######## module_keypad_scan ########
Figure 1. Placement by cell class (module_keypad_scan).
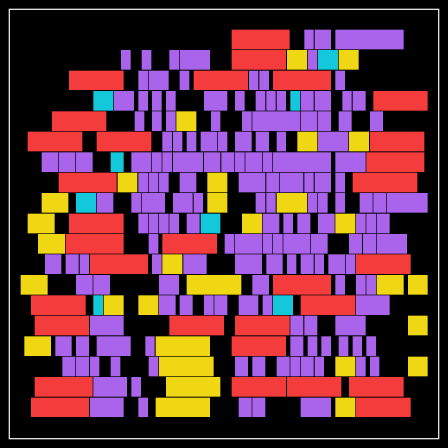
Figure 2. I/O nets highlighted (module_keypad_scan).
Bar = 20 um.
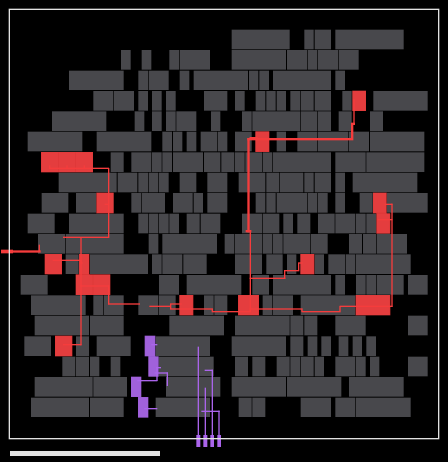
Figure 3. PDN straps and rails (module_keypad_scan).
Bar = 20 um. Pins as bars on the die edge.
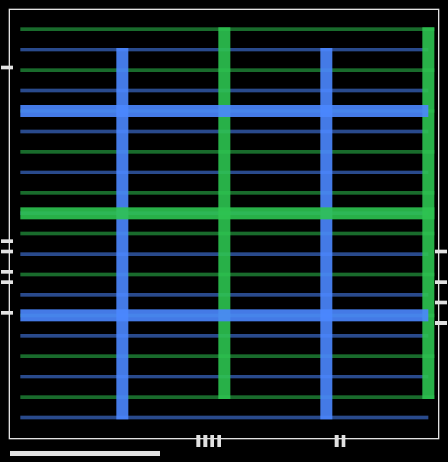
### src/rtl/module_keypad_scan.sv
// 4x4 matrix keypad scanner with debounce and one-code-per-press valid/ready output.
// Ports: clk, reset (sync, active-high), row_in[3:0], col_out[3:0], key_code[3:0], key_valid, key_ready.
`timescale 1ns/1ps

module module_keypad_scan #(
  parameter int SETTLE_CYCLES = 4,
  parameter int N             = 4
) (
  input  logic       clk,
  input  logic       reset,
  input  logic [3:0] row_in,
  output logic [3:0] col_out,
  output logic [3:0] key_code,
  output logic       key_valid,
  input  logic       key_ready
);

  localparam int SW = (SETTLE_CYCLES > 2) ? $clog2(SETTLE_CYCLES) : 2;
  localparam logic [SW-1:0] SETTLE_LAST = SW'(SETTLE_CYCLES - 1);
  localparam logic [N-1:0]  DB_MAX      = '1;

  typedef enum logic [1:0] {
    SCAN,
    DEBOUNCE,
    PRESSED,
    WAIT_RELEASE
  } state_t;

  state_t        state;
  state_t        state_nxt;
  logic [3:0]    sync1;
  logic [3:0]    rows;
  logic [1:0]    col;
  logic [1:0]    col_nxt;
  logic [SW-1:0] settle_cnt;
  logic [SW-1:0] settle_nxt;
  logic [N-1:0]  db_cnt;
  logic [N-1:0]  db_nxt;
  logic [3:0]    row_pat;
  logic [3:0]    pat_nxt;
  logic [1:0]    row_idx;
  logic [1:0]    ridx_nxt;
  logic [1:0]    col_idx;
  logic [1:0]    cidx_nxt;
  logic [3:0]    code_nxt;
  logic          valid_nxt;
  logic          one_low;
  logic [1:0]    low_idx;

  assign col_out = ~(4'b0001 << col);

  // Only a single low row is a usable key; chords and ghosts fall to default.
  always_comb begin
    one_low = 1'b1;
    low_idx = 2'd0;
    unique case (rows)
      4'b1110: low_idx = 2'd0;
      4'b1101: low_idx = 2'd1;
      4'b1011: low_idx = 2'd2;
      4'b0111: low_idx = 2'd3;
      default: one_low = 1'b0;
    endcase
  end

  always_ff @(posedge clk) begin
    if (reset) begin
      sync1      <= 4'hF;
      rows       <= 4'hF;
      state      <= SCAN;
      col        <= 2'd0;
      settle_cnt <= '0;
      db_cnt     <= '0;
      row_pat    <= 4'hF;
      row_idx    <= 2'd0;
      col_idx    <= 2'd0;
      key_code   <= 4'h0;
      key_valid  <= 1'b0;
    end else begin
      sync1      <= row_in;
      rows       <= sync1;
      state      <= state_nxt;
      col        <= col_nxt;
      settle_cnt <= settle_nxt;
      db_cnt     <= db_nxt;
      row_pat    <= pat_nxt;
      row_idx    <= ridx_nxt;
      col_idx    <= cidx_nxt;
      key_code   <= code_nxt;
      key_valid  <= valid_nxt;
    end
  end

  always_comb begin
    state_nxt  = state;
    col_nxt    = col;
    settle_nxt = settle_cnt;
    db_nxt     = db_cnt;
    pat_nxt    = row_pat;
    ridx_nxt   = row_idx;
    cidx_nxt   = col_idx;
    code_nxt   = key_code;
    valid_nxt  = key_valid;
    unique case (state)
      SCAN: begin
        if (settle_cnt == SETTLE_LAST) begin
          settle_nxt = '0;
          if (one_low) begin
            pat_nxt   = rows;
            ridx_nxt  = low_idx;
            cidx_nxt  = col;
            db_nxt    = '0;
            state_nxt = DEBOUNCE;
          end else begin
            col_nxt = col + 2'd1;
          end
        end else begin
          settle_nxt = settle_cnt + 1'b1;
        end
      end
      DEBOUNCE: begin
        // Any deviation restarts the settle on the same column.
        if (rows != row_pat) begin
          db_nxt     = '0;
          settle_nxt = '0;
          state_nxt  = SCAN;
        end else if (db_cnt != DB_MAX) begin
          db_nxt = db_cnt + 1'b1;
        end else begin
          code_nxt  = {row_idx, col_idx};
          valid_nxt = 1'b1;
          state_nxt = PRESSED;
        end
      end
      PRESSED: begin
        if (key_ready) begin
          valid_nxt = 1'b0;
          db_nxt    = '0;
          state_nxt = WAIT_RELEASE;
        end
      end
      WAIT_RELEASE: begin
        if (rows != 4'hF) begin
          db_nxt = '0;
        end else if (db_cnt == DB_MAX) begin
          col_nxt    = col + 2'd1;
          settle_nxt = '0;
          state_nxt  = SCAN;
        end else begin
          db_nxt = db_cnt + 1'b1;
        end
      end
      default: state_nxt = SCAN;
    endcase
  end

endmodule

### config.mk
export PLATFORM = sky130hd
export DESIGN_NAME = module_keypad_scan
export DESIGN_NICKNAME = d
export VERILOG_FILES = /design/src/rtl/module_keypad_scan.sv
export SDC_FILE = /design/constraint.sdc
export NUM_CORES = 1
export LEC_CHECK = 0
export ABC_AREA = 1
export CORE_MARGIN = 1
export CORE_UTILIZATION = 49
export DETAILED_ROUTE_END_ITERATION = 6
export GPL_ROUTABILITY_DRIVEN = 0
export MAX_ROUTING_LAYER = met4
export PLACE_DENSITY = 0.73
export SLEW_MARGIN = 20
export SYNTH_ARGS = -nofsm -noshare
export SYNTH_HDL_FRONTEND = slang
export SYNTH_SLANG_ARGS = --single-unit
### constraint.sdc
create_clock -name clk -period 1.5 [get_ports clk]
set_clock_uncertainty 0.1 [all_clocks]
set_input_delay 0.15 -clock clk [delete_from_list [all_inputs] [get_ports clk]]
set_output_delay 0.15 -clock clk [all_outputs]
set_load 0.05 [all_outputs]
==> impl_metrics.ini <==
; generated from flow reports
[drt]
num_vias = 1386
drt_pass1_iterations = 4

[logic_synthesis]
postSynthSeqShare_pct = 41.9
post_synth_instance_area_um2 = 1480
compound_area_share_pct = 10.8
number_of_instances_in_the_synthesized_netlist = 198

[power]
p_per_area_nw_per_um2 = 965
pwr-share-seq_pct = 48.7

[global_routing]
grtUsageMet3_pct = 5.67
grt_pass1_wl_um = 5240

[status]
result_of_the_run = finished, violations left
failed_checks = setup timing

[hold_path]
hold-path-cell-count = 2

[placed_design]
placedCellCount = 252

[die]
die.size.y_um = 57.0

[timing]
final.setup.worst_slack_ns = -0.0381
final-setup-viol-count = 4
Notes on Figure 1 above:
Key: cyan = clock drivers and dummy loads [cells 8]; yellow = remaining buffers and delay cells [cells 30]; red = sequential cells [cells 31]; purple = combinational and other logic [cells 165]

Notes on Figure 2 above:
Key: purple = col_out [direction output, end cells 4, wire 43.4 um]; red = reset [direction input, end cells 17, wire 165 um]

Notes on Figure 3 above:
Key: green = VDD; blue = VSS
4 straps on met4. The core has 19 rows. 20 met1 rails follow the rows. 3 straps on met5. 16 signal pins sit on the boundary.


######## ext_stream_sequencer ########
<file path="config.mk">
export PLATFORM = sky130hd
export DESIGN_NAME = ext_stream_sequencer
export DESIGN_NICKNAME = d
export VERILOG_FILES = /design/src/rtl/ext_stream_sequencer_pkg.sv /design/src/rtl/ext_seq_result_buf.sv /design/src/rtl/ext_stream_sequencer.sv
export SDC_FILE = /design/constraint.sdc
export NUM_CORES = 2
export LEC_CHECK = 0
export ABC_AREA = 1
export CORE_MARGIN = 2
export CORE_UTILIZATION = 60
export DETAILED_ROUTE_END_ITERATION = 6
export PLACE_DENSITY = 0.87
export SYNTH_ARGS = -nofsm -noshare
export SYNTH_HDL_FRONTEND = slang
export SYNTH_SLANG_ARGS = --single-unit
</file>
<file path="constraint.sdc">
create_clock -name clk_i -period 10.2 [get_ports clk_i]
set_input_delay 2.04 -clock clk_i [delete_from_list [all_inputs] [get_ports clk_i]]
set_output_delay 2.04 -clock clk_i [all_outputs]
set_load 0.02 [all_outputs]
</file>
<file path="src/rtl/ext_stream_sequencer_pkg.sv">
// Shared types for the external-mode stream sequencer: drive bundle, FSM states, error bit indices.
package ext_stream_sequencer_pkg;

  localparam int unsigned EXT_WIDTH = 8;
  localparam int unsigned EXT_ROW   = 4;
  localparam int unsigned EXT_COL   = 4;

  localparam int unsigned ERR_OVF = 0;
  localparam int unsigned ERR_TMO = 1;

  typedef struct packed {
    logic                           ext_weight_en;
    logic [EXT_ROW*EXT_WIDTH-1:0]   ext_input;
    logic                           ext_valid;
    logic [EXT_COL*EXT_WIDTH-1:0]   ext_weight;
    logic [EXT_COL*EXT_WIDTH-1:0]   ext_psum;
  } external_inputs_struct;

  typedef enum logic [2:0] {
    StIdle,
    StWload,
    StStream,
    StCollect,
    StDone
  } seq_state_e;

endpackage

</file>
<file path="src/rtl/ext_seq_result_buf.sv">
// Circular result buffer: write port, registered read port, wrap-around pointers and fill count.
module ext_seq_result_buf #(
  parameter int unsigned DW    = 32,
  parameter int unsigned DEPTH = 16,
  parameter int unsigned CntW  = $clog2(DEPTH + 1)
) (
  input  logic            clk_i,
  input  logic            rst_i,
  input  logic            clr_i,
  input  logic            wr_en_i,
  input  logic [DW-1:0]   wr_data_i,
  input  logic            rd_en_i,
  output logic [DW-1:0]   rd_data_o,
  output logic [CntW-1:0] count_o
);

  localparam int unsigned AW = $clog2(DEPTH);

  logic [DW-1:0] mem_q [DEPTH];
  logic [AW-1:0] wr_ptr_q, rd_ptr_q;
  logic          do_rd;

  function automatic logic [AW-1:0] ptr_inc(input logic [AW-1:0] p);
    return (p == AW'(DEPTH - 1)) ? '0 : p + AW'(1);
  endfunction

  always_comb begin
    do_rd = rd_en_i & (count_o != '0) & ~clr_i;
  end

  // Contents are deliberately left unreset.
  always_ff @(posedge clk_i) begin
    if (wr_en_i) begin
      mem_q[wr_ptr_q] <= wr_data_i;
    end
  end

  always_ff @(posedge clk_i) begin
    if (rst_i) begin
      wr_ptr_q  <= '0;
      rd_ptr_q  <= '0;
      count_o   <= '0;
      rd_data_o <= '0;
    end else if (clr_i) begin
      wr_ptr_q <= '0;
      rd_ptr_q <= '0;
      count_o  <= '0;
    end else begin
      if (wr_en_i) begin
        wr_ptr_q <= ptr_inc(wr_ptr_q);
      end
      if (do_rd) begin
        rd_ptr_q  <= ptr_inc(rd_ptr_q);
        rd_data_o <= mem_q[rd_ptr_q];
      end
      count_o <= count_o + CntW'(wr_en_i) - CntW'(do_rd);
    end
  end

endmodule

</file>
<file path="src/rtl/ext_stream_sequencer.sv">
// Host-side transmitter for the array external mode: streams a weight tile and N vectors, collects
// N results. Optional COLLECT idle timeout enabled by defining EXT_SEQ_TIMEOUT_EN.
module ext_stream_sequencer
  import ext_stream_sequencer_pkg::*;
#(
  parameter int unsigned WIDTH        = EXT_WIDTH,
  parameter int unsigned ROW          = EXT_ROW,
  parameter int unsigned COL          = EXT_COL,
  parameter int unsigned DEPTH        = 16,
  parameter int unsigned TIMEOUT      = 1024,
  parameter int unsigned DRIVER_WIDTH = WIDTH * (ROW + COL)
) (
  input  logic                          clk_i,
  input  logic                          rst_i,
  input  logic                          start_i,
  input  logic [$clog2(DEPTH+1)-1:0]    num_vec_i,
  input  logic                          wgt_wr_en_i,
  input  logic [$clog2(ROW)-1:0]        wgt_wr_addr_i,
  input  logic [COL*WIDTH-1:0]          wgt_wr_data_i,
  input  logic                          vec_wr_en_i,
  input  logic [$clog2(DEPTH)-1:0]      vec_wr_addr_i,
  input  logic [(ROW+COL)*WIDTH-1:0]    vec_wr_data_i,
  output logic                          ext_en_o,
  output external_inputs_struct         ext_inputs_o,
  input  logic [DRIVER_WIDTH-1:0]       ext_result_i,
  input  logic                          ext_valid_i,
  input  logic                          res_rd_en_i,
  output logic [COL*WIDTH-1:0]          res_rd_data_o,
  output logic [$clog2(DEPTH+1)-1:0]    res_count_o,
  output logic                          busy_o,
  output logic                          done_o,
  output logic [1:0]                    err_o
);

  localparam int unsigned CntW = $clog2(DEPTH + 1);
  localparam int unsigned RowW = $clog2(ROW);
  localparam int unsigned AW   = $clog2(DEPTH);
  localparam int unsigned VecW = (ROW + COL) * WIDTH;
  localparam int unsigned ResW = COL * WIDTH;

  seq_state_e     state_q;
  logic           start_q;
  logic [CntW-1:0] n_q, cap_cnt_q, cap_cnt_d, n_clamped;
  logic [AW-1:0]   vec_idx_q;
  logic [RowW-1:0] row_q;
  logic [ResW-1:0] wgt_q [ROW];
  logic [VecW-1:0] vec_q [DEPTH];
  logic            start_acc, run_active, cap_fire, discard, clamp;

  always_comb begin
    start_acc  = start_i & ~start_q & ((state_q == StIdle) || (state_q == StDone));
    run_active = (state_q == StStream) || (state_q == StCollect);
    cap_fire   = ext_valid_i & run_active & (cap_cnt_q < n_q);
    discard    = ext_valid_i & ~cap_fire;
    cap_cnt_d  = cap_cnt_q + CntW'(cap_fire);
    clamp      = num_vec_i > CntW'(DEPTH);
    n_clamped  = clamp ? CntW'(DEPTH) : num_vec_i;
  end

  // Host writes land only while no run is in progress.
  always_ff @(posedge clk_i) begin
    if (!busy_o && wgt_wr_en_i) begin
      wgt_q[wgt_wr_addr_i] <= wgt_wr_data_i;
    end
    if (!busy_o && vec_wr_en_i) begin
      vec_q[vec_wr_addr_i] <= vec_wr_data_i;
    end
  end

`ifdef EXT_SEQ_TIMEOUT_EN
  localparam int unsigned TmoW = $clog2(TIMEOUT + 1);
  logic [TmoW-1:0] tmo_q;
`else
  logic unused_timeout;
  assign unused_timeout = ^TIMEOUT;
`endif

  always_ff @(posedge clk_i) begin
    if (rst_i) begin
      state_q      <= StIdle;
      start_q      <= 1'b0;
      n_q          <= '0;
      cap_cnt_q    <= '0;
      vec_idx_q    <= '0;
      row_q        <= '0;
      ext_inputs_o <= '0;
      ext_en_o     <= 1'b0;
      busy_o       <= 1'b0;
      done_o       <= 1'b0;
      err_o        <= '0;
`ifdef EXT_SEQ_TIMEOUT_EN
      tmo_q        <= '0;
`endif
    end else begin
      start_q      <= start_i;
      cap_cnt_q    <= cap_cnt_d;
      ext_inputs_o <= '0;
      if (discard) begin
        err_o[ERR_OVF] <= 1'b1;
      end
      unique case (state_q)
        StIdle, StDone: begin
          if (start_acc) begin
            state_q                    <= StWload;
            n_q                        <= n_clamped;
            cap_cnt_q                  <= '0;
            row_q                      <= '0;
            err_o[ERR_OVF]             <= clamp | discard;
            err_o[ERR_TMO]             <= 1'b0;
            busy_o                     <= 1'b1;
            ext_en_o                   <= 1'b1;
            done_o                     <= 1'b0;
            ext_inputs_o.ext_weight_en <= 1'b1;
            ext_inputs_o.ext_weight    <= wgt_q[0];
          end
        end
        StWload: begin
          if (row_q == RowW'(ROW - 1)) begin
            if (n_q == '0) begin
              // Nothing to stream or collect: finish straight away.
              state_q  <= StDone;
              busy_o   <= 1'b0;
              ext_en_o <= 1'b0;
              done_o   <= 1'b1;
            end else begin
              state_q                <= StStream;
              vec_idx_q              <= '0;
              ext_inputs_o.ext_valid <= 1'b1;
              {ext_inputs_o.ext_input, ext_inputs_o.ext_psum} <= vec_q[0];
            end
          end else begin
            row_q                      <= row_q + RowW'(1);
            ext_inputs_o.ext_weight_en <= 1'b1;
            ext_inputs_o.ext_weight    <= wgt_q[row_q + RowW'(1)];
          end
        end
        StStream: begin
          if (CntW'(vec_idx_q) == n_q - CntW'(1)) begin
            state_q <= StCollect;
`ifdef EXT_SEQ_TIMEOUT_EN
            tmo_q   <= '0;
`endif
          end else begin
            vec_idx_q              <= vec_idx_q + AW'(1);
            ext_inputs_o.ext_valid <= 1'b1;
            {ext_inputs_o.ext_input, ext_inputs_o.ext_psum} <= vec_q[vec_idx_q + AW'(1)];
          end
        end
        StCollect: begin
          if (cap_cnt_d == n_q) begin
            state_q  <= StDone;
            busy_o   <= 1'b0;
            ext_en_o <= 1'b0;
            done_o   <= 1'b1;
`ifdef EXT_SEQ_TIMEOUT_EN
          end else if (cap_fire) begin
            tmo_q <= '0;
          end else if (tmo_q == TmoW'(TIMEOUT - 1)) begin
            state_q        <= StDone;
            busy_o         <= 1'b0;
            ext_en_o       <= 1'b0;
            done_o         <= 1'b1;
            err_o[ERR_TMO] <= 1'b1;
          end else begin
            tmo_q <= tmo_q + TmoW'(1);
`endif
          end
        end
        default: state_q <= StIdle;
      endcase
    end
  end

  // Only the low COL lanes of the wrapper result carry data.
  logic unused_result_hi;
  assign unused_result_hi = ^ext_result_i[DRIVER_WIDTH-1:ResW];

  ext_seq_result_buf #(
    .DW   (ResW),
    .DEPTH(DEPTH)
  ) u_res_buf (
    .clk_i    (clk_i),
    .rst_i    (rst_i),
    .clr_i    (start_acc),
    .wr_en_i  (cap_fire),
    .wr_data_i(ext_result_i[ResW-1:0]),
    .rd_en_i  (res_rd_en_i),
    .rd_data_o(res_rd_data_o),
    .count_o  (res_count_o)
  );

endmodule

</file>
==> impl_metrics.ini <==
; generated from flow reports
[clock_tree]
cts-root-buf = sky130_fd_sc_hd__clkbuf_16

[final_layout]
fin_cells = 7483
final_layout_top_logic_cell = sky130_fd_sc_hd__edfxtp_1
area_dominant_class = sequential cells
seq_cells = 1830
post-route-util_pct = 68.7
design.final.nets = 5979
area.sequential_um2 = 53300

[logic_synthesis]
post_synth_instance_area_um2 = 71100
compound_area_share_pct = 8.80
synth.cells.most_frequent = sky130_fd_sc_hd__edfxtp_1, sky130_fd_sc_hd__nand2_1, sky130_fd_sc_hd__nand3_1
topCombFamilyByArea = simple AND/OR/NAND/NOR gates
dominantRegCellSynth = sky130_fd_sc_hd__edfxtp_1
yosysChipArea_um2 = 71100

[critical_path]
crit_type = in2reg

[die]
dieWidth_um = 348

[timing]
drv_slew = 0
finalCriticalPeriod_ns = 5.52

[hold_path]
launch_instance_of_the_worst_min_delay_path = done_o
hold-path-cell-count = 2
hold-path-endpoint = done_o

[drt]
drt-initial-drc-count = 8069
avgRoutedWirePerCell_um = 25.0
num_vias = 49000

[global_routing]
grt_max_degree = 233
first_global_vias = 48000
grt_pass1_wl_um = 277000

[power]
power_leader = sequential cells
clockPowerShare_pct = 34.3

[status]
result_of_the_run = finished, final reports clean

[placed_design]
place.port_buffers = 284
Figure 4. PDN straps and rails (ext_stream_sequencer).
Bar = 100 um. Pins as bars on the die edge.
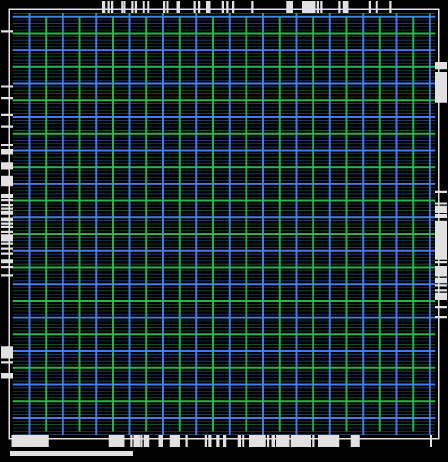
Key: blue = VSS; green = VDD
25 straps on met5. The core has 126 rows.


######## alarm_pattern_gen ########
[config.mk]
export PLATFORM = sky130hd
export DESIGN_NAME = alarm_pattern_gen
export DESIGN_NICKNAME = d
export VERILOG_FILES = /design/src/rtl/alarm_pattern_gen.sv
export SDC_FILE = /design/constraint.sdc
export NUM_CORES = 1
export LEC_CHECK = 0
export CORE_MARGIN = 1
export CORE_UTILIZATION = 28
export DETAILED_ROUTE_END_ITERATION = 10
export GPL_TIMING_DRIVEN = 1
export SLEW_MARGIN = 20
export SYNTH_ARGS = -nofsm -noshare
export SYNTH_HDL_FRONTEND = slang
export SYNTH_SLANG_ARGS = --single-unit
[constraint.sdc]
create_clock -name clk_in -period 6.1 [get_ports clk_in]
set_clock_uncertainty 0.2 [all_clocks]
set_input_delay 1.83 -clock clk_in [delete_from_list [all_inputs] [get_ports clk_in]]
set_output_delay 1.83 -clock clk_in [all_outputs]
set_load 0.02 [all_outputs]
[src/rtl/alarm_pattern_gen.sv]
// Parametrised N_CH-channel alarm LED pattern generator with operator acknowledge.
// Optional feature macro: ALARM_AUTO_SILENCE_EN (auto-silence after TIMEOUT_STEPS steps in RUN).
module alarm_pattern_gen #(
  parameter int CLK_HZ        = 125_000_000,
  parameter int STEP_HZ       = 4,
  parameter int N_CH          = 4,
  parameter int TIMEOUT_STEPS = 120
) (
  input  logic            clk_in,
  input  logic            rst_n,
  input  logic            enb,
  input  logic [1:0]      mode,
  input  logic            ack,
  output logic [N_CH-1:0] led_out,
  output logic            active
);

  localparam int DIV = CLK_HZ / STEP_HZ;
  localparam int PW  = (DIV > 1) ? $clog2(DIV) : 1;
  localparam int PHW = (N_CH > 1) ? $clog2(N_CH) : 1;
  localparam logic [PW-1:0]  PRESC_LAST = PW'(DIV - 1);
  localparam logic [PHW-1:0] PHASE_LAST = PHW'(N_CH - 1);

  if (DIV < 2 || N_CH < 2 || N_CH > 16 || (N_CH % 2) != 0 || TIMEOUT_STEPS < 1) begin : g_bad_params
    $error("alarm_pattern_gen: illegal parameter set");
  end

  typedef enum logic [1:0] {ST_IDLE, ST_RUN, ST_SILENCED} state_e;
  typedef enum logic [1:0] {MODE_ALT, MODE_CHASE, MODE_STROBE, MODE_STEADY} mode_e;

  state_e          state_q, state_d;
  logic [PW-1:0]   presc_q, presc_d;
  logic [PHW-1:0]  phase_q, phase_d, phase_inc;
  logic [N_CH-1:0] led_d;
  logic            active_d;
  logic            tick;
  logic            timeout_hit;

`ifdef ALARM_AUTO_SILENCE_EN
  localparam int TW = $clog2(TIMEOUT_STEPS + 1);
  localparam logic [TW-1:0] TMO_LAST = TW'(TIMEOUT_STEPS - 1);
  logic [TW-1:0] tmo_q, tmo_d;
`endif

  function automatic logic [N_CH-1:0] pattern(input mode_e m, input logic [PHW-1:0] p);
    logic [N_CH-1:0] pat;
    pat = '0;
    case (m)
      MODE_ALT:    for (int i = 0; i < N_CH; i++) pat[i] = (i[0] == p[0]);
      MODE_CHASE:  pat = {{(N_CH-1){1'b0}}, 1'b1} << p;
      MODE_STROBE: pat = (p == '0) ? '1 : '0;
      default:     pat = '1;
    endcase
    return pat;
  endfunction

  // NOTE: every variable gets a default before any branch so no latch is inferred.
  always_comb begin
    state_d   = state_q;
    presc_d   = presc_q;
    phase_d   = phase_q;
    led_d     = led_out;
    active_d  = active;
    tick      = (state_q == ST_RUN) && (presc_q == PRESC_LAST);
    phase_inc = (phase_q == PHASE_LAST) ? '0 : phase_q + 1'b1;
`ifdef ALARM_AUTO_SILENCE_EN
    tmo_d       = tmo_q;
    timeout_hit = (tmo_q == TMO_LAST);
`else
    timeout_hit = 1'b0;
`endif

    // Dropping enb dominates acknowledge, ticks and timeout alike.
    if (!enb) begin
      state_d  = ST_IDLE;
      presc_d  = '0;
      phase_d  = '0;
      led_d    = '0;
      active_d = 1'b0;
`ifdef ALARM_AUTO_SILENCE_EN
      tmo_d    = '0;
`endif
    end else begin
      case (state_q)
        ST_IDLE: begin
          presc_d = '0;
          phase_d = '0;
`ifdef ALARM_AUTO_SILENCE_EN
          tmo_d   = '0;
`endif
          if (ack) begin
            state_d  = ST_SILENCED;
            led_d    = '0;
            active_d = 1'b0;
          end else begin
            state_d  = ST_RUN;
            led_d    = pattern(mode_e'(mode), '0);
            active_d = 1'b1;
          end
        end
        ST_RUN: begin
          if (ack || (tick && timeout_hit)) begin
            state_d  = ST_SILENCED;
            presc_d  = '0;
            phase_d  = '0;
            led_d    = '0;
            active_d = 1'b0;
          end else if (tick) begin
            presc_d = '0;
            phase_d = phase_inc;
            led_d   = pattern(mode_e'(mode), phase_inc);
`ifdef ALARM_AUTO_SILENCE_EN
            tmo_d   = tmo_q + 1'b1;
`endif
          end else begin
            presc_d = presc_q + 1'b1;
          end
        end
        ST_SILENCED: begin
          led_d    = '0;
          active_d = 1'b0;
        end
        default: begin
          state_d  = ST_IDLE;
          led_d    = '0;
          active_d = 1'b0;
        end
      endcase
    end
  end

  // NOTE: state registers use non-blocking assignments so all flops update together.
  always_ff @(posedge clk_in or negedge rst_n) begin
    if (!rst_n) begin
      state_q <= ST_IDLE;
      presc_q <= '0;
      phase_q <= '0;
      led_out <= '0;
      active  <= 1'b0;
`ifdef ALARM_AUTO_SILENCE_EN
      tmo_q   <= '0;
`endif
    end else begin
      state_q <= state_d;
      presc_q <= presc_d;
      phase_q <= phase_d;
      led_out <= led_d;
      active  <= active_d;
`ifdef ALARM_AUTO_SILENCE_EN
      tmo_q   <= tmo_d;
`endif
    end
  end

endmodule

Figure 5. Placement by cell class (alarm_pattern_gen).
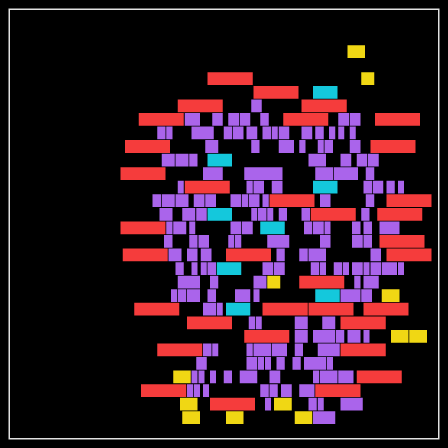
Key: red = sequential cells [cells 34]; cyan = clock drivers and dummy loads [cells 8]; yellow = remaining buffers and delay cells [cells 12]; purple = combinational and other logic [cells 171]

Figure 6. PDN straps and rails (alarm_pattern_gen).
Bar = 20 um. Pins as bars on the die edge.
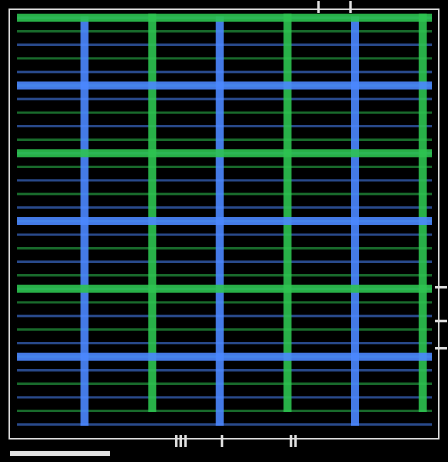
Key: blue = VSS; green = VDD
11 signal pins sit on the boundary. The core has 30 rows. 31 met1 rails follow the rows. 6 straps on met4.

==> impl_metrics.ini <==
; generated from flow reports
[logic_synthesis]
ys_warn_count = 0
share_of_cell_area_taken_by_muxes_after_synthesis_pct = 1.02
post_synth_and_or_nand_nor_area_fraction_pct = 25.2
topCombFamilyByArea = simple AND/OR/NAND/NOR gates
synth.cells.most_frequent = sky130_fd_sc_hd__dfrtp_1, sky130_fd_sc_hd__nand2_1, sky130_fd_sc_hd__a31oi_1
number_of_instances_in_the_synthesized_netlist = 214
postSynthSeqShare_pct = 43.2
dominantRegCellSynth = sky130_fd_sc_hd__dfrtp_1
synth_cell_type_count = 44

[final_layout]
seq-cell-share_pct = 37.8
area_dominant_class = combinational gates
largest_reg_flops = 25
seq_cells = 34

[placed_design]
detailed_place_hpwl_um = 2760
placed_instance_area_um2 = 2140
place_ws_ns = 1.91

[timing]
max_clock_freq_ghz = 0.256
final-setup-viol-count = 0
timing.slew.headroom_pct = 52.1

[global_routing]
grt_max_degree = 35
grt_use_met1_pct = 17.0

[clock_tree]
tritoncts = done
clkSinkCount = 34
insertion_delay_ns = 0.28

[power]
p_per_area_nw_per_um2 = 203
power.switching_fraction_pct = 22.6
internal_power_w = 0.000354
combPwrFrac_pct = 6.9

[status]
result_of_the_run = finished, final reports clean

[drt]
routed_wl_um = 4070
num_vias = 1616
wirelength_met1_um = 2150

[critical_path]
critical_path.max_stage_delay_ns = 0.55
crit_path_max_fanout = 25

[hold_path]
hold-path-endpoint = presc_q[24]

[die]
row_count = 30

######## fifo_bank_flat ########
==> src/rtl/fifo_pkg.sv <==
// Shared widths and lane-slice helpers for the fifo_bank sort FIFO.
// FIFO_ERR_EN enables the sticky overflow/underflow flags on every lane.
package fifo_pkg;

  localparam int DEF_DATA_WIDTH = 32;
  localparam int DEF_LOG2_DEPTH = 4;
  localparam int DEF_NUM_CH     = 4;
  localparam int DEF_CNT_W      = DEF_LOG2_DEPTH + 1;
  localparam int DEF_DEPTH      = 2 ** DEF_LOG2_DEPTH;

`ifdef FIFO_ERR_EN
  localparam bit ERR_EN = 1'b1;
`else
  localparam bit ERR_EN = 1'b0;
`endif

  function automatic int cnt_w(input int log2_depth);
    return log2_depth + 1;
  endfunction

  function automatic int depth(input int log2_depth);
    return 2 ** log2_depth;
  endfunction

endpackage

==> src/rtl/fifo_bank_if.sv <==
// Bus bundle for the fifo_bank lanes: per-lane requests in, data and flags out.
// FIFO_ERR_EN adds err_clr / overflow / underflow.
interface fifo_bank_if
  import fifo_pkg::*;
#(
  parameter int DATA_WIDTH = DEF_DATA_WIDTH,
  parameter int LOG2_DEPTH = DEF_LOG2_DEPTH,
  parameter int NUM_CH     = DEF_NUM_CH
);

  logic [NUM_CH*DATA_WIDTH-1:0]     din;
  logic [NUM_CH-1:0]                wr_en;
  logic [NUM_CH-1:0]                rd_en;
  logic [NUM_CH*DATA_WIDTH-1:0]     dout;
  logic [NUM_CH*DATA_WIDTH-1:0]     dcmp;
  logic [NUM_CH-1:0]                empty;
  logic [NUM_CH-1:0]                full;
  logic [NUM_CH-1:0]                almost_full;
  logic [NUM_CH*(LOG2_DEPTH+1)-1:0] count;
`ifdef FIFO_ERR_EN
  logic [NUM_CH-1:0]                err_clr;
  logic [NUM_CH-1:0]                overflow;
  logic [NUM_CH-1:0]                underflow;

  modport master (
    output din, wr_en, rd_en, err_clr,
    input  dout, dcmp, empty, full, almost_full, count, overflow, underflow
  );

  modport slave (
    input  din, wr_en, rd_en, err_clr,
    output dout, dcmp, empty, full, almost_full, count, overflow, underflow
  );
`else
  modport master (
    output din, wr_en, rd_en,
    input  dout, dcmp, empty, full, almost_full, count
  );

  modport slave (
    input  din, wr_en, rd_en,
    output dout, dcmp, empty, full, almost_full, count
  );
`endif

endinterface

==> src/rtl/fifo_lane.sv <==
// One FIFO lane: pointers, storage, occupancy, flags and (FIFO_ERR_EN) sticky
// overflow/underflow. Reads are 0-latency; no write-to-read bypass.
module fifo_lane
  import fifo_pkg::*;
#(
  parameter int DATA_WIDTH   = DEF_DATA_WIDTH,
  parameter int LOG2_DEPTH   = DEF_LOG2_DEPTH,
  parameter int AFULL_THRESH = (2 ** LOG2_DEPTH) - 2
) (
  input  logic                  clk,
  input  logic                  reset,
  input  logic [DATA_WIDTH-1:0] i_din,
  input  logic                  i_wr_en,
  input  logic                  i_rd_en,
  output logic [DATA_WIDTH-1:0] o_dout,
  output logic [DATA_WIDTH-1:0] o_dcmp,
  output logic                  o_empty,
  output logic                  o_full,
  output logic                  o_almost_full,
  output logic [LOG2_DEPTH:0]   o_count
`ifdef FIFO_ERR_EN
  ,
  input  logic                  i_err_clr,
  output logic                  o_overflow,
  output logic                  o_underflow
`endif
);

  localparam int DEPTH = depth(LOG2_DEPTH);
  localparam int CNT_W = cnt_w(LOG2_DEPTH);

  logic [DATA_WIDTH-1:0] r_mem [DEPTH];
  logic [LOG2_DEPTH-1:0] r_wr_ptr;
  logic [LOG2_DEPTH-1:0] r_rd_ptr;
  logic [CNT_W-1:0]      r_cnt;

  logic w_empty;
  logic w_full;
  logic w_rd_acc;
  logic w_wr_acc;

  assign w_empty  = (r_cnt == '0);
  assign w_full   = (r_cnt == CNT_W'(DEPTH));
  assign w_rd_acc = i_rd_en & ~w_empty;
  // A full lane still takes a write when the same cycle pops a word.
  assign w_wr_acc = i_wr_en & (~w_full | w_rd_acc);

  always_ff @(posedge clk) begin
    if (reset) begin
      r_wr_ptr <= '0;
      r_rd_ptr <= '0;
      r_cnt    <= '0;
    end else begin
      if (w_wr_acc) r_wr_ptr <= r_wr_ptr + 1'b1;
      if (w_rd_acc) r_rd_ptr <= r_rd_ptr + 1'b1;
      case ({w_rd_acc, w_wr_acc})
        2'b10:   r_cnt <= r_cnt - 1'b1;
        2'b01:   r_cnt <= r_cnt + 1'b1;
        default: r_cnt <= r_cnt;
      endcase
    end
  end

  // Storage is not reset; only the reset-cycle write is suppressed.
  always_ff @(posedge clk) begin
    if (!reset && w_wr_acc) r_mem[r_wr_ptr] <= i_din;
  end

  assign o_dout        = w_rd_acc ? r_mem[r_rd_ptr] : '0;
  assign o_dcmp        = w_empty ? '0 : r_mem[r_rd_ptr];
  assign o_empty       = w_empty;
  assign o_full        = w_full;
  assign o_almost_full = (int'(r_cnt) >= AFULL_THRESH);
  assign o_count       = r_cnt;

`ifdef FIFO_ERR_EN
  logic r_overflow;
  logic r_underflow;

  // Set has priority over a same-cycle clear.
  always_ff @(posedge clk) begin
    if (reset) begin
      r_overflow  <= 1'b0;
      r_underflow <= 1'b0;
    end else begin
      r_overflow  <= (i_wr_en & ~w_wr_acc) | (r_overflow  & ~i_err_clr);
      r_underflow <= (i_rd_en & w_empty)   | (r_underflow & ~i_err_clr);
    end
  end

  assign o_overflow  = r_overflow;
  assign o_underflow = r_underflow;
`endif

endmodule

==> src/rtl/fifo_bank.sv <==
// NUM_CH independent sort-FIFO lanes on one clock; this level only slices the
// bus into lanes. FIFO_ERR_EN adds per-lane sticky error flags.
module fifo_bank
  import fifo_pkg::*;
#(
  parameter int DATA_WIDTH   = DEF_DATA_WIDTH,
  parameter int LOG2_DEPTH   = DEF_LOG2_DEPTH,
  parameter int NUM_CH       = DEF_NUM_CH,
  parameter int AFULL_THRESH = (2 ** LOG2_DEPTH) - 2
) (
  input  logic        clk,
  input  logic        reset,
  fifo_bank_if.slave  bus
);

  localparam int CNT_W = cnt_w(LOG2_DEPTH);

  logic [NUM_CH-1:0][DATA_WIDTH-1:0] w_dout;
  logic [NUM_CH-1:0][DATA_WIDTH-1:0] w_dcmp;
  logic [NUM_CH-1:0][CNT_W-1:0]      w_count;
  logic [NUM_CH-1:0]                 w_empty;
  logic [NUM_CH-1:0]                 w_full;
  logic [NUM_CH-1:0]                 w_almost_full;
`ifdef FIFO_ERR_EN
  logic [NUM_CH-1:0]                 w_overflow;
  logic [NUM_CH-1:0]                 w_underflow;
`endif

  for (genvar gi = 0; gi < NUM_CH; gi++) begin : g_lane
    fifo_lane #(
      .DATA_WIDTH   (DATA_WIDTH),
      .LOG2_DEPTH   (LOG2_DEPTH),
      .AFULL_THRESH (AFULL_THRESH)
    ) u_lane (
      .clk           (clk),
      .reset         (reset),
      .i_din         (bus.din[gi*DATA_WIDTH +: DATA_WIDTH]),
      .i_wr_en       (bus.wr_en[gi]),
      .i_rd_en       (bus.rd_en[gi]),
      .o_dout        (w_dout[gi]),
      .o_dcmp        (w_dcmp[gi]),
      .o_empty       (w_empty[gi]),
      .o_full        (w_full[gi]),
      .o_almost_full (w_almost_full[gi]),
      .o_count       (w_count[gi])
`ifdef FIFO_ERR_EN
      ,
      .i_err_clr     (bus.err_clr[gi]),
      .o_overflow    (w_overflow[gi]),
      .o_underflow   (w_underflow[gi])
`endif
    );
  end

  assign bus.dout        = w_dout;
  assign bus.dcmp        = w_dcmp;
  assign bus.count       = w_count;
  assign bus.empty       = w_empty;
  assign bus.full        = w_full;
  assign bus.almost_full = w_almost_full;
`ifdef FIFO_ERR_EN
  assign bus.overflow    = w_overflow;
  assign bus.underflow   = w_underflow;
`endif

endmodule

==> src/flat_wrapper.sv <==
// flat-port wrapper written by rule: the top's interface ports become plain ports
module fifo_bank_flat import fifo_pkg::*;
#(
  parameter int DATA_WIDTH   = DEF_DATA_WIDTH,
  parameter int LOG2_DEPTH   = DEF_LOG2_DEPTH,
  parameter int NUM_CH       = DEF_NUM_CH,
  parameter int AFULL_THRESH = (2 ** LOG2_DEPTH) - 2
)
  (clk, reset, bus_din, bus_wr_en, bus_rd_en, bus_dout, bus_dcmp, bus_empty, bus_full, bus_almost_full, bus_count);
  fifo_bank_if #(.DATA_WIDTH(DATA_WIDTH), .LOG2_DEPTH(LOG2_DEPTH), .NUM_CH(NUM_CH)) bus_i ();
  input  logic clk;
  input  logic reset;
  input wire logic [$bits(bus_i.din)-1:0] bus_din;
  input wire logic [$bits(bus_i.wr_en)-1:0] bus_wr_en;
  input wire logic [$bits(bus_i.rd_en)-1:0] bus_rd_en;
  output wire logic [$bits(bus_i.dout)-1:0] bus_dout;
  output wire logic [$bits(bus_i.dcmp)-1:0] bus_dcmp;
  output wire logic [$bits(bus_i.empty)-1:0] bus_empty;
  output wire logic [$bits(bus_i.full)-1:0] bus_full;
  output wire logic [$bits(bus_i.almost_full)-1:0] bus_almost_full;
  output wire logic [$bits(bus_i.count)-1:0] bus_count;
  assign bus_i.din = bus_din;
  assign bus_i.wr_en = bus_wr_en;
  assign bus_i.rd_en = bus_rd_en;
  assign bus_dout = bus_i.dout;
  assign bus_dcmp = bus_i.dcmp;
  assign bus_empty = bus_i.empty;
  assign bus_full = bus_i.full;
  assign bus_almost_full = bus_i.almost_full;
  assign bus_count = bus_i.count;
  fifo_bank #(.DATA_WIDTH(DATA_WIDTH), .LOG2_DEPTH(LOG2_DEPTH), .NUM_CH(NUM_CH), .AFULL_THRESH(AFULL_THRESH)) u_core (.clk(clk), .reset(reset), .bus(bus_i));
endmodule
==> config.mk <==
export PLATFORM = sky130hd
export DESIGN_NAME = fifo_bank_flat
export DESIGN_NICKNAME = d
export VERILOG_FILES = /design/src/rtl/fifo_pkg.sv /design/src/rtl/fifo_bank_if.sv /design/src/rtl/fifo_lane.sv /design/src/rtl/fifo_bank.sv /design/src/flat_wrapper.sv
export SDC_FILE = /design/constraint.sdc
export NUM_CORES = 2
export LEC_CHECK = 0
export CORE_ASPECT_RATIO = 1.1
export CORE_UTILIZATION = 52
export DETAILED_ROUTE_END_ITERATION = 16
export HOLD_SLACK_MARGIN = 0.15
export PLACE_DENSITY_LB_ADDON = 0.25
export SYNTH_ARGS = -nofsm -noshare
export SYNTH_HDL_FRONTEND = slang
export SYNTH_HIERARCHICAL = 1
export SYNTH_SLANG_ARGS = --single-unit
==> constraint.sdc <==
create_clock -name clk -period 6.75 [get_ports clk]
set_input_delay 1.6875 -clock clk [delete_from_list [all_inputs] [get_ports clk]]
set_output_delay 1.6875 -clock clk [all_outputs]
set_load 0.01 [all_outputs]
Figure 7. I/O nets highlighted (fifo_bank_flat).
Bar = 100 um.
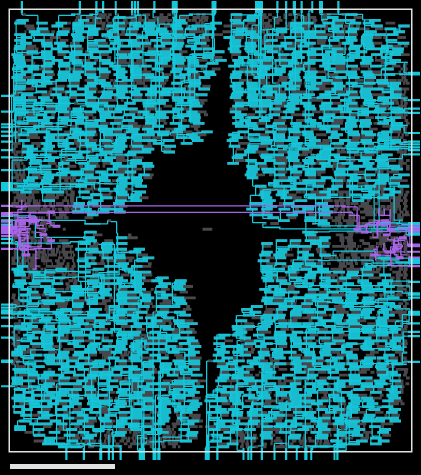
Key: purple = bus_count [direction output, end cells 20, wire 1950 um]; cyan = bus_din [direction input, end cells 2048, wire 24.0 mm]

Figure 8. Placement density heat map (fifo_bank_flat).
Bar = 100 um. 19 x 21 tiles, from black (low) to pale yellow (high), 0 to 100% covered.
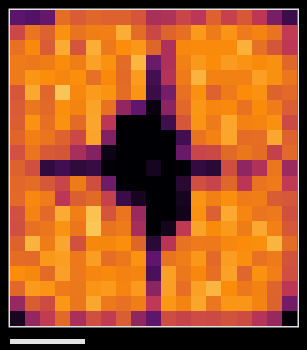
The emptiest ninth of the die: middle. The fullest tile reaches 88%. 6.5% of the tiles are nearly empty. The mean over all tiles is 58%.

==> impl_metrics.ini <==
; generated from flow reports
[timing]
finalCriticalPeriod_ns = 5.58
setup_tns_ns = 0
rsz0062_at_grt = false
tightest_slew_ns = 1.15
period_used_pct = 82.6
timing.slew.headroom_pct = 23.4
timing_hold_violations_final = 0

[power]
seq_power_w = 0.0153
power_leader = sequential cells
clock_power_w = 0.0106
comb_group_w = 0.00721
clockPowerShare_pct = 32.1
power.leakage_nw = 29.1
pwr-share-seq_pct = 46.2

[die]
row_count = 152
die.size.y_um = 419
dieWidth_um = 381
num_tap_cells = 2079
floorplan.core_util_pct = 52.6

[clock_tree]
htreeDepth = 4
cts_buffer_depth = 3
tritoncts.num_buffers = 199
cts.repair_timing.setup_buffer_count = 0
clkSinkCount = 2116
cts.reportedPaths.clkPinSlew_ns = 0.06
insertion_delay_ns = 0.83

[critical_path]
cp_num_buf_inv = 2
crit_path_max_fanout = 41
critical_path.max_stage_delay_ns = 0.93
reg2reg_to = u_core/g_lane[1].u_lane/o_count[4]
endpoint = bus_dout[66]
arrival_ns = 3.89

[final_layout]
multi_input_comb_cells = 1402
antennaDiodeCount = 4
largest_register = u_core/g_lane.u_lane/r_mem
stdcell_area_um2 = 95800
fraction_of_area_in_clock_buffers_and_inverters_pct = 6.47
nonClockInverterCount = 19
clock_buffers = 242
area.sequential_um2 = 62900
final_layout_top_logic_cell = sky130_fd_sc_hd__edfxtp_1
dominant_logic_cell_types_in_the_final_layout = sky130_fd_sc_hd__edfxtp_1, sky130_fd_sc_hd__mux4_2, sky130_fd_sc_hd__clkdlybuf4s50_1

[logic_synthesis]
synth.most_common_cell = sky130_fd_sc_hd__edfxtp_1
synth.largest_area_cell = sky130_fd_sc_hd__edfxtp_1
synth_cell_type_count = 43
postSynthAreaPerCell_um2 = 21.9
number_of_instances_in_the_synthesized_netlist = 3755
share_of_cell_area_taken_by_muxes_after_synthesis_pct = 17.3
postSynthSeqShare_pct = 76.4
ys_warn_count = 6

[hold_path]
hold-path-endpoint = u_core/g_lane[3].u_lane/r_wr_ptr[1]
hold_class = reg2reg

[placed_design]
detailed_place_hpwl_um = 106000
placedCellCount = 6155
placed_instance_area_um2 = 89600

[drt]
viasPerCell = 6.10

[global_routing]
grt_antenna_before_repair = 12
gr-max-usage-layer = met2
grtUsageMet2_pct = 38.0

[status]
result_of_the_run = finished, final reports clean

######## xor_secuenciador_paridad_flat ########
Figure 9. I/O nets highlighted (xor_secuenciador_paridad_flat).
Bar = 20 um.
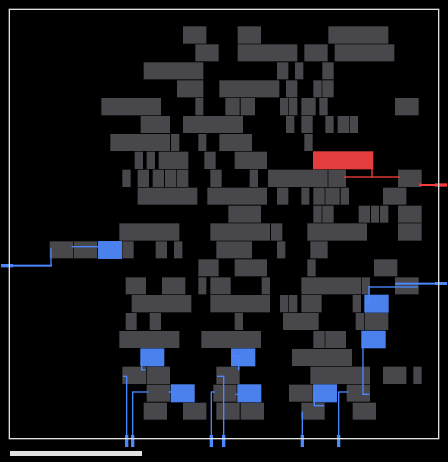
Figure 10. PDN straps and rails (xor_secuenciador_paridad_flat).
Bar = 20 um. Pins as bars on the die edge.
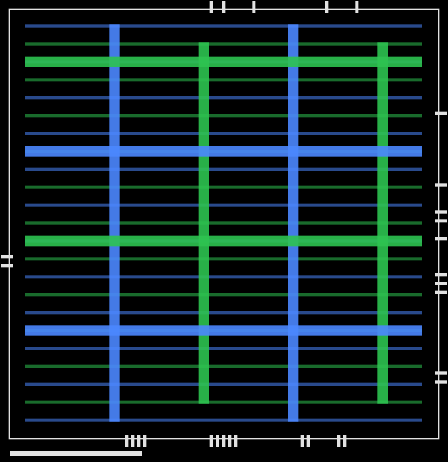
--- src/rtl/xor_secuenciador_paridad_if.sv ---
// Requester/XOR-unit bundle for the parity sequencer.
// master: requesters plus external XOR; slave: the controller.
interface xor_secuenciador_paridad_if #(
  parameter int ANCHO = 8
);
  logic [1:0]       Solicitud;
  logic [ANCHO-1:0] Dato0;
  logic [ANCHO-1:0] Dato1;
  logic [1:0]       Concedido;
  logic [1:0]       Listo;
  logic             Paridad;
  logic             Ocupado;
  logic             Error;
  logic [1:0]       XorEntrada;
  logic             XorSalida;

  modport master (
    output Solicitud, Dato0, Dato1, XorSalida,
    input  Concedido, Listo, Paridad, Ocupado,
    input  Error, XorEntrada
  );

  modport slave (
    input  Solicitud, Dato0, Dato1, XorSalida,
    output Concedido, Listo, Paridad, Ocupado,
    output Error, XorEntrada
  );
endinterface

--- src/rtl/xor_secuenciador_paridad.sv ---
// Bit-serial parity through one shared XOR, two requesters.
// Optional self-check enabled by macro XOR_SEC_VERIFICA_EN.
module xor_secuenciador_paridad #(
  parameter int ANCHO = 8
) (
  input logic                       Reloj,
  input logic                       Reset_n,
  xor_secuenciador_paridad_if.slave bus
);

  localparam int CW = (ANCHO > 1) ? $clog2(ANCHO) : 1;
  localparam logic [CW-1:0] ULT = CW'(ANCHO - 1);

  typedef enum logic [1:0] {
    REPOSO,
    CALCULA,
    ENTREGA
  } estado_t;

  estado_t          estado;
  logic             puntero;
  logic             dueno;
  logic             elige;
  logic [ANCHO-1:0] sr;
  logic             acc;
  logic [CW-1:0]    cuenta;
  logic [1:0]       concedido;
  logic [1:0]       listo;
  logic             paridad;
  logic             ocupado;
  logic             ultimo;

  assign ultimo = (estado == CALCULA) && (cuenta == ULT);

  assign bus.Concedido  = concedido;
  assign bus.Listo      = listo;
  assign bus.Paridad    = paridad;
  assign bus.Ocupado    = ocupado;
  assign bus.XorEntrada = (estado == CALCULA) ?
                          {acc, sr[0]} : 2'b00;

  // Arbitration: lone requester wins, otherwise pointer decides
  always_comb begin
    elige = 1'b0;
    unique case (1'b1)
      (bus.Solicitud == 2'b11): elige = puntero;
      (bus.Solicitud == 2'b10): elige = 1'b1;
      default:                  elige = 1'b0;
    endcase
  end

  // Main FSM: grant, shift through shared XOR, deliver result
  always_ff @(posedge Reloj or negedge Reset_n) begin
    if (!Reset_n) begin
      estado    <= REPOSO;
      puntero   <= 1'b0;
      dueno     <= 1'b0;
      sr        <= '0;
      acc       <= 1'b0;
      cuenta    <= '0;
      concedido <= 2'b00;
      listo     <= 2'b00;
      paridad   <= 1'b0;
      ocupado   <= 1'b0;
    end else begin
      unique case (estado)
        REPOSO: begin
          if (|bus.Solicitud) begin
            sr        <= elige ? bus.Dato1 : bus.Dato0;
            acc       <= 1'b0;
            cuenta    <= '0;
            dueno     <= elige;
            concedido <= elige ? 2'b10 : 2'b01;
            ocupado   <= 1'b1;
            estado    <= CALCULA;
          end
        end
        CALCULA: begin
          concedido <= 2'b00;
          acc       <= bus.XorSalida;
          sr        <= sr >> 1;
          cuenta    <= cuenta + CW'(1);
          if (cuenta == ULT) begin
            paridad <= bus.XorSalida;
            listo   <= dueno ? 2'b10 : 2'b01;
            estado  <= ENTREGA;
          end
        end
        ENTREGA: begin
          listo   <= 2'b00;
          puntero <= ~dueno;
          ocupado <= 1'b0;
          estado  <= REPOSO;
        end
        default: estado <= REPOSO;
      endcase
    end
  end

`ifdef XOR_SEC_VERIFICA_EN
  logic chk;
  logic err;

  // Reference parity at grant, compared with the serial result
  always_ff @(posedge Reloj or negedge Reset_n) begin
    if (!Reset_n) begin
      chk <= 1'b0;
      err <= 1'b0;
    end else begin
      if (estado == REPOSO && |bus.Solicitud)
        chk <= elige ? ^bus.Dato1 : ^bus.Dato0;
      err <= ultimo ? (bus.XorSalida != chk) : 1'b0;
    end
  end

  assign bus.Error = err;
`else
  assign bus.Error = 1'b0;
`endif

endmodule

--- src/flat_wrapper.sv ---
// flat-port wrapper written by rule: the top's interface ports become plain ports
module xor_secuenciador_paridad_flat 
#(
  parameter int ANCHO = 8
)
  (Reloj, Reset_n, bus_Solicitud, bus_Dato0, bus_Dato1, bus_XorSalida, bus_Concedido, bus_Listo, bus_Paridad, bus_Ocupado, bus_Error, bus_XorEntrada);
  xor_secuenciador_paridad_if #(.ANCHO(ANCHO)) bus_i ();
  input logic Reloj;
  input logic Reset_n;
  input wire logic [$bits(bus_i.Solicitud)-1:0] bus_Solicitud;
  input wire logic [$bits(bus_i.Dato0)-1:0] bus_Dato0;
  input wire logic [$bits(bus_i.Dato1)-1:0] bus_Dato1;
  input wire logic [$bits(bus_i.XorSalida)-1:0] bus_XorSalida;
  output wire logic [$bits(bus_i.Concedido)-1:0] bus_Concedido;
  output wire logic [$bits(bus_i.Listo)-1:0] bus_Listo;
  output wire logic [$bits(bus_i.Paridad)-1:0] bus_Paridad;
  output wire logic [$bits(bus_i.Ocupado)-1:0] bus_Ocupado;
  output wire logic [$bits(bus_i.Error)-1:0] bus_Error;
  output wire logic [$bits(bus_i.XorEntrada)-1:0] bus_XorEntrada;
  assign bus_i.Solicitud = bus_Solicitud;
  assign bus_i.Dato0 = bus_Dato0;
  assign bus_i.Dato1 = bus_Dato1;
  assign bus_i.XorSalida = bus_XorSalida;
  assign bus_Concedido = bus_i.Concedido;
  assign bus_Listo = bus_i.Listo;
  assign bus_Paridad = bus_i.Paridad;
  assign bus_Ocupado = bus_i.Ocupado;
  assign bus_Error = bus_i.Error;
  assign bus_XorEntrada = bus_i.XorEntrada;
  xor_secuenciador_paridad #(.ANCHO(ANCHO)) u_core (.Reloj(Reloj), .Reset_n(Reset_n), .bus(bus_i));
endmodule
--- config.mk ---
export PLATFORM = sky130hd
export DESIGN_NAME = xor_secuenciador_paridad_flat
export DESIGN_NICKNAME = d
export VERILOG_FILES = /design/src/rtl/xor_secuenciador_paridad_if.sv /design/src/rtl/xor_secuenciador_paridad.sv /design/src/flat_wrapper.sv
export SDC_FILE = /design/constraint.sdc
export NUM_CORES = 1
export LEC_CHECK = 0
export CAP_MARGIN = 20
export CORE_MARGIN = 2
export CORE_UTILIZATION = 30
export CTS_CLUSTER_DIAMETER = 50
export DETAILED_ROUTE_END_ITERATION = 16
export GPL_ROUTABILITY_DRIVEN = 0
export PLACE_DENSITY_LB_ADDON = 0.15
export RECOVER_POWER = 100
export SLEW_MARGIN = 15
export SYNTH_ARGS = -nofsm -noshare
export SYNTH_HDL_FRONTEND = slang
export SYNTH_SLANG_ARGS = --single-unit
--- constraint.sdc ---
create_clock -name Reloj -period 4.06 [get_ports Reloj]
set_clock_uncertainty 0.1 [all_clocks]
set_input_delay 0.812 -clock Reloj [delete_from_list [all_inputs] [get_ports Reloj]]
set_output_delay 0.812 -clock Reloj [all_outputs]
set_load 0.01 [all_outputs]
==> impl_metrics.ini <==
; generated from flow reports
[logic_synthesis]
synth.net_count = 129
postSynthSeqShare_pct = 49.3
compound_area_share_pct = 16.5
synth.cells.most_frequent = sky130_fd_sc_hd__dfrtp_1, sky130_fd_sc_hd__nand2_1, sky130_fd_sc_hd__nand3_1
ys_cells = 106
postSynthAreaPerCell_um2 = 10.5
synth.most_common_cell = sky130_fd_sc_hd__dfrtp_1
number_of_instances_in_the_synthesized_netlist = 106
yosysChipArea_um2 = 1120
post_synth_instance_area_um2 = 1120

[clock_tree]
post_cts_resized = 0
cts.repair_timing.setup_buffer_count = 0
cts.reportedPaths.clkPinSlew_ns = 0.08
tritoncts = done
cts-root-buf = sky130_fd_sc_hd__clkbuf_8
holdBufCountCts = 0

[final_layout]
fill_cells = 370
seq-cell-share_pct = 38.8
signal_buffers = 30
design.final.nets = 158
clock_buffers = 4
fin_cells = 182
drive_gt1_share_pct = 6.72
largest_reg_flops = 8

[global_routing]
grt_antenna_before_repair = 0
grtUsageMet2_pct = 19.6
first_global_vias = 815
global_route.overflow_total = 0

[critical_path]
timing.critical_path.slowest_stage_cell = sky130_fd_sc_hd__clkdlybuf4s50_1
largest_delay_contributor_family_on_the_critical_path = buffers and inverters
crit_type = reg2out
critical_path.max_stage_delay_ns = 0.56
ff2ff_setup_slack_ns = 2.20
reg2reg_to = u_core.sr[6]
arrival_ns = 1.96
worstSetupEndpointType = output pin
endpoint = bus_XorEntrada[0]

[status]
result_of_the_run = finished, final reports clean

[power]
clockPowerShare_pct = 17.6
clock_power_w = 0.000158
power.leakage_nw = 0.657
pwr-share-seq_pct = 41.1
combPwrFrac_pct = 41.3
max-vdd-ir-drop_mv = 0.164
post-layout-total-power_w = 0.000899
internal_power_w = 0.000570

[job]
log.warning_count = 26
max-cap-violations = 0

[drt]
routed_wl_um = 2160
drt.antenna.violating_nets = 0

[die]
dieWidth_um = 65.0
die.size.y_um = 65.0
ioPinCount = 30
design.core.area_um2 = 3610

[timing]
timing_hold_violations_final = 0
finalCriticalPeriod_ns = 2.87
setup_tns_ns = 0
final.setup.worst_slack_ns = 1.19
period_used_pct = 70.8

[hold_path]
hold-path-cell-count = 1
launch_instance_of_the_worst_min_delay_path = u_core.bus.Ocupado

[placed_design]
place_ws_ns = 1.20
## Picture notes: Figure 9
Key: blue = bus_Dato1 [direction input, end cells 8, wire 95.7 um]; red = bus_Ocupado [direction output, end cells 1, wire 12.4 um]

## Picture notes: Figure 10
Key: green = VDD; blue = VSS
4 straps on met4. 4 straps on met5. 23 met1 rails follow the rows.


######## bf16_lane_serializer ########
--- src/rtl/bf16_pkg.sv ---
// Shared types for the bfloat16 lane serializer: word width, word type and FSM states.
package bf16_pkg;

  localparam int BF16_W = 16;

  typedef logic [BF16_W-1:0] bf16_t;

  typedef enum logic {
    IDLE = 1'b0,
    SEND = 1'b1
  } ser_state_t;

endpackage : bf16_pkg

--- src/rtl/bf16_lane_serializer_lane_counter.sv ---
// Lane index counter for the serializer. It can be cleared back to lane 0 or
// advanced by one lane, and it flags when it sits on the final lane.
module lane_counter
  import bf16_pkg::*;
#(
  parameter int N = 4,
  localparam int LW = (N > 1) ? $clog2(N) : 1
) (
  input  logic          clk,
  input  logic          rst,
  input  logic          clear,
  input  logic          advance,
  output logic [LW-1:0] lane,
  output logic          is_last
);

  // Lane register: clear takes priority so a fresh vector always starts at lane 0.
  always_ff @(posedge clk or posedge rst) begin
    if (rst) begin
      lane <= '0;
    end else if (clear) begin
      lane <= '0;
    end else if (advance) begin
      lane <= lane + LW'(1);
    end
  end

  assign is_last = (lane == LW'(N - 1));

endmodule : lane_counter

--- src/rtl/bf16_lane_serializer.sv ---
// Streams an N-lane packed bfloat16 result vector out one lane per beat over
// valid/ready. The final beat of a vector can capture the next vector in the
// same cycle, so back-to-back vectors stream without a bubble.
module bf16_lane_serializer
  import bf16_pkg::*;
#(
  parameter int N = 4,
  localparam int LW = (N > 1) ? $clog2(N) : 1
) (
  input  logic                clk1,
  input  logic                rst1,
  input  logic [16*N-1:0]     in_vec,
  input  logic                in_valid,
  output logic                in_ready,
  output bf16_t               out_data,
  output logic [LW-1:0]       out_lane,
  output logic                out_valid,
  input  logic                out_ready,
  output logic                out_last,
  output logic                busy
);

  localparam int HW = BF16_W * N;

  ser_state_t      state;
  ser_state_t      state_next;
  logic [HW-1:0]   hold;
  logic            load_hold;
  logic            shift_hold;
  logic            zero_hold;
  logic            lane_clear;
  logic            lane_advance;
  logic [LW-1:0]   lane;
  logic            is_last;

  lane_counter #(.N(N)) u_lane_counter (
    .clk     (clk1),
    .rst     (rst1),
    .clear   (lane_clear),
    .advance (lane_advance),
    .lane    (lane),
    .is_last (is_last)
  );

  // State register for the IDLE/SEND controller.
  always_ff @(posedge clk1 or posedge rst1) begin
    if (rst1) begin
      state <= IDLE;
    end else begin
      state <= state_next;
    end
  end

  // Next-state and handshake decode; in_ready never looks at in_valid.
  always_comb begin
    state_next   = state;
    load_hold    = 1'b0;
    shift_hold   = 1'b0;
    zero_hold    = 1'b0;
    lane_clear   = 1'b0;
    lane_advance = 1'b0;
    in_ready     = 1'b0;
    out_valid    = 1'b0;
    unique case (state)
      IDLE: begin
        in_ready = !rst1;
        if (in_valid && !rst1) begin
          load_hold  = 1'b1;
          lane_clear = 1'b1;
          state_next = SEND;
        end
      end
      SEND: begin
        out_valid = 1'b1;
        in_ready  = out_ready && is_last;
        if (out_ready) begin
          if (!is_last) begin
            shift_hold   = 1'b1;
            lane_advance = 1'b1;
          end else if (in_valid) begin
            load_hold  = 1'b1;
            lane_clear = 1'b1;
          end else begin
            zero_hold  = 1'b1;
            lane_clear = 1'b1;
            state_next = IDLE;
          end
        end
      end
      default: begin
        state_next = IDLE;
      end
    endcase
  end

  // Hold shift register: the low word is always the lane being presented.
  always_ff @(posedge clk1 or posedge rst1) begin
    if (rst1) begin
      hold <= '0;
    end else if (load_hold) begin
      hold <= in_vec;
    end else if (shift_hold) begin
      hold <= hold >> BF16_W;
    end else if (zero_hold) begin
      hold <= '0;
    end
  end

  assign out_data = hold[BF16_W-1:0];
  assign out_lane = lane;
  assign out_last = (state == SEND) && is_last;
  assign busy     = (state == SEND);

endmodule : bf16_lane_serializer

--- config.mk ---
export PLATFORM = sky130hd
export DESIGN_NAME = bf16_lane_serializer
export DESIGN_NICKNAME = d
export VERILOG_FILES = /design/src/rtl/bf16_pkg.sv /design/src/rtl/bf16_lane_serializer_lane_counter.sv /design/src/rtl/bf16_lane_serializer.sv
export SDC_FILE = /design/constraint.sdc
export NUM_CORES = 1
export LEC_CHECK = 0
export CORE_UTILIZATION = 42
export CTS_BUF_LIST = sky130_fd_sc_hd__clkbuf_4 sky130_fd_sc_hd__clkbuf_8
export DETAILED_ROUTE_END_ITERATION = 8
export PLACE_DENSITY_LB_ADDON = 0.2
export SYNTH_ARGS = -nofsm -noshare
export SYNTH_HDL_FRONTEND = slang
export SYNTH_SLANG_ARGS = --single-unit
--- constraint.sdc ---
create_clock -name clk1 -period 2.6 [get_ports clk1]
set_input_delay 0.26 -clock clk1 [delete_from_list [all_inputs] [get_ports clk1]]
set_output_delay 0.26 -clock clk1 [all_outputs]
set_load 0.03 [all_outputs]
Figure 11. Placement by cell class (bf16_lane_serializer).
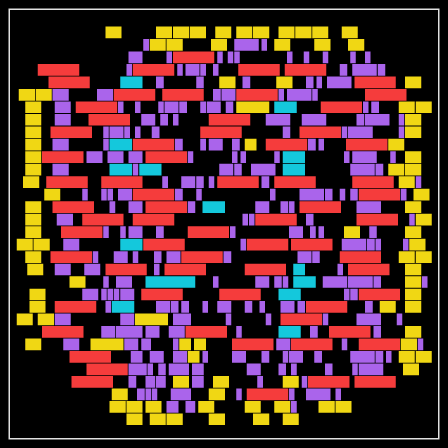
Key: yellow = remaining buffers and delay cells [cells 96]; cyan = clock drivers and dummy loads [cells 15]; red = sequential cells [cells 67]; purple = combinational and other logic [cells 235]

Figure 12. Congestion heat map (bf16_lane_serializer).
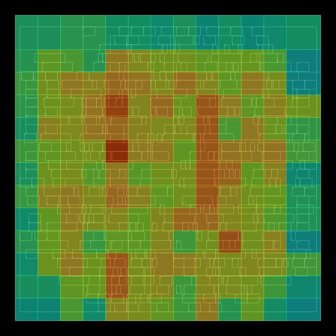
most used routing layer: met2
GRT met1 Usage: 28.2%
met2 global-route usage: 30.8%
post-route core utilization: 57.3%

==> impl_metrics.ini <==
; generated from flow reports
[critical_path]
arrival_ns = 1.90
ff2ff_setup_slack_ns = 0.64
reg2reg_to = hold[57]
cp_num_buf_inv = 1

[placed_design]
placedCellCount = 500

[final_layout]
nonClockInverterCount = 50
signal_buffers = 96

[die]
die.size.y_um = 93.3
num_tap_cells = 102

[logic_synthesis]
postSynthRegisterBits = 67
post_synth_xor_area_fraction_pct = 0

[global_routing]
first_global_vias = 2739

[status]
result_of_the_run = finished, final reports clean

[power]
comb_group_w = 0.00181

[timing]
setup_tns_ns = 0
Figure 13. PDN straps and rails (bf16_lane_serializer).
Bar = 20 um. Pins as bars on the die edge.
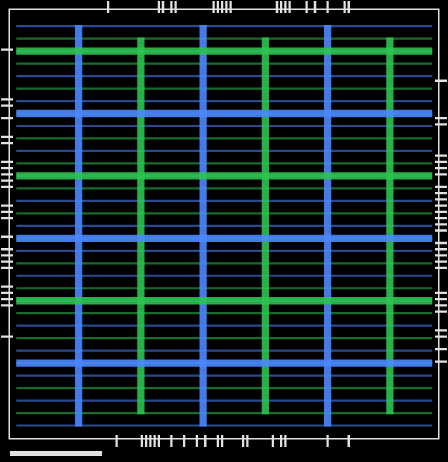
Key: green = VDD; blue = VSS
90 signal pins sit on the boundary. The core has 32 rows.


######## agc ########
$ cat config.mk
export PLATFORM = sky130hd
export DESIGN_NAME = agc
export DESIGN_NICKNAME = d
export VERILOG_FILES = /design/src/rtl/agc_pkg.sv /design/src/rtl/agc_scaler.sv /design/src/rtl/agc.sv
export SDC_FILE = /design/constraint.sdc
export NUM_CORES = 1
export LEC_CHECK = 0
export CORE_ASPECT_RATIO = 0.9
export CORE_MARGIN = 8
export CORE_UTILIZATION = 55
export CTS_CLUSTER_SIZE = 8
export DETAILED_ROUTE_END_ITERATION = 8
export PLACE_DENSITY = 0.85
export SYNTH_ARGS = -nofsm -noshare
export SYNTH_HDL_FRONTEND = slang
export SYNTH_SLANG_ARGS = --single-unit
$ cat constraint.sdc
create_clock -name clk -period 13 [get_ports clk]
set_input_delay 1.3 -clock clk [delete_from_list [all_inputs] [get_ports clk]]
set_output_delay 1.3 -clock clk [all_outputs]
set_load 0.05 [all_outputs]
$ cat src/rtl/agc_pkg.sv
// Shared widths, state encoding and helpers for the I/Q automatic gain control.
package agc_pkg;

   localparam int SAMPLE_W = 12;
   localparam int MANT_W   = 8;
   localparam int EXP_W    = 4;
   localparam int LVL_W    = 8;

   typedef enum logic {
      LOAD,
      RUN
   } state_t;

   // |v| for a 12-bit two's complement sample; |-2048| = 2048 needs 13 bits
   function automatic logic [SAMPLE_W:0] abs13(logic [SAMPLE_W-1:0] v);
      logic signed [SAMPLE_W:0] s;
      s = {v[SAMPLE_W-1], v};
      return s[SAMPLE_W] ? (SAMPLE_W+1)'(-s) : (SAMPLE_W+1)'(s);
   endfunction

endpackage

$ cat src/rtl/agc_scaler.sv
// One rail of the gain stage: capture, mantissa multiply, exponent shift, saturate.
module agc_scaler
   import agc_pkg::*;
#(
   parameter int EXP_BIAS = 10
) (
   input  logic                clk,
   input  logic                rst,
   input  logic                cap,
   input  logic                mul,
   input  logic                fin,
   input  logic [SAMPLE_W-1:0] x,
   input  logic [MANT_W-1:0]   m,
   input  logic [EXP_W-1:0]    e,
   output logic [SAMPLE_W-1:0] y
);

   localparam int P_W = 21;
   localparam int W_W = 36;

   logic signed [SAMPLE_W-1:0] x_r;
   logic signed [P_W-1:0]      p_r;
   logic [EXP_W-1:0]           e_r;
   logic signed [9:0]          gain;
   logic signed [21:0]         prod;
   logic signed [W_W-1:0]      wide;
   logic signed [W_W-1:0]      shr;
   logic [SAMPLE_W-1:0]        sat;

   always_comb begin
      gain = $signed({2'b01, m});
      prod = x_r * gain;
      wide = $signed({{(W_W-P_W){p_r[P_W-1]}}, p_r}) <<< e_r;
      shr  = wide >>> (8 + EXP_BIAS);
      sat  = shr[SAMPLE_W-1:0];
      if (shr > 36'sd2047)
         sat = 12'h7FF;
      else if (shr < -36'sd2048)
         sat = 12'h800;
   end

   always_ff @(posedge clk or negedge rst) begin
      if (!rst) begin
         x_r <= '0;
         p_r <= '0;
         e_r <= '0;
         y   <= '0;
      end else begin
         if (cap)
            x_r <= $signed(x);
         // exponent travels with the product so both use the T+2 gain
         if (mul) begin
            p_r <= prod[P_W-1:0];
            e_r <= e;
         end
         if (fin)
            y <= sat;
      end
   end

endmodule

$ cat src/rtl/agc.sv
// Automatic gain control: strobe detect, two scaler rails, level averaging and gain loop.
module agc
   import agc_pkg::*;
#(
   parameter int EXP_BIAS = 10,
   parameter int STEP     = 8,
   parameter int HYST     = 8,
   parameter int AVG_LOG2 = 4
) (
   input  logic                clk,
   input  logic                rst,
   input  logic                clk_8,
   input  logic [SAMPLE_W-1:0] sample_i,
   input  logic [SAMPLE_W-1:0] sample_q,
   input  logic [LVL_W-1:0]    threshold,
   input  logic [MANT_W-1:0]   mantissa,
   input  logic [EXP_W-1:0]    exp,
   output logic [SAMPLE_W-1:0] out_i,
   output logic [SAMPLE_W-1:0] out_q,
   output logic                out_valid,
   output logic [MANT_W-1:0]   gain_mantissa,
   output logic [EXP_W-1:0]    gain_exp
);

   localparam int SUM_W = LVL_W + AVG_LOG2;
   localparam logic [MANT_W-1:0] STEP_M  = MANT_W'(STEP);
   localparam logic [MANT_W-1:0] INC_LIM = MANT_W'(255 - STEP);
   localparam logic signed [9:0] HYST_S  = 10'(HYST);

   state_t               state;
   logic                 clk_8_d;
   logic                 v1;
   logic                 v2;
   logic [MANT_W-1:0]    m;
   logic [EXP_W-1:0]     e;
   logic [SUM_W-1:0]     sum;
   logic [AVG_LOG2-1:0]  cnt;

   logic                 strobe;
   logic [SAMPLE_W:0]    a;
   logic [SAMPLE_W:0]    b;
   logic [SAMPLE_W:0]    mag;
   logic [10:0]          clamp;
   logic [LVL_W-1:0]     lvl;
   logic [SUM_W-1:0]     sum_nxt;
   logic signed [9:0]    avg;
   logic signed [9:0]    hi;
   logic signed [9:0]    lo;
   logic                 inc;
   logic                 dec;
   logic                 win_end;

   assign strobe        = clk_8 & ~clk_8_d & (state == RUN);
   assign gain_mantissa = m;
   assign gain_exp      = e;

   agc_scaler #(.EXP_BIAS(EXP_BIAS)) u_i (
      .clk(clk), .rst(rst), .cap(strobe), .mul(v1), .fin(v2),
      .x(sample_i), .m(m), .e(e), .y(out_i)
   );

   agc_scaler #(.EXP_BIAS(EXP_BIAS)) u_q (
      .clk(clk), .rst(rst), .cap(strobe), .mul(v1), .fin(v2),
      .x(sample_q), .m(m), .e(e), .y(out_q)
   );

   // max + min/2 magnitude estimate, clamped and reduced to Q0.8
   always_comb begin
      a       = abs13(out_i);
      b       = abs13(out_q);
      mag     = (a > b) ? a + (b >> 1) : b + (a >> 1);
      clamp   = (mag > 13'd2047) ? 11'h7FF : mag[10:0];
      lvl     = clamp[10:3];
      sum_nxt = sum + SUM_W'(lvl);
      avg     = $signed({2'b00, sum_nxt[SUM_W-1:AVG_LOG2]});
      hi      = $signed({2'b00, threshold}) + HYST_S;
      lo      = $signed({2'b00, threshold}) - HYST_S;
      dec     = avg > hi;
      inc     = avg < lo;
      win_end = out_valid && (cnt == '1);
   end

   always_ff @(posedge clk or negedge rst) begin
      if (!rst) begin
         state     <= LOAD;
         clk_8_d   <= 1'b1;
         v1        <= 1'b0;
         v2        <= 1'b0;
         out_valid <= 1'b0;
         m         <= '0;
         e         <= '0;
         sum       <= '0;
         cnt       <= '0;
      end else begin
         clk_8_d   <= clk_8;
         v1        <= strobe;
         v2        <= v1;
         out_valid <= v2;
         unique case (state)
            LOAD: begin
               m     <= mantissa;
               e     <= exp;
               state <= RUN;
            end
            RUN: begin
               if (out_valid) begin
                  cnt <= cnt + 1'b1;
                  sum <= win_end ? '0 : sum_nxt;
               end
               if (win_end && inc) begin
                  if (m <= INC_LIM)
                     m <= m + STEP_M;
                  else if (e != 4'd15) begin
                     e <= e + 1'b1;
                     m <= '0;
                  end else
                     m <= 8'd255;
               end else if (win_end && dec) begin
                  if (m >= STEP_M)
                     m <= m - STEP_M;
                  else if (e != 4'd0) begin
                     e <= e - 1'b1;
                     m <= 8'd255;
                  end else
                     m <= '0;
               end
            end
            default: state <= LOAD;
         endcase
      end
   end

endmodule

==> impl_metrics.ini <==
; generated from flow reports
[timing]
max_clock_freq_ghz = 0.108
whs_ns = 0.494
final.setup.worst_slack_ns = 3.73
final-setup-viol-count = 0

[drt]
viasPerCell = 5.78
routed_wl_um = 40000
dr.max_layer_used = met4
remaining_drc_errors = 0
num_vias = 13600
avgRoutedWirePerCell_um = 17.0
drt.antenna.violating_nets = 0

[critical_path]
crit_type = reg2reg
endpoint = gain_exp[3]
worstSetupEndpointType = flip-flop
crit_path_frequent_cell = sky130_fd_sc_hd__ha_1
ff2ff_setup_slack_ns = 3.73
reg2reg_to = gain_exp[3]
critPathLaunchType = flip-flop
critical_path.max_stage_delay_ns = 0.51
critPathRequiredTime_ns = 13.30

[clock_tree]
tritoncts = done
htreeDepth = 4
tritoncts.num_buffers = 17

[logic_synthesis]
post_synth_and_or_nand_nor_area_fraction_pct = 17.1
compound_area_share_pct = 12.2
synth_cell_type_count = 83
post_synth_instance_area_um2 = 17000
top_area_share_pct = 21.8
topCellsByArea = sky130_fd_sc_hd__fa_1, sky130_fd_sc_hd__dfrtp_1, sky130_fd_sc_hd__ha_1, sky130_fd_sc_hd__inv_1, sky130_fd_sc_hd__nand2_1
post_synth_xor_area_fraction_pct = 5.76
synth.most_common_cell = sky130_fd_sc_hd__inv_1
ys_cells = 1883
synth.cells.most_frequent = sky130_fd_sc_hd__inv_1, sky130_fd_sc_hd__nand2_1, sky130_fd_sc_hd__fa_1

[global_routing]
grt_max_degree = 82
gr-max-usage-layer = met2
grt_antenna_before_repair = 0
grt_pass1_wl_um = 69000

[die]
floorplan.core_util_pct = 55.4
row_count = 61
design.core.area_um2 = 30600

[final_layout]
multi_input_comb_cells = 1435
area_dominant_class = combinational gates
stdcell_area_um2 = 18800
antennaDiodeCount = 0
top_regs = u_i.p_r x18, u_q.p_r x18
area_delta_synth_final_pct = 10.6
signal_buffers = 99
area.sequential_um2 = 3030
design.final.nets = 2305
combinational_fraction_of_the_cell_area_pct = 67.7
final_layout_top_logic_cell = sky130_fd_sc_hd__inv_1

[hold_path]
hold-path-cell-count = 0
hold-path-endpoint = out_valid

[placed_design]
placed_instance_area_um2 = 18100
place.port_buffers = 83

[status]
result_of_the_run = finished, final reports clean
Figure 14. Placement density heat map (agc).
Bar = 50 um. 20 x 18 tiles, from black (low) to pale yellow (high), 0 to 100% covered.
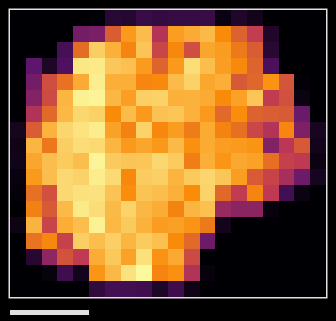
The fullest tile reaches 99%. The mean over all tiles is 50%. 24% of the tiles are nearly empty. 40% of the tiles are over 75% full. The emptiest ninth of the die: bottom right.


######## mem_stage_hs_flat ########
Figure 15. Placement by cell class (mem_stage_hs_flat).
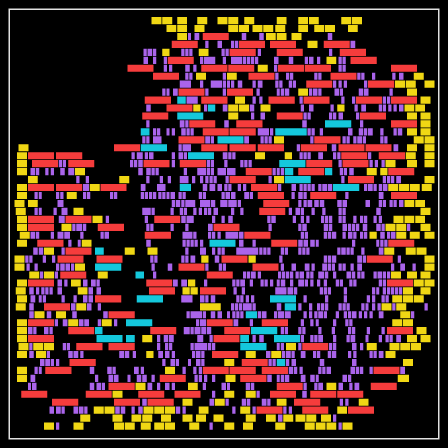
Figure 16. Placement density heat map (mem_stage_hs_flat).
Bar = 50 um. 15 x 15 tiles, from black (low) to pale yellow (high), 0 to 100% covered.
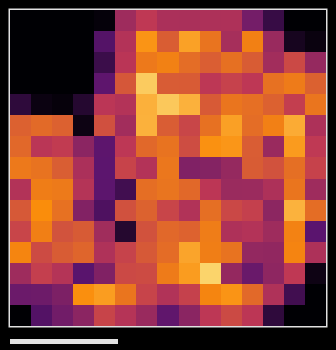
$ cat config.mk
export PLATFORM = sky130hd
export DESIGN_NAME = mem_stage_hs_flat
export DESIGN_NICKNAME = d
export VERILOG_FILES = /design/src/rtl/mem_stage_hs_if.sv /design/src/rtl/mem_stage_hs.sv /design/src/flat_wrapper.sv
export SDC_FILE = /design/constraint.sdc
export NUM_CORES = 1
export LEC_CHECK = 0
export ABC_AREA = 1
export CAP_MARGIN = 20
export CELL_PAD_IN_SITES_DETAIL_PLACEMENT = 0
export CELL_PAD_IN_SITES_GLOBAL_PLACEMENT = 1
export CORE_MARGIN = 1
export CORE_UTILIZATION = 36
export CTS_CLUSTER_SIZE = 16
export DETAILED_ROUTE_END_ITERATION = 10
export PLACE_DENSITY = 0.92
export SYNTH_ARGS = -nofsm -noshare
export SYNTH_HDL_FRONTEND = slang
export SYNTH_SLANG_ARGS = --single-unit
$ cat constraint.sdc
create_clock -name CLK -period 4 [get_ports CLK]
set_input_delay 0.8 -clock CLK [delete_from_list [all_inputs] [get_ports CLK]]
set_output_delay 0.8 -clock CLK [all_outputs]
set_load 0.005 [all_outputs]
$ cat src/rtl/mem_stage_hs_if.sv
// rtl/mem_stage_hs_if.sv - upstream, data-memory and writeback bundle for the memory stage
interface mem_stage_hs_if;
   // upstream instruction handshake
   logic        in_valid;
   logic        in_ready;
   logic [3:0]  op;
   logic [31:0] alu_result;
   logic [31:0] store_data;
   logic [4:0]  wreg;
   logic        regwrite;
   // data-memory request/ack bus
   logic        dm_req;
   logic        dm_we;
   logic [31:0] dm_addr;
   logic [3:0]  dm_be;
   logic [31:0] dm_wdata;
   logic        dm_ack;
   logic [31:0] dm_rdata;
   // writeback result
   logic        wb_valid;
   logic [4:0]  wb_reg;
   logic        wb_regwrite;
   logic [31:0] wb_data;
   logic [1:0]  wb_err;

   // environment side: drives instructions and memory responses
   modport master (
      output in_valid, op, alu_result, store_data, wreg, regwrite, dm_ack, dm_rdata,
      input  in_ready, dm_req, dm_we, dm_addr, dm_be, dm_wdata,
      input  wb_valid, wb_reg, wb_regwrite, wb_data, wb_err
   );

   // stage side
   modport slave (
      input  in_valid, op, alu_result, store_data, wreg, regwrite, dm_ack, dm_rdata,
      output in_ready, dm_req, dm_we, dm_addr, dm_be, dm_wdata,
      output wb_valid, wb_reg, wb_regwrite, wb_data, wb_err
   );
endinterface

$ cat src/rtl/mem_stage_hs.sv
// rtl/mem_stage_hs.sv - pipeline memory stage with data-memory handshake and timeout
module mem_stage_hs #(
   parameter int BIG_ENDIAN = 1,
   parameter int TIMEOUT    = 256
) (
   input  logic          CLK,
   input  logic          RESET,
   mem_stage_hs_if.slave bus
);

   typedef enum logic {IDLE = 1'b0, WAIT = 1'b1} state_t;

   localparam logic [3:0] OP_LB  = 4'd1;
   localparam logic [3:0] OP_LBU = 4'd2;
   localparam logic [3:0] OP_LH  = 4'd3;
   localparam logic [3:0] OP_LHU = 4'd4;
   localparam logic [3:0] OP_LW  = 4'd5;
   localparam logic [3:0] OP_SB  = 4'd6;
   localparam logic [3:0] OP_SH  = 4'd7;
   localparam logic [3:0] OP_SW  = 4'd8;

   localparam logic [1:0] ERR_OK      = 2'd0;
   localparam logic [1:0] ERR_ALIGN   = 2'd1;
   localparam logic [1:0] ERR_TIMEOUT = 2'd2;

   localparam logic [15:0] CNT_LAST = 16'(TIMEOUT - 1);

   // Physical byte position (from LSB) of the byte at address offset k.
   function automatic logic [1:0] byte_pos(input logic [1:0] k);
      return (BIG_ENDIAN != 0) ? ~k : k;
   endfunction

   // Physical byte position of the low-order byte of the halfword at even offset k.
   function automatic logic [1:0] half_pos(input logic [1:0] k);
      return (BIG_ENDIAN != 0) ? {~k[1], 1'b0} : {k[1], 1'b0};
   endfunction

   state_t      state_q, state_d;
   logic [15:0] cnt_q, cnt_d;
   logic [3:0]  op_q, op_d;
   logic [1:0]  off_q, off_d;
   logic [4:0]  wreg_q, wreg_d;
   logic        regwrite_q, regwrite_d;
   logic        dm_req_q, dm_req_d;
   logic        dm_we_q, dm_we_d;
   logic [31:0] dm_addr_q, dm_addr_d;
   logic [3:0]  dm_be_q, dm_be_d;
   logic [31:0] dm_wdata_q, dm_wdata_d;
   logic        wb_valid_q, wb_valid_d;
   logic [4:0]  wb_reg_q, wb_reg_d;
   logic        wb_regwrite_q, wb_regwrite_d;
   logic [31:0] wb_data_q, wb_data_d;
   logic [1:0]  wb_err_q, wb_err_d;

   logic        in_is_load, in_is_store, in_misaligned;
   logic        q_is_load;
   logic [7:0]  ld_byte;
   logic [15:0] ld_half;
   logic [31:0] load_val;

   assign bus.in_ready    = (state_q == IDLE);
   assign bus.dm_req      = dm_req_q;
   assign bus.dm_we       = dm_we_q;
   assign bus.dm_addr     = dm_addr_q;
   assign bus.dm_be       = dm_be_q;
   assign bus.dm_wdata    = dm_wdata_q;
   assign bus.wb_valid    = wb_valid_q;
   assign bus.wb_reg      = wb_reg_q;
   assign bus.wb_regwrite = wb_regwrite_q;
   assign bus.wb_data     = wb_data_q;
   assign bus.wb_err      = wb_err_q;

   // Decode the incoming op and extract/extend the load value from the returned word.
   always_comb begin
      in_is_load    = (bus.op >= OP_LB) && (bus.op <= OP_LW);
      in_is_store   = (bus.op >= OP_SB) && (bus.op <= OP_SW);
      in_misaligned = 1'b0;
      case (bus.op)
         OP_LH, OP_LHU, OP_SH: in_misaligned = bus.alu_result[0];
         OP_LW, OP_SW:         in_misaligned = (bus.alu_result[1:0] != 2'b00);
         default:              in_misaligned = 1'b0;
      endcase

      q_is_load = (op_q >= OP_LB) && (op_q <= OP_LW);
      ld_byte   = 8'(bus.dm_rdata >> {byte_pos(off_q), 3'b000});
      ld_half   = 16'(bus.dm_rdata >> {half_pos(off_q), 3'b000});
      case (op_q)
         OP_LB:   load_val = {{24{ld_byte[7]}}, ld_byte};
         OP_LBU:  load_val = {24'h0, ld_byte};
         OP_LH:   load_val = {{16{ld_half[15]}}, ld_half};
         OP_LHU:  load_val = {16'h0, ld_half};
         OP_LW:   load_val = bus.dm_rdata;
         default: load_val = 32'h0;
      endcase
   end

   // Next-state and output computation for the IDLE/WAIT handshake machine.
   always_comb begin
      state_d       = state_q;
      cnt_d         = cnt_q;
      op_d          = op_q;
      off_d         = off_q;
      wreg_d        = wreg_q;
      regwrite_d    = regwrite_q;
      dm_req_d      = dm_req_q;
      dm_we_d       = dm_we_q;
      dm_addr_d     = dm_addr_q;
      dm_be_d       = dm_be_q;
      dm_wdata_d    = dm_wdata_q;
      wb_valid_d    = 1'b0;
      wb_reg_d      = wb_reg_q;
      wb_regwrite_d = wb_regwrite_q;
      wb_data_d     = wb_data_q;
      wb_err_d      = wb_err_q;

      case (state_q)
         IDLE: begin
            if (bus.in_valid) begin
               op_d       = bus.op;
               off_d      = bus.alu_result[1:0];
               wreg_d     = bus.wreg;
               regwrite_d = bus.regwrite;
               if (!in_is_load && !in_is_store) begin
                  // pass-through result completes at the accept edge
                  wb_valid_d    = 1'b1;
                  wb_reg_d      = bus.wreg;
                  wb_regwrite_d = bus.regwrite;
                  wb_data_d     = bus.alu_result;
                  wb_err_d      = ERR_OK;
               end else if (in_misaligned) begin
                  // rejected without touching memory
                  wb_valid_d    = 1'b1;
                  wb_reg_d      = bus.wreg;
                  wb_regwrite_d = 1'b0;
                  wb_data_d     = 32'h0;
                  wb_err_d      = ERR_ALIGN;
               end else begin
                  state_d    = WAIT;
                  cnt_d      = 16'h0;
                  dm_req_d   = 1'b1;
                  dm_we_d    = in_is_store;
                  dm_addr_d  = {bus.alu_result[31:2], 2'b00};
                  dm_be_d    = 4'b1111;
                  dm_wdata_d = 32'h0;
                  case (bus.op)
                     OP_SB: begin
                        dm_be_d    = 4'b0001 << byte_pos(bus.alu_result[1:0]);
                        dm_wdata_d = {4{bus.store_data[7:0]}};
                     end
                     OP_SH: begin
                        dm_be_d    = 4'b0011 << half_pos(bus.alu_result[1:0]);
                        dm_wdata_d = {2{bus.store_data[15:0]}};
                     end
                     OP_SW: begin
                        dm_wdata_d = bus.store_data;
                     end
                     default: ;
                  endcase
               end
            end
         end
         WAIT: begin
            if (bus.dm_ack) begin
               // ack wins even on the cycle the timeout would fire
               state_d       = IDLE;
               dm_req_d      = 1'b0;
               wb_valid_d    = 1'b1;
               wb_reg_d      = wreg_q;
               wb_regwrite_d = q_is_load ? regwrite_q : 1'b0;
               wb_data_d     = q_is_load ? load_val : 32'h0;
               wb_err_d      = ERR_OK;
            end else if (cnt_q == CNT_LAST) begin
               state_d       = IDLE;
               dm_req_d      = 1'b0;
               wb_valid_d    = 1'b1;
               wb_reg_d      = wreg_q;
               wb_regwrite_d = 1'b0;
               wb_data_d     = 32'h0;
               wb_err_d      = ERR_TIMEOUT;
            end else begin
               cnt_d = cnt_q + 16'd1;
            end
         end
         default: state_d = IDLE;
      endcase
   end

   // State and output registers; reset abandons any in-flight request.
   always_ff @(posedge CLK or negedge RESET) begin
      if (!RESET) begin
         state_q       <= IDLE;
         cnt_q         <= 16'h0;
         op_q          <= 4'h0;
         off_q         <= 2'b00;
         wreg_q        <= 5'h0;
         regwrite_q    <= 1'b0;
         dm_req_q      <= 1'b0;
         dm_we_q       <= 1'b0;
         dm_addr_q     <= 32'h0;
         dm_be_q       <= 4'h0;
         dm_wdata_q    <= 32'h0;
         wb_valid_q    <= 1'b0;
         wb_reg_q      <= 5'h0;
         wb_regwrite_q <= 1'b0;
         wb_data_q     <= 32'h0;
         wb_err_q      <= 2'b00;
      end else begin
         state_q       <= state_d;
         cnt_q         <= cnt_d;
         op_q          <= op_d;
         off_q         <= off_d;
         wreg_q        <= wreg_d;
         regwrite_q    <= regwrite_d;
         dm_req_q      <= dm_req_d;
         dm_we_q       <= dm_we_d;
         dm_addr_q     <= dm_addr_d;
         dm_be_q       <= dm_be_d;
         dm_wdata_q    <= dm_wdata_d;
         wb_valid_q    <= wb_valid_d;
         wb_reg_q      <= wb_reg_d;
         wb_regwrite_q <= wb_regwrite_d;
         wb_data_q     <= wb_data_d;
         wb_err_q      <= wb_err_d;
      end
   end

endmodule

$ cat src/flat_wrapper.sv
// flat-port wrapper written by rule: the top's interface ports become plain ports
module mem_stage_hs_flat 
#(
   parameter int BIG_ENDIAN = 1,
   parameter int TIMEOUT    = 256
)
  (CLK, RESET, bus_in_valid, bus_op, bus_alu_result, bus_store_data, bus_wreg, bus_regwrite, bus_dm_ack, bus_dm_rdata, bus_in_ready, bus_dm_req, bus_dm_we, bus_dm_addr, bus_dm_be, bus_dm_wdata, bus_wb_valid, bus_wb_reg, bus_wb_regwrite, bus_wb_data, bus_wb_err);
  mem_stage_hs_if bus_i ();
  input  logic CLK;
  input  logic RESET;
  input wire logic [$bits(bus_i.in_valid)-1:0] bus_in_valid;
  input wire logic [$bits(bus_i.op)-1:0] bus_op;
  input wire logic [$bits(bus_i.alu_result)-1:0] bus_alu_result;
  input wire logic [$bits(bus_i.store_data)-1:0] bus_store_data;
  input wire logic [$bits(bus_i.wreg)-1:0] bus_wreg;
  input wire logic [$bits(bus_i.regwrite)-1:0] bus_regwrite;
  input wire logic [$bits(bus_i.dm_ack)-1:0] bus_dm_ack;
  input wire logic [$bits(bus_i.dm_rdata)-1:0] bus_dm_rdata;
  output wire logic [$bits(bus_i.in_ready)-1:0] bus_in_ready;
  output wire logic [$bits(bus_i.dm_req)-1:0] bus_dm_req;
  output wire logic [$bits(bus_i.dm_we)-1:0] bus_dm_we;
  output wire logic [$bits(bus_i.dm_addr)-1:0] bus_dm_addr;
  output wire logic [$bits(bus_i.dm_be)-1:0] bus_dm_be;
  output wire logic [$bits(bus_i.dm_wdata)-1:0] bus_dm_wdata;
  output wire logic [$bits(bus_i.wb_valid)-1:0] bus_wb_valid;
  output wire logic [$bits(bus_i.wb_reg)-1:0] bus_wb_reg;
  output wire logic [$bits(bus_i.wb_regwrite)-1:0] bus_wb_regwrite;
  output wire logic [$bits(bus_i.wb_data)-1:0] bus_wb_data;
  output wire logic [$bits(bus_i.wb_err)-1:0] bus_wb_err;
  assign bus_i.in_valid = bus_in_valid;
  assign bus_i.op = bus_op;
  assign bus_i.alu_result = bus_alu_result;
  assign bus_i.store_data = bus_store_data;
  assign bus_i.wreg = bus_wreg;
  assign bus_i.regwrite = bus_regwrite;
  assign bus_i.dm_ack = bus_dm_ack;
  assign bus_i.dm_rdata = bus_dm_rdata;
  assign bus_in_ready = bus_i.in_ready;
  assign bus_dm_req = bus_i.dm_req;
  assign bus_dm_we = bus_i.dm_we;
  assign bus_dm_addr = bus_i.dm_addr;
  assign bus_dm_be = bus_i.dm_be;
  assign bus_dm_wdata = bus_i.dm_wdata;
  assign bus_wb_valid = bus_i.wb_valid;
  assign bus_wb_reg = bus_i.wb_reg;
  assign bus_wb_regwrite = bus_i.wb_regwrite;
  assign bus_wb_data = bus_i.wb_data;
  assign bus_wb_err = bus_i.wb_err;
  mem_stage_hs #(.BIG_ENDIAN(BIG_ENDIAN), .TIMEOUT(TIMEOUT)) u_core (.CLK(CLK), .RESET(RESET), .bus(bus_i));
endmodule
==> impl_metrics.ini <==
; generated from flow reports
[critical_path]
crit_type = reg2out
critical_path_depth = 2
critPathRequiredTime_ns = 3.20
arrival_ns = 1.86
crit_path_cell_trace = clkinv_1, clkdlybuf4s50_1
cp_num_buf_inv = 2
critical_path.reg2reg.startpoint = u_core.off_q[1]
crit_path_max_fanout = 11

[timing]
setup_tns_ns = 0
timing_hold_violations_final = 0
tightest_slew_ns = 0.905
whs_ns = 0.458
drv_slew = 0
period_used_pct = 66.4
finalCriticalPeriod_ns = 2.66
final.setup.worst_slack_ns = 1.34

[final_layout]
fraction_of_area_in_clock_buffers_and_inverters_pct = 5.57
multiInputGateArea_um2 = 3420
design.final.nets = 1365
seq-cell-share_pct = 33.1
area_dominant_class = sequential cells
post-route-util_pct = 51.2
final_layout_top_logic_cell = sky130_fd_sc_hd__nand2_1
signal_buffers = 232
nonClockInverterCount = 91
stdcell_area_um2 = 10400

[power]
clock_power_w = 0.00159
combPwrFrac_pct = 27.9
seq_power_w = 0.00184
clockPowerShare_pct = 33.4
pwr-share-seq_pct = 38.7
max-vdd-ir-drop_mv = 0.305
internal_power_w = 0.00321
net_sw_power_w = 0.00154

[drt]
drt_pass1_iterations = 5
wirelength_met1_um = 10900
remaining_drc_errors = 0
drt.antenna.violating_nets = 0
route.met2.wl_um = 11800

[logic_synthesis]
number_of_instances_in_the_synthesized_netlist = 1055
synth.most_common_cell = sky130_fd_sc_hd__nand2_1
dominantRegCellSynth = sky130_fd_sc_hd__dfrtp_1
post_synth_xor_area_fraction_pct = 1.05
yosysChipArea_um2 = 7510
share_of_cell_area_taken_by_muxes_after_synthesis_pct = 0.750
post_synth_instance_area_um2 = 7510
synth.cells.most_frequent = sky130_fd_sc_hd__nand2_1, sky130_fd_sc_hd__dfrtp_1, sky130_fd_sc_hd__nand3_1
ys_cells = 1055
synth-edff-count = 0
synth.largest_area_cell = sky130_fd_sc_hd__dfrtp_1

[global_routing]
gr-max-usage-layer = met2
first_global_vias = 7414
grtUsageMet2_pct = 39.1
grt_max_degree = 95
grt_pass1_wl_um = 39500
grt.total_usage_pct = 23.6

[die]
floorplan.core_util_pct = 36.9
ioPinCount = 222
num_tap_cells = 270
row_count = 52

[status]
result_of_the_run = finished, final reports clean

[job]
max-cap-violations = 0

[placed_design]
place_ws_ns = 1.18
placedCellCount = 1505

[clock_tree]
tritoncts.num_buffers = 17
insertion_delay_ns = 0.42
cts.reportedPaths.clkPinSlew_ns = 0.07

[hold_path]
hold_class = in2async
About Figure 15:
Key: red = sequential cells [cells 138]; cyan = clock drivers and dummy loads [cells 32]; yellow = remaining buffers and delay cells [cells 232]; purple = combinational and other logic [cells 865]

About Figure 16:
The fullest tile reaches 91%. 8.9% of the tiles are over 75% full. The emptiest ninth of the die: top left. The mean over all tiles is 47%.


######## cla_queue_mc ########
[src/rtl/cla_queue_mc.sv]
// Clause lookup queue: node buffer, literal head table,
// round-robin lookup port and per-engine node read ports.
module cla_queue_mc #(
  parameter int DEPTH   = 16,
  parameter int NUM_BCP = 2,
  parameter int LIT_W   = 8,
  parameter int NODE_W  = 32,
  localparam int PTR_W  = $clog2(DEPTH),
  localparam int CH_W   = (NUM_BCP > 1) ? $clog2(NUM_BCP) : 1
) (
  input  logic                      clk,
  input  logic                      rst_n,
  input  logic                      flush,
  input  logic                      push,
  input  logic [NODE_W-1:0]         node_in,
  output logic                      full,
  output logic [PTR_W:0]            count,
  output logic                      overflow,
  input  logic                      head_we,
  input  logic [LIT_W-1:0]          head_lit,
  input  logic [PTR_W-1:0]          head_ptr,
  input  logic [NUM_BCP-1:0]        lk_req_valid,
  input  logic [NUM_BCP*LIT_W-1:0]  lk_req_lit,
  output logic [NUM_BCP-1:0]        lk_req_ready,
  output logic                      lk_rsp_valid,
  output logic [CH_W-1:0]           lk_rsp_ch,
  output logic [PTR_W-1:0]          lk_rsp_ptr,
  output logic                      lk_rsp_hit,
  output logic                      lk_rsp_err,
  input  logic [NUM_BCP-1:0]        rd_valid,
  input  logic [NUM_BCP*PTR_W-1:0]  rd_idx,
  output logic [NUM_BCP*NODE_W-1:0] rd_data,
  output logic [NUM_BCP-1:0]        rd_data_valid
);

  localparam int HT_N = 2 ** LIT_W;

  function automatic logic [LIT_W-1:0] lit_idx(
    input logic [LIT_W-1:0] lit
  );
    logic [LIT_W-1:0] v;
    v = lit[LIT_W-1] ? -lit : lit;
    return {lit[LIT_W-1], v[LIT_W-2:0]};
  endfunction

  // 0 and the most negative value both have zero magnitude bits
  function automatic logic lit_bad(
    input logic [LIT_W-1:0] lit
  );
    return lit[LIT_W-2:0] == '0;
  endfunction

  logic [NODE_W-1:0] mem_q [DEPTH];
  logic [PTR_W-1:0]  hptr_q [HT_N];

  logic [HT_N-1:0]   hvld_q, hvld_d;
  logic [PTR_W-1:0]  tail_q, tail_d;
  logic [PTR_W:0]    count_q, count_d;
  logic              ovf_q, ovf_d;
  logic [CH_W-1:0]   rr_q, rr_d;

  logic              rsp_vld_q, rsp_vld_d;
  logic [CH_W-1:0]   rsp_ch_q, rsp_ch_d;
  logic [PTR_W-1:0]  rsp_ptr_q, rsp_ptr_d;
  logic              rsp_hit_q, rsp_hit_d;
  logic              rsp_err_q, rsp_err_d;

  logic [NUM_BCP*NODE_W-1:0] rdd_q, rdd_d;
  logic [NUM_BCP-1:0]        rdv_q, rdv_d;

  logic              any;
  logic              go;
  int                best;
  logic [CH_W-1:0]   win;
  logic [CH_W-1:0]   win_nxt;
  logic [LIT_W-1:0]  lk_lit;
  logic [LIT_W-1:0]  lk_idx;
  logic              lk_bad;
  logic              mem_we;
  logic              hd_we;
  logic [LIT_W-1:0]  hd_idx;

  assign full     = count_q == (PTR_W+1)'(DEPTH);
  assign count    = count_q;
  assign overflow = ovf_q;

  // winner is the requester closest to the priority pointer
  always_comb begin
    best   = NUM_BCP;
    win    = '0;
    lk_lit = '0;
    any    = |lk_req_valid;
    for (int c = 0; c < NUM_BCP; c++) begin
      if (lk_req_valid[c] &&
          ((c - int'(rr_q) + NUM_BCP) % NUM_BCP) < best) begin
        best = (c - int'(rr_q) + NUM_BCP) % NUM_BCP;
        win  = CH_W'(c);
      end
    end
    for (int c = 0; c < NUM_BCP; c++) begin
      if (win == CH_W'(c)) lk_lit = lk_req_lit[c*LIT_W +: LIT_W];
    end
  end

  assign go      = any && rst_n && !flush;
  assign win_nxt = (win == CH_W'(NUM_BCP - 1)) ? '0 : win + CH_W'(1);
  assign lk_req_ready = go ? (NUM_BCP'(1) << win) : '0;
  assign lk_idx  = lit_idx(lk_lit);
  assign lk_bad  = lit_bad(lk_lit);

  assign mem_we = rst_n && push && !flush && !full;
  assign hd_we  = rst_n && head_we && !flush && !lit_bad(head_lit);
  assign hd_idx = lit_idx(head_lit);

  always_comb begin
    tail_d    = tail_q;
    count_d   = count_q;
    ovf_d     = ovf_q;
    hvld_d    = hvld_q;
    rr_d      = rr_q;
    rsp_vld_d = go;
    rsp_ch_d  = rsp_ch_q;
    rsp_ptr_d = rsp_ptr_q;
    rsp_hit_d = rsp_hit_q;
    rsp_err_d = rsp_err_q;
    if (flush) begin
      tail_d  = '0;
      count_d = '0;
      ovf_d   = 1'b0;
      hvld_d  = '0;
      rr_d    = '0;
    end else begin
      if (push) begin
        if (full) begin
          ovf_d = 1'b1;
        end else begin
          tail_d  = tail_q + PTR_W'(1);
          count_d = count_q + (PTR_W+1)'(1);
        end
      end
      if (hd_we) hvld_d[hd_idx] = 1'b1;
      if (go) begin
        rr_d      = win_nxt;
        rsp_ch_d  = win;
        rsp_err_d = lk_bad;
        rsp_hit_d = !lk_bad && hvld_q[lk_idx];
        rsp_ptr_d = rsp_hit_d ? hptr_q[lk_idx] : '0;
      end
    end
  end

  always_comb begin
    rdd_d = '0;
    rdv_d = rd_valid;
    for (int c = 0; c < NUM_BCP; c++) begin
      rdd_d[c*NODE_W +: NODE_W] = mem_q[rd_idx[c*PTR_W +: PTR_W]];
    end
  end

  always_ff @(posedge clk) begin
    if (!rst_n) begin
      hvld_q    <= '0;
      tail_q    <= '0;
      count_q   <= '0;
      ovf_q     <= 1'b0;
      rr_q      <= '0;
      rsp_vld_q <= 1'b0;
      rsp_ch_q  <= '0;
      rsp_ptr_q <= '0;
      rsp_hit_q <= 1'b0;
      rsp_err_q <= 1'b0;
      rdd_q     <= '0;
      rdv_q     <= '0;
    end else begin
      hvld_q    <= hvld_d;
      tail_q    <= tail_d;
      count_q   <= count_d;
      ovf_q     <= ovf_d;
      rr_q      <= rr_d;
      rsp_vld_q <= rsp_vld_d;
      rsp_ch_q  <= rsp_ch_d;
      rsp_ptr_q <= rsp_ptr_d;
      rsp_hit_q <= rsp_hit_d;
      rsp_err_q <= rsp_err_d;
      rdd_q     <= rdd_d;
      rdv_q     <= rdv_d;
    end
  end

  // storage arrays need no reset; validity lives in hvld_q and count_q
  always_ff @(posedge clk) begin
    if (mem_we) mem_q[tail_q] <= node_in;
    if (hd_we) hptr_q[hd_idx] <= head_ptr;
  end

  assign lk_rsp_valid  = rsp_vld_q;
  assign lk_rsp_ch     = rsp_ch_q;
  assign lk_rsp_ptr    = rsp_ptr_q;
  assign lk_rsp_hit    = rsp_hit_q;
  assign lk_rsp_err    = rsp_err_q;
  assign rd_data       = rdd_q;
  assign rd_data_valid = rdv_q;

endmodule

[config.mk]
export PLATFORM = sky130hd
export DESIGN_NAME = cla_queue_mc
export DESIGN_NICKNAME = d
export VERILOG_FILES = /design/src/rtl/cla_queue_mc.sv
export SDC_FILE = /design/constraint.sdc
export NUM_CORES = 2
export LEC_CHECK = 0
export CAP_MARGIN = 20
export CORE_AREA = 5 5 576 578
export DETAILED_ROUTE_END_ITERATION = 8
export DIE_AREA = 0 0 581 583
export DONT_BUFFER_PORTS = 1
export SYNTH_ARGS = -nofsm -noshare
export SYNTH_HDL_FRONTEND = slang
export SYNTH_SLANG_ARGS = --single-unit
[constraint.sdc]
create_clock -name clk -period 4.6 [get_ports clk]
set_clock_uncertainty 0.05 [all_clocks]
set_input_delay 0.92 -clock clk [delete_from_list [all_inputs] [get_ports clk]]
set_output_delay 0.92 -clock clk [all_outputs]
set_load 0.1 [all_outputs]
Figure 17. Congestion heat map (cla_queue_mc).
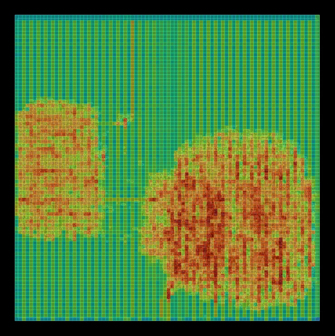
GRT met1 Usage: 18.1%
post-route core utilization: 27.8%
met2 global-route usage: 22.0%
most used routing layer: met2
global routing usage on met3: 4.00%

==> impl_metrics.ini <==
; generated from flow reports
[status]
result_of_the_run = finished, final reports clean

[drt]
avgRoutedWirePerCell_um = 23.7
dr.max_layer_used = met5

[logic_synthesis]
share_of_cell_area_taken_by_muxes_after_synthesis_pct = 10.3
postSynthRegisterBits = 1877

[critical_path]
worstSetupStartpoint = rr_q
arrival_ns = 5.06
crit_type = reg2reg
timing.critical_path.slowest_stage_cell = sky130_fd_sc_hd__nor4_1

[final_layout]
multiInputGateArea_um2 = 23300
fill_cells = 32900
stdcell_area_um2 = 90600

[hold_path]
hold-path-endpoint = hptr_q[40][1]
hold-path-cell-count = 0

[clock_tree]
clkSinkCount = 1877
holdBufCountCts = 0

[placed_design]
placedCellCount = 9953
placer_congestion_estimate = 0.908

[global_routing]
grt_pass1_wl_um = 354000

[die]
ioPinCount = 160
num_tap_cells = 4346

[power]
pwr-share-seq_pct = 49.5
power.leakage_nw = 28.9

######## instruction_fetch_unit ########
===== src/rtl/instruction_fetch_unit.sv =====
// PC register and fetch stage feeding a combinational program ROM; registers the word for decode via valid/ready.
// Optional build macro FETCH_ALIGN_CHECK_EN: misaligned redirect targets fault instead of being word-aligned.
module instruction_fetch_unit #(
  parameter int DATA_WIDTH = 32,
  parameter int MEMORY_DEPTH = 64,
  parameter logic [DATA_WIDTH-1:0] BASE_ADDR = 'h0040_0000
) (
  input  logic                  clk,
  input  logic                  reset,
  output logic [DATA_WIDTH-1:0] Address_o,
  input  logic [DATA_WIDTH-1:0] Instruction_i,
  input  logic                  Redirect_i,
  input  logic [DATA_WIDTH-1:0] Target_i,
  input  logic                  Ready_i,
  output logic                  Valid_o,
  output logic [DATA_WIDTH-1:0] Instruction_o,
  output logic [DATA_WIDTH-1:0] PC_o,
  output logic                  Fault_o
);

  localparam logic [DATA_WIDTH-1:0] ROM_SPAN  = DATA_WIDTH'(4 * MEMORY_DEPTH);
  localparam logic [DATA_WIDTH-1:0] PC_STEP   = DATA_WIDTH'(4);
  localparam logic [DATA_WIDTH-1:0] WORD_MASK = ~DATA_WIDTH'(3);

  typedef enum logic [1:0] {
    FETCH = 2'd0,
    STALL = 2'd1,
    FAULT = 2'd2
  } state_t;

  state_t                state_reg;
  logic [DATA_WIDTH-1:0] pc_reg;
  logic [DATA_WIDTH-1:0] instr_reg;
  logic [DATA_WIDTH-1:0] pc_out_reg;
  logic                  valid_reg;
  logic                  fault_reg;

  logic                  in_range;
  logic                  load;
  logic [DATA_WIDTH-1:0] target_pc;
  logic                  target_misaligned;

  // Subtraction only happens once pc_reg >= BASE_ADDR, so no wrap can sneak a low PC into range.
  assign in_range = (pc_reg >= BASE_ADDR) && ((pc_reg - BASE_ADDR) < ROM_SPAN);
  assign load     = !valid_reg || Ready_i;

`ifdef FETCH_ALIGN_CHECK_EN
  assign target_pc         = Target_i;
  assign target_misaligned = |Target_i[1:0];
`else
  assign target_pc         = Target_i & WORD_MASK;
  assign target_misaligned = 1'b0;
`endif

  always_ff @(posedge clk) begin
    if (!reset) begin
      state_reg  <= FETCH;
      pc_reg     <= BASE_ADDR;
      instr_reg  <= '0;
      pc_out_reg <= '0;
      valid_reg  <= 1'b0;
      fault_reg  <= 1'b0;
    end else if (Redirect_i) begin
      // Flush wins over a same-cycle handshake; stale instr/pc stay visible under Valid_o=0.
      pc_reg    <= target_pc;
      valid_reg <= 1'b0;
      if (target_misaligned) begin
        fault_reg <= 1'b1;
        state_reg <= FAULT;
      end else begin
        fault_reg <= 1'b0;
        state_reg <= FETCH;
      end
    end else begin
      case (state_reg)
        FETCH, STALL: begin
          if (!load) begin
            state_reg <= STALL;
          end else if (in_range) begin
            instr_reg  <= Instruction_i;
            pc_out_reg <= pc_reg;
            valid_reg  <= 1'b1;
            pc_reg     <= pc_reg + PC_STEP;
            state_reg  <= FETCH;
          end else begin
            valid_reg <= 1'b0;
            fault_reg <= 1'b1;
            state_reg <= FAULT;
          end
        end
        default: begin
          valid_reg <= 1'b0;
          fault_reg <= 1'b1;
        end
      endcase
    end
  end

  assign Address_o     = pc_reg;
  assign Valid_o       = valid_reg;
  assign Instruction_o = instr_reg;
  assign PC_o          = pc_out_reg;
  assign Fault_o       = fault_reg;

endmodule

===== config.mk =====
export PLATFORM = sky130hd
export DESIGN_NAME = instruction_fetch_unit
export DESIGN_NICKNAME = d
export VERILOG_FILES = /design/src/rtl/instruction_fetch_unit.sv
export SDC_FILE = /design/constraint.sdc
export NUM_CORES = 1
export LEC_CHECK = 0
export CORE_MARGIN = 2
export CORE_UTILIZATION = 38
export DETAILED_ROUTE_END_ITERATION = 10
export GPL_TIMING_DRIVEN = 1
export PLACE_DENSITY = 0.77
export SETUP_SLACK_MARGIN = 0.1
export SYNTH_ARGS = -nofsm -noshare
export SYNTH_HDL_FRONTEND = slang
export SYNTH_SLANG_ARGS = --single-unit

===== constraint.sdc =====
create_clock -name clk -period 1.6 [get_ports clk]
set_input_delay 0.4 -clock clk [delete_from_list [all_inputs] [get_ports clk]]
set_output_delay 0.4 -clock clk [all_outputs]
set_load 0.01 [all_outputs]

==> impl_metrics.ini <==
; generated from flow reports
[drt]
wirelength_met1_um = 4630
detailroute.wirelength.met3_um = 740
viasPerCell = 4.87
remaining_drc_errors = 0

[final_layout]
combinational_fraction_of_the_cell_area_pct = 30.9
fill_cells = 839
buf_share_pct = 31.5
area_delta_synth_final_pct = 67.7
signal_buffers = 205
largest_reg_flops = 32
design.final.nets = 647
nonClockInverterCount = 6
seq-cell-share_pct = 31.2

[timing]
final-setup-viol-count = 65
finalCriticalPeriod_ns = 1.85
period_used_pct = 116
timing.clock.skew_ns = 0.0153
final.setup.worst_slack_ns = -0.251
setup_tns_ns = -9.69

[logic_synthesis]
topCombFamilyByArea = simple AND/OR/NAND/NOR gates
synth_cell_type_count = 43
adder_share_synth_pct = 0.673
synth.cells.most_frequent = sky130_fd_sc_hd__dfxtp_1, sky130_fd_sc_hd__nand2_1, sky130_fd_sc_hd__mux2i_1
share_of_cell_area_taken_by_muxes_after_synthesis_pct = 16.4
ys_cells = 386
dominantRegCellSynth = sky130_fd_sc_hd__dfxtp_1
post_synth_xor_area_fraction_pct = 0
synth-edff-count = 0
postSynthRegisterBits = 95
top_area_share_pct = 51.2

[global_routing]
global_route.overflow_total = 0
grt_antenna_before_repair = 0
first_global_vias = 3489
grt.total_usage_pct = 19.7
grt_pass1_wl_um = 16400

[critical_path]
crit_path_cell_trace = nor4_4, buf_4, nand4_4, nor3_4, buf_6, buf_12, clkbuf_16, mux2i_1
endpoint = Instruction_o[6]
worst_case_reg_to_reg_path_depth = 8
critPathRequiredTime_ns = 1.87
critPathLaunchType = flip-flop
crit_path_max_fanout = 5
timing.critical_path.slowest_stage_cell = sky130_fd_sc_hd__dfxtp_4
ff2ff_setup_slack_ns = -0.25
arrival_ns = 2.13

[placed_design]
place.port_buffers = 159
placer_congestion_estimate = 0.905
placed_instance_area_um2 = 5610
placedCellCount = 677

[die]
dieWidth_um = 103
floorplan.core_util_pct = 38.6
design.core.area_um2 = 9640

[power]
net_sw_power_w = 0.00130
power.leakage_nw = 2.85
seq_power_w = 0.00249
power.switching_fraction_pct = 26.6
post-layout-total-power_w = 0.00488
pwr-share-seq_pct = 51.1
internal_power_w = 0.00358
p_per_area_nw_per_um2 = 783

[clock_tree]
post_cts_resized = 141

[status]
failed_checks = setup timing
result_of_the_run = finished, violations left

[hold_path]
launch_instance_of_the_worst_min_delay_path = Redirect_i
Figure 18. Congestion heat map (instruction_fetch_unit).
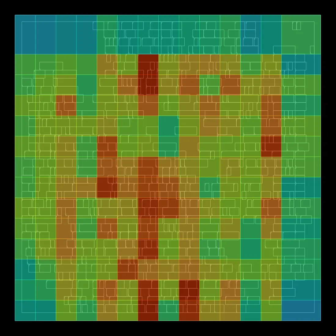
global routing usage on met3: 5.15%
most used routing layer: met2


######## if_pc_redirect ########
Figure 19. Placement by cell class (if_pc_redirect).
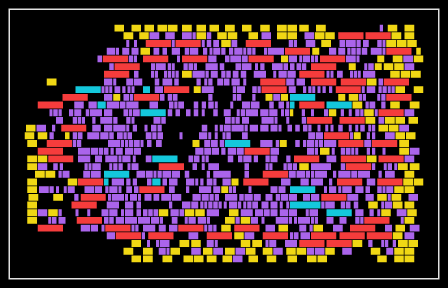
Figure 20. PDN straps and rails (if_pc_redirect).
Bar = 50 um. Pins as bars on the die edge.
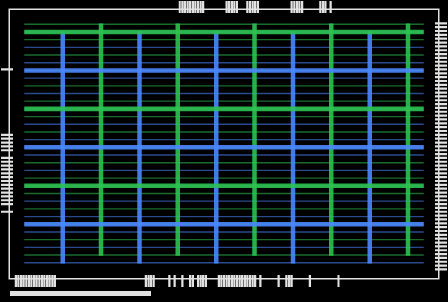
`src/rtl/cpu_pkg.sv`:
```
// Shared CPU front-end definitions: reset/exception vectors, opcodes, and the PC unit state encoding.
package cpu_pkg;
   localparam logic [31:0] RESET_PC_DEF   = 32'h0000_0000;
   localparam logic [31:0] EXC_VECTOR_DEF = 32'h0000_0008;

   localparam logic [5:0] OP_REGIMM = 6'h01;
   localparam logic [5:0] OP_J      = 6'h02;
   localparam logic [5:0] OP_JAL    = 6'h03;
   localparam logic [5:0] OP_BEQ    = 6'h04;
   localparam logic [5:0] OP_BNE    = 6'h05;
   localparam logic [5:0] OP_BLEZ   = 6'h06;
   localparam logic [5:0] OP_BGTZ   = 6'h07;

   typedef enum logic [1:0] {
      BOOT = 2'd0,
      RUN  = 2'd1,
      HOLD = 2'd2
   } pc_state_t;
endpackage

```
`src/rtl/if_target_calc.sv`:
```
// Combinational next-PC candidates: sequential, IF-stage branch target, ID-stage jump target.
// Zero latency; no flow control.
module if_target_calc (
   input  logic [31:0] pc,
   input  logic [15:0] offset,
   input  logic [31:0] id_pc_plus4,
   input  logic [25:0] instr_index,
   output logic [31:0] seq,
   output logic [31:0] btgt,
   output logic [31:0] jtgt
);
   assign seq  = pc + 32'd4;
   assign btgt = seq + {{14{offset[15]}}, offset, 2'b00};
   assign jtgt = {id_pc_plus4[31:28], instr_index, 2'b00};
endmodule

```
`src/rtl/if_pc_redirect.sv`:
```
// IF-stage PC register and IF/ID PC fields with static taken prediction, ID corrections and exception redirect.
// Redirects land one cycle later (one bubble); stall holds PC and IF/ID fields.
module if_pc_redirect
   import cpu_pkg::*;
#(
   parameter logic [31:0] RESET_PC   = RESET_PC_DEF,
   parameter logic [31:0] EXC_VECTOR = EXC_VECTOR_DEF
) (
   input  logic        clock,
   input  logic        reset,
   input  logic [31:0] if_instr,
   input  logic        if_branch,
   input  logic        id_nbranch,
   input  logic        id_j,
   input  logic        id_jr,
   input  logic [31:0] id_rs,
   input  logic [25:0] id_instr_index,
   input  logic        stall,
   input  logic        exc_req,
   output logic [31:0] pc,
   output logic [31:0] id_pc_plus4,
   output logic        id_pred_taken,
   output logic        id_valid,
   output logic        if_id_flush
);
   pc_state_t   state, state_nxt;
   logic        exc_pend;
   logic        exc_apply, id_redir;
   logic [31:0] seq, btgt, jtgt, id_tgt, pc_nxt;
   logic        unused_instr_hi;

   assign unused_instr_hi = ^if_instr[31:16];

   if_target_calc u_tgt (
      .pc          (pc),
      .offset      (if_instr[15:0]),
      .id_pc_plus4 (id_pc_plus4),
      .instr_index (id_instr_index),
      .seq         (seq),
      .btgt        (btgt),
      .jtgt        (jtgt)
   );

   always_ff @(posedge clock or posedge reset) begin
      if (reset) state <= BOOT;
      else       state <= state_nxt;
   end

   always_comb begin
      state_nxt = state;
      case (state)
         BOOT:    state_nxt = RUN;
         RUN:     if (exc_req && stall) state_nxt = HOLD;
         HOLD:    if (!stall) state_nxt = RUN;
         default: state_nxt = BOOT;
      endcase
   end

   // Not-taken recovery only matters if we actually predicted taken.
   always_comb begin
      exc_apply   = (state != BOOT) && !stall && (exc_req || exc_pend);
      id_redir    = (state == RUN) && id_valid && !stall &&
                    ((id_nbranch && id_pred_taken) || id_jr || id_j);
      if_id_flush = exc_apply || id_redir;
      id_tgt      = jtgt;
      if (id_nbranch && id_pred_taken) id_tgt = id_pc_plus4;
      else if (id_jr)                  id_tgt = id_rs;
      pc_nxt = seq;
      if (state == BOOT)  pc_nxt = pc;
      else if (exc_apply) pc_nxt = EXC_VECTOR;
      else if (id_redir)  pc_nxt = id_tgt;
      else if (stall)     pc_nxt = pc;
      else if (if_branch) pc_nxt = btgt;
   end

   always_ff @(posedge clock or posedge reset) begin
      if (reset) begin
         pc            <= RESET_PC;
         id_pc_plus4   <= 32'd0;
         id_pred_taken <= 1'b0;
         id_valid      <= 1'b0;
         exc_pend      <= 1'b0;
      end else begin
         pc <= pc_nxt;
         if (exc_apply)                            exc_pend <= 1'b0;
         else if (state == RUN && exc_req && stall) exc_pend <= 1'b1;
         // First fetch is still in flight during BOOT, so ID stays a bubble.
         if (state != BOOT) begin
            if (if_id_flush) begin
               id_valid      <= 1'b0;
               id_pred_taken <= 1'b0;
            end else if (!stall) begin
               id_pc_plus4   <= seq;
               id_pred_taken <= if_branch;
               id_valid      <= 1'b1;
            end
         end
      end
   end
endmodule

```
`config.mk`:
```
export PLATFORM = sky130hd
export DESIGN_NAME = if_pc_redirect
export DESIGN_NICKNAME = d
export VERILOG_FILES = /design/src/rtl/cpu_pkg.sv /design/src/rtl/if_target_calc.sv /design/src/rtl/if_pc_redirect.sv
export SDC_FILE = /design/constraint.sdc
export NUM_CORES = 1
export LEC_CHECK = 0
export CAP_MARGIN = 20
export CORE_ASPECT_RATIO = 0.6
export CORE_MARGIN = 5
export CORE_UTILIZATION = 49
export CTS_CLUSTER_DIAMETER = 60
export DETAILED_ROUTE_END_ITERATION = 7
export PLACE_DENSITY = 0.82
export RECOVER_POWER = 50
export SYNTH_ARGS = -nofsm -noshare
export SYNTH_HDL_FRONTEND = slang
export SYNTH_SLANG_ARGS = --single-unit
```
`constraint.sdc`:
```
create_clock -name clock -period 4.6 [get_ports clock]
set_clock_uncertainty 0.1 [all_clocks]
set_input_delay 0.69 -clock clock [delete_from_list [all_inputs] [get_ports clock]]
set_output_delay 0.69 -clock clock [all_outputs]
set_load 0.01 [all_outputs]
```
==> impl_metrics.ini <==
; generated from flow reports
[logic_synthesis]
synth.cells.most_frequent = sky130_fd_sc_hd__nand2_1, sky130_fd_sc_hd__dfrtp_1, sky130_fd_sc_hd__a21oi_1
post_synth_and_or_nand_nor_area_fraction_pct = 19.5
postSynthSeqShare_pct = 29.4
adder_share_synth_pct = 8.01
ys_cells = 743
topCombFamilyByArea = AND-OR/OR-AND gates
top_area_share_pct = 29.4

[final_layout]
combinational_fraction_of_the_cell_area_pct = 49.5
area_delta_synth_final_pct = 33.0
fraction_of_area_in_clock_buffers_and_inverters_pct = 3.72
seq-cell-share_pct = 22.1
drive_gt1_share_pct = 5.21
final_layout_top_logic_cell = sky130_fd_sc_hd__nand2_1
stdcell_area_um2 = 7810

[critical_path]
critical_path_depth = 18
largest_delay_contributor_family_on_the_critical_path = AND-OR/OR-AND gates
critPathLaunchType = flip-flop

[placed_design]
placer_congestion_estimate = 0.984

[power]
max-vdd-ir-drop_mv = 0.176
power.switching_fraction_pct = 39.5
combPwrFrac_pct = 46.3
post-layout-total-power_w = 0.00296

[global_routing]
gr-max-usage-layer = met1
grtUsageMet3_pct = 8.44

[die]
die.size.y_um = 94.8

[clock_tree]
tritoncts.num_buffers = 9

[drt]
route.met2.wl_um = 8220
dr.max_layer_used = met4
avgRoutedWirePerCell_um = 19.6

[status]
failed_checks = capacitance limit, slew limit
result_of_the_run = finished, violations left

[timing]
drv_slew = 72
rsz0062_at_grt = false
timing.slew.headroom_pct = -13.3

[hold_path]
hold-path-cell-count = 2

[job]
max-cap-violations = 2
About Figure 19:
Key: yellow = remaining buffers and delay cells [cells 165]; red = sequential cells [cells 69]; purple = combinational and other logic [cells 634]; cyan = clock drivers and dummy loads [cells 15]

About Figure 20:
Key: blue = VSS; green = VDD
165 signal pins sit on the boundary. The core has 31 rows. 10 straps on met4. 6 straps on met5.


######## gravity_ctrl ########
Figure 21. Congestion heat map (gravity_ctrl).
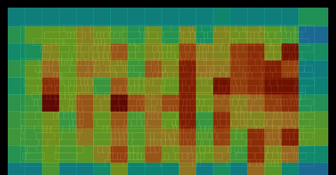
Figure 22. Placement density heat map (gravity_ctrl).
Bar = 50 um. 13 x 7 tiles, from black (low) to pale yellow (high), 0 to 100% covered.
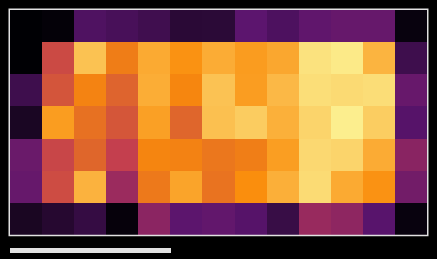
Figure 23. PDN straps and rails (gravity_ctrl).
Bar = 50 um. Pins as bars on the die edge.
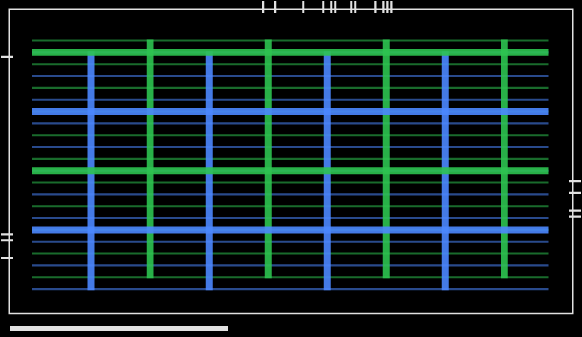
## src/rtl/gravity_ctrl.sv

```systemverilog
// Piece gravity sequencer: fall-timer restarts, drop requests, lock delay and level tracking.
// Optional HARD_DROP_EN adds a hard_drop input; `LEVEL_LEN sets the level width (default 4).
`ifndef LEVEL_LEN
`define LEVEL_LEN 4
`endif

module gravity_ctrl #(
  parameter int unsigned LOCK_DELAY      = 50_000_000,
  parameter int unsigned SOFT_PERIOD     = 5_000_000,
  parameter int unsigned LINES_PER_LEVEL = 10,
  parameter int unsigned MAX_LEVEL       = 1
) (
  input  logic                  clk,
  input  logic                  rst,
  input  logic                  start,
  input  logic                  timeout,
  input  logic                  soft_drop,
  input  logic                  mv_ack,
  input  logic                  mv_blocked,
  input  logic                  lock_ack,
  input  logic                  clear_valid,
  input  logic [2:0]            lines_cleared,
`ifdef HARD_DROP_EN
  input  logic                  hard_drop,
`endif
  output logic                  timer_rst,
  output logic                  drop_req,
  output logic                  lock_req,
  output logic [`LEVEL_LEN-1:0] level,
  output logic                  busy
);
  localparam int unsigned LOCK_W  = (LOCK_DELAY > 1) ? $clog2(LOCK_DELAY) : 1;
  localparam int unsigned SOFT_W  = (SOFT_PERIOD > 1) ? $clog2(SOFT_PERIOD) : 1;
  localparam int unsigned LINE_W  = 8;
  localparam int unsigned LEVEL_W = `LEVEL_LEN;

  typedef enum logic [2:0] {IDLE, WAIT, REQ, LOCKW, LOCK} state_t;

  state_t              state, state_n;
  logic [LOCK_W-1:0]   lock_cnt, lock_cnt_n;
  logic [SOFT_W-1:0]   soft_cnt, soft_cnt_n;
  logic                retry, retry_n;
  logic                hard, hard_n;
  logic                timer_rst_n;
  logic                soft_step, lock_done, hard_evt;
  logic [LINE_W-1:0]   lines, lines_n;
  logic [LINE_W:0]     lines_sum;
  logic [31:0]         lvl_q;
  logic [LEVEL_W-1:0]  level_n;

`ifdef HARD_DROP_EN
  assign hard_evt = hard_drop;
`else
  assign hard_evt = 1'b0;
`endif

  // Next-state logic; retry marks a drop issued from lock wait so its counter survives.
  always_comb begin
    state_n     = state;
    lock_cnt_n  = lock_cnt;
    soft_cnt_n  = '0;
    retry_n     = retry;
    hard_n      = hard;
    timer_rst_n = 1'b0;
    soft_step   = 1'b0;
    lock_done   = (lock_cnt == LOCK_W'(LOCK_DELAY - 1));

    if ((state == WAIT || state == LOCKW) && soft_drop) begin
      if (soft_cnt == SOFT_W'(SOFT_PERIOD - 1)) soft_step = 1'b1;
      else soft_cnt_n = soft_cnt + SOFT_W'(1);
    end

    case (state)
      IDLE: if (start) begin
        state_n     = WAIT;
        timer_rst_n = 1'b1;
      end
      WAIT: if (hard_evt) begin
        state_n = REQ;
        hard_n  = 1'b1;
        retry_n = 1'b0;
      end else if (timeout || soft_step) begin
        state_n = REQ;
        hard_n  = 1'b0;
        retry_n = 1'b0;
      end
      REQ: if (mv_ack) begin
        if (!mv_blocked) begin
          if (!hard) begin
            state_n     = WAIT;
            timer_rst_n = 1'b1;
            retry_n     = 1'b0;
          end
        end else if (hard) begin
          state_n = LOCK;
          hard_n  = 1'b0;
        end else begin
          state_n = LOCKW;
          if (!retry) lock_cnt_n = '0;
          retry_n = 1'b0;
        end
      end
      LOCKW: begin
        if (!lock_done) lock_cnt_n = lock_cnt + LOCK_W'(1);
        if (lock_done) begin
          state_n = LOCK;
        end else if (hard_evt) begin
          state_n = REQ;
          hard_n  = 1'b1;
        end else if (timeout || soft_step) begin
          state_n = REQ;
          retry_n = 1'b1;
        end
      end
      LOCK: if (lock_ack) state_n = IDLE;
      default: state_n = IDLE;
    endcase

    if (state_n != WAIT && state_n != LOCKW) soft_cnt_n = '0;
  end

  // Saturating line counter and level derived from the updated count.
  always_comb begin
    lines_sum = {1'b0, lines} + (LINE_W + 1)'(lines_cleared);
    lines_n   = lines;
    if (clear_valid) lines_n = lines_sum[LINE_W] ? {LINE_W{1'b1}} : lines_sum[LINE_W-1:0];
    lvl_q     = 32'(lines_n) / 32'(LINES_PER_LEVEL);
    level_n   = (lvl_q > 32'(MAX_LEVEL)) ? LEVEL_W'(MAX_LEVEL) : LEVEL_W'(lvl_q);
  end

  always_ff @(posedge clk) begin
    if (rst) begin
      state     <= IDLE;
      lock_cnt  <= '0;
      soft_cnt  <= '0;
      retry     <= 1'b0;
      hard      <= 1'b0;
      lines     <= '0;
      level     <= '0;
      timer_rst <= 1'b0;
      drop_req  <= 1'b0;
      lock_req  <= 1'b0;
      busy      <= 1'b0;
    end else begin
      state     <= state_n;
      lock_cnt  <= lock_cnt_n;
      soft_cnt  <= soft_cnt_n;
      retry     <= retry_n;
      hard      <= hard_n;
      lines     <= lines_n;
      level     <= level_n;
      timer_rst <= timer_rst_n;
      drop_req  <= (state_n == REQ);
      lock_req  <= (state_n == LOCK);
      busy      <= (state_n != IDLE);
    end
  end
endmodule

```

## config.mk

```make
export PLATFORM = sky130hd
export DESIGN_NAME = gravity_ctrl
export DESIGN_NICKNAME = d
export VERILOG_FILES = /design/src/rtl/gravity_ctrl.sv
export SDC_FILE = /design/constraint.sdc
export NUM_CORES = 1
export LEC_CHECK = 0
export ABC_AREA = 1
export CORE_ASPECT_RATIO = 0.5
export CORE_MARGIN = 5
export CORE_UTILIZATION = 54
export CTS_CLUSTER_DIAMETER = 120
export DETAILED_ROUTE_END_ITERATION = 8
export PLACE_DENSITY = 0.76
export SLEW_MARGIN = 10
export SYNTH_ARGS = -nofsm -noshare
export SYNTH_HDL_FRONTEND = slang
export SYNTH_SLANG_ARGS = --single-unit
```

## constraint.sdc

```tcl
create_clock -name clk -period 4.1 [get_ports clk]
set_input_delay 1.23 -clock clk [delete_from_list [all_inputs] [get_ports clk]]
set_output_delay 1.23 -clock clk [all_outputs]
set_load 0.005 [all_outputs]
```

==> impl_metrics.ini <==
; generated from flow reports
[status]
result_of_the_run = finished, final reports clean

[global_routing]
grtUsageMet2_pct = 31.7

[final_layout]
drive_gt1_share_pct = 23.4
seq_cells = 69
buf_share_pct = 10.3
top_regs = lock_cnt x26, soft_cnt x23, lines x8
nonClockInverterCount = 90

[timing]
finalCriticalPeriod_ns = 4.03
period_used_pct = 98.2
whs_ns = 0.470

[logic_synthesis]
dominantRegCellSynth = sky130_fd_sc_hd__dfxtp_1
postSynthSeqShare_pct = 36.0
postSynthAreaPerCell_um2 = 6.95
synth-edff-count = 0
ys_cells = 552

[drt]
drt-initial-drc-count = 320
remaining_drc_errors = 0

[critical_path]
critical_path.max_stage_delay_ns = 0.37
critPathRequiredTime_ns = 4.33
critPathLaunchType = input pin
worstSetupStartpoint = lines_cleared[0]
arrival_ns = 4.26
crit_type = in2reg

[placed_design]
place_ws_ns = -0.613
placedCellCount = 690
placer_congestion_estimate = 0.849

[clock_tree]
post_cts_resized = 22
cts_buffer_depth = 2
tritoncts = done

[power]
max-vdd-ir-drop_mv = 0.259
power_leader = the clock network
combPwrFrac_pct = 8.5
p_per_area_nw_per_um2 = 322

[die]
row_count = 21
Notes on Figure 21 above:
Routed WL per cell: 12.9 um
total global-route track usage: 19.9%
most used routing layer: met2
global routing usage on met3: 6.77%

Notes on Figure 22 above:
39% of the tiles are over 75% full. The mean over all tiles is 54%. The fullest tile reaches 96%.

Notes on Figure 23 above:
Key: green = VDD; blue = VSS
20 signal pins sit on the boundary. 8 straps on met4. The core has 21 rows.



## Gallery

Placement density heat map.
Plate I
Bar = 50 um. 15 x 9 tiles, from black (low) to pale yellow (high), 0 to 100% covered.
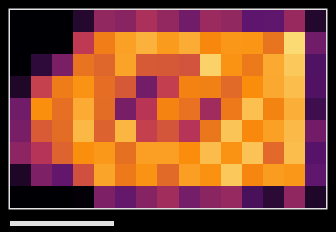
Plate II
Bar = 20 um. 9 x 9 tiles, from black (low) to pale yellow (high), 0 to 100% covered.
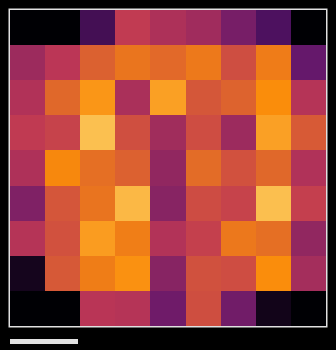
Plate III
Bar = 200 um. 29 x 29 tiles, from black (low) to pale yellow (high), 0 to 100% covered.
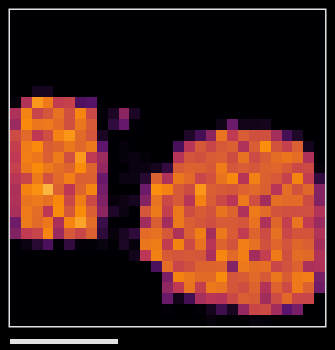
Plate IV
Bar = 100 um. 35 x 35 tiles, from black (low) to pale yellow (high), 0 to 100% covered.
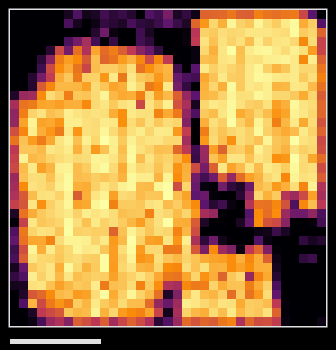
Plate V
Bar = 20 um. 10 x 10 tiles, from black (low) to pale yellow (high), 0 to 100% covered.
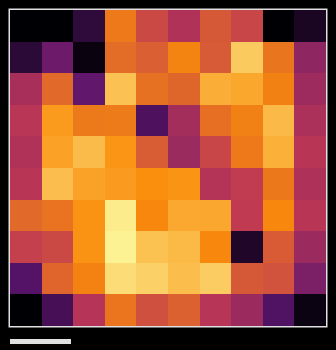
Plate VI
Bar = 20 um. 11 x 11 tiles, from black (low) to pale yellow (high), 0 to 100% covered.
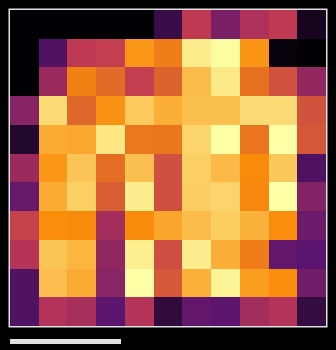
Plate V: instruction_fetch_unit
Plate II: bf16_lane_serializer
Plate IV: ext_stream_sequencer
Plate I: if_pc_redirect
Plate III: cla_queue_mc
Plate VI: module_keypad_scan
Of these, smallest die: Plate VI
Of these, lowest utilization: Plate III


==> screenshots <==
I/O nets highlighted.
(a)
Bar = 50 um.
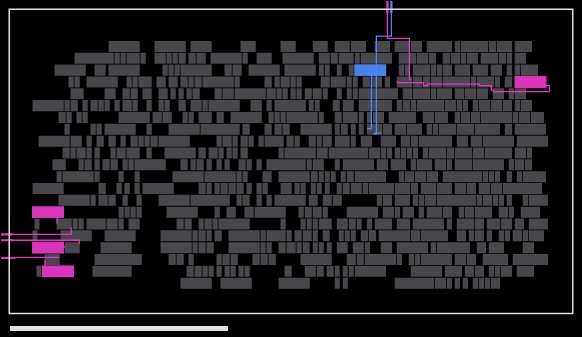
(b)
Bar = 200 um.
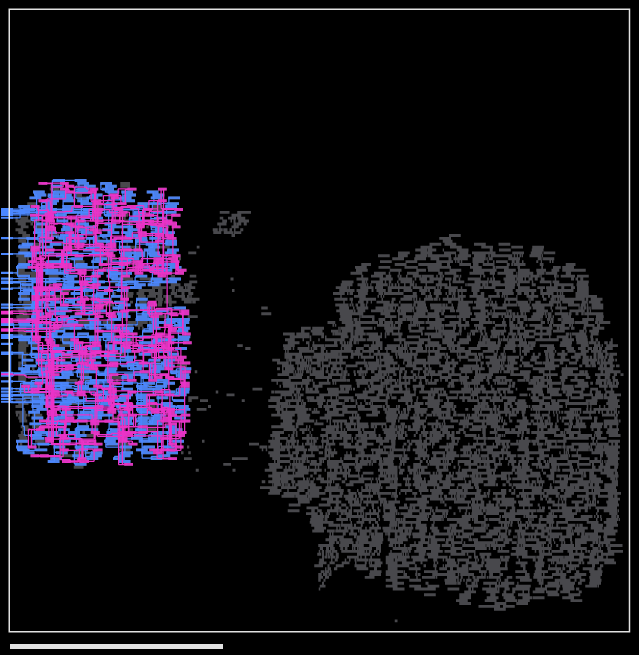
(c)
Bar = 50 um.
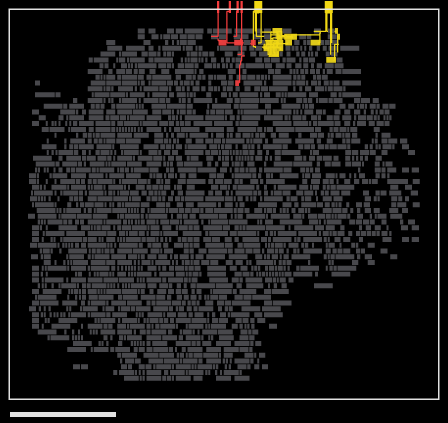
(d)
Bar = 50 um.
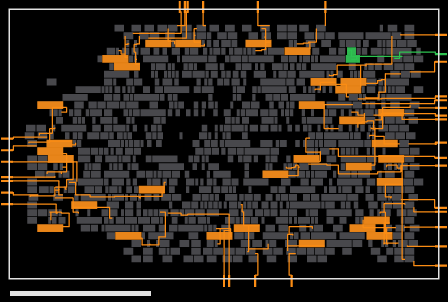
(e)
Bar = 100 um.
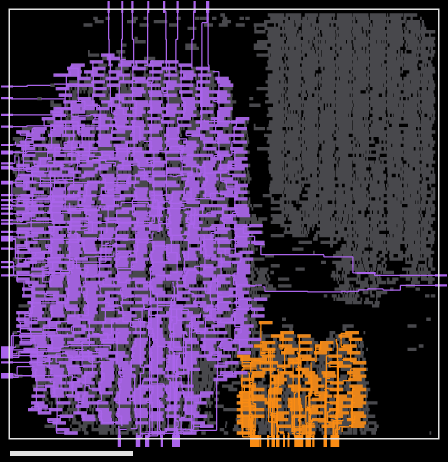
(f)
Bar = 20 um.
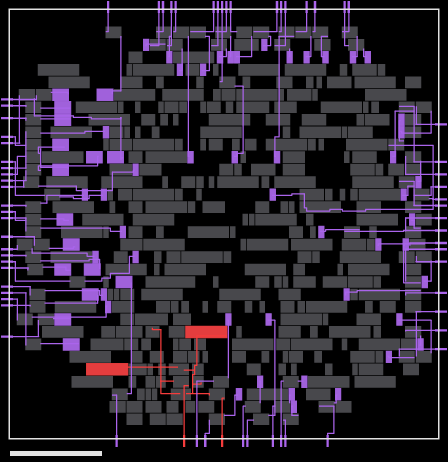
| from | picture |
|---|---|
| ext_stream_sequencer | (e) |
| if_pc_redirect | (d) |
| cla_queue_mc | (b) |
| gravity_ctrl | (a) |
| bf16_lane_serializer | (f) |
| agc | (c) |
- largest die: (b)
- fewest cells: (f)

Key to (b):
Key: blue = node_in [direction input, end cells 512, wire 6750 um]; magenta = rd_idx [direction input, end cells 320, wire 11800 um]

Power and IR drop assume default switching activity.
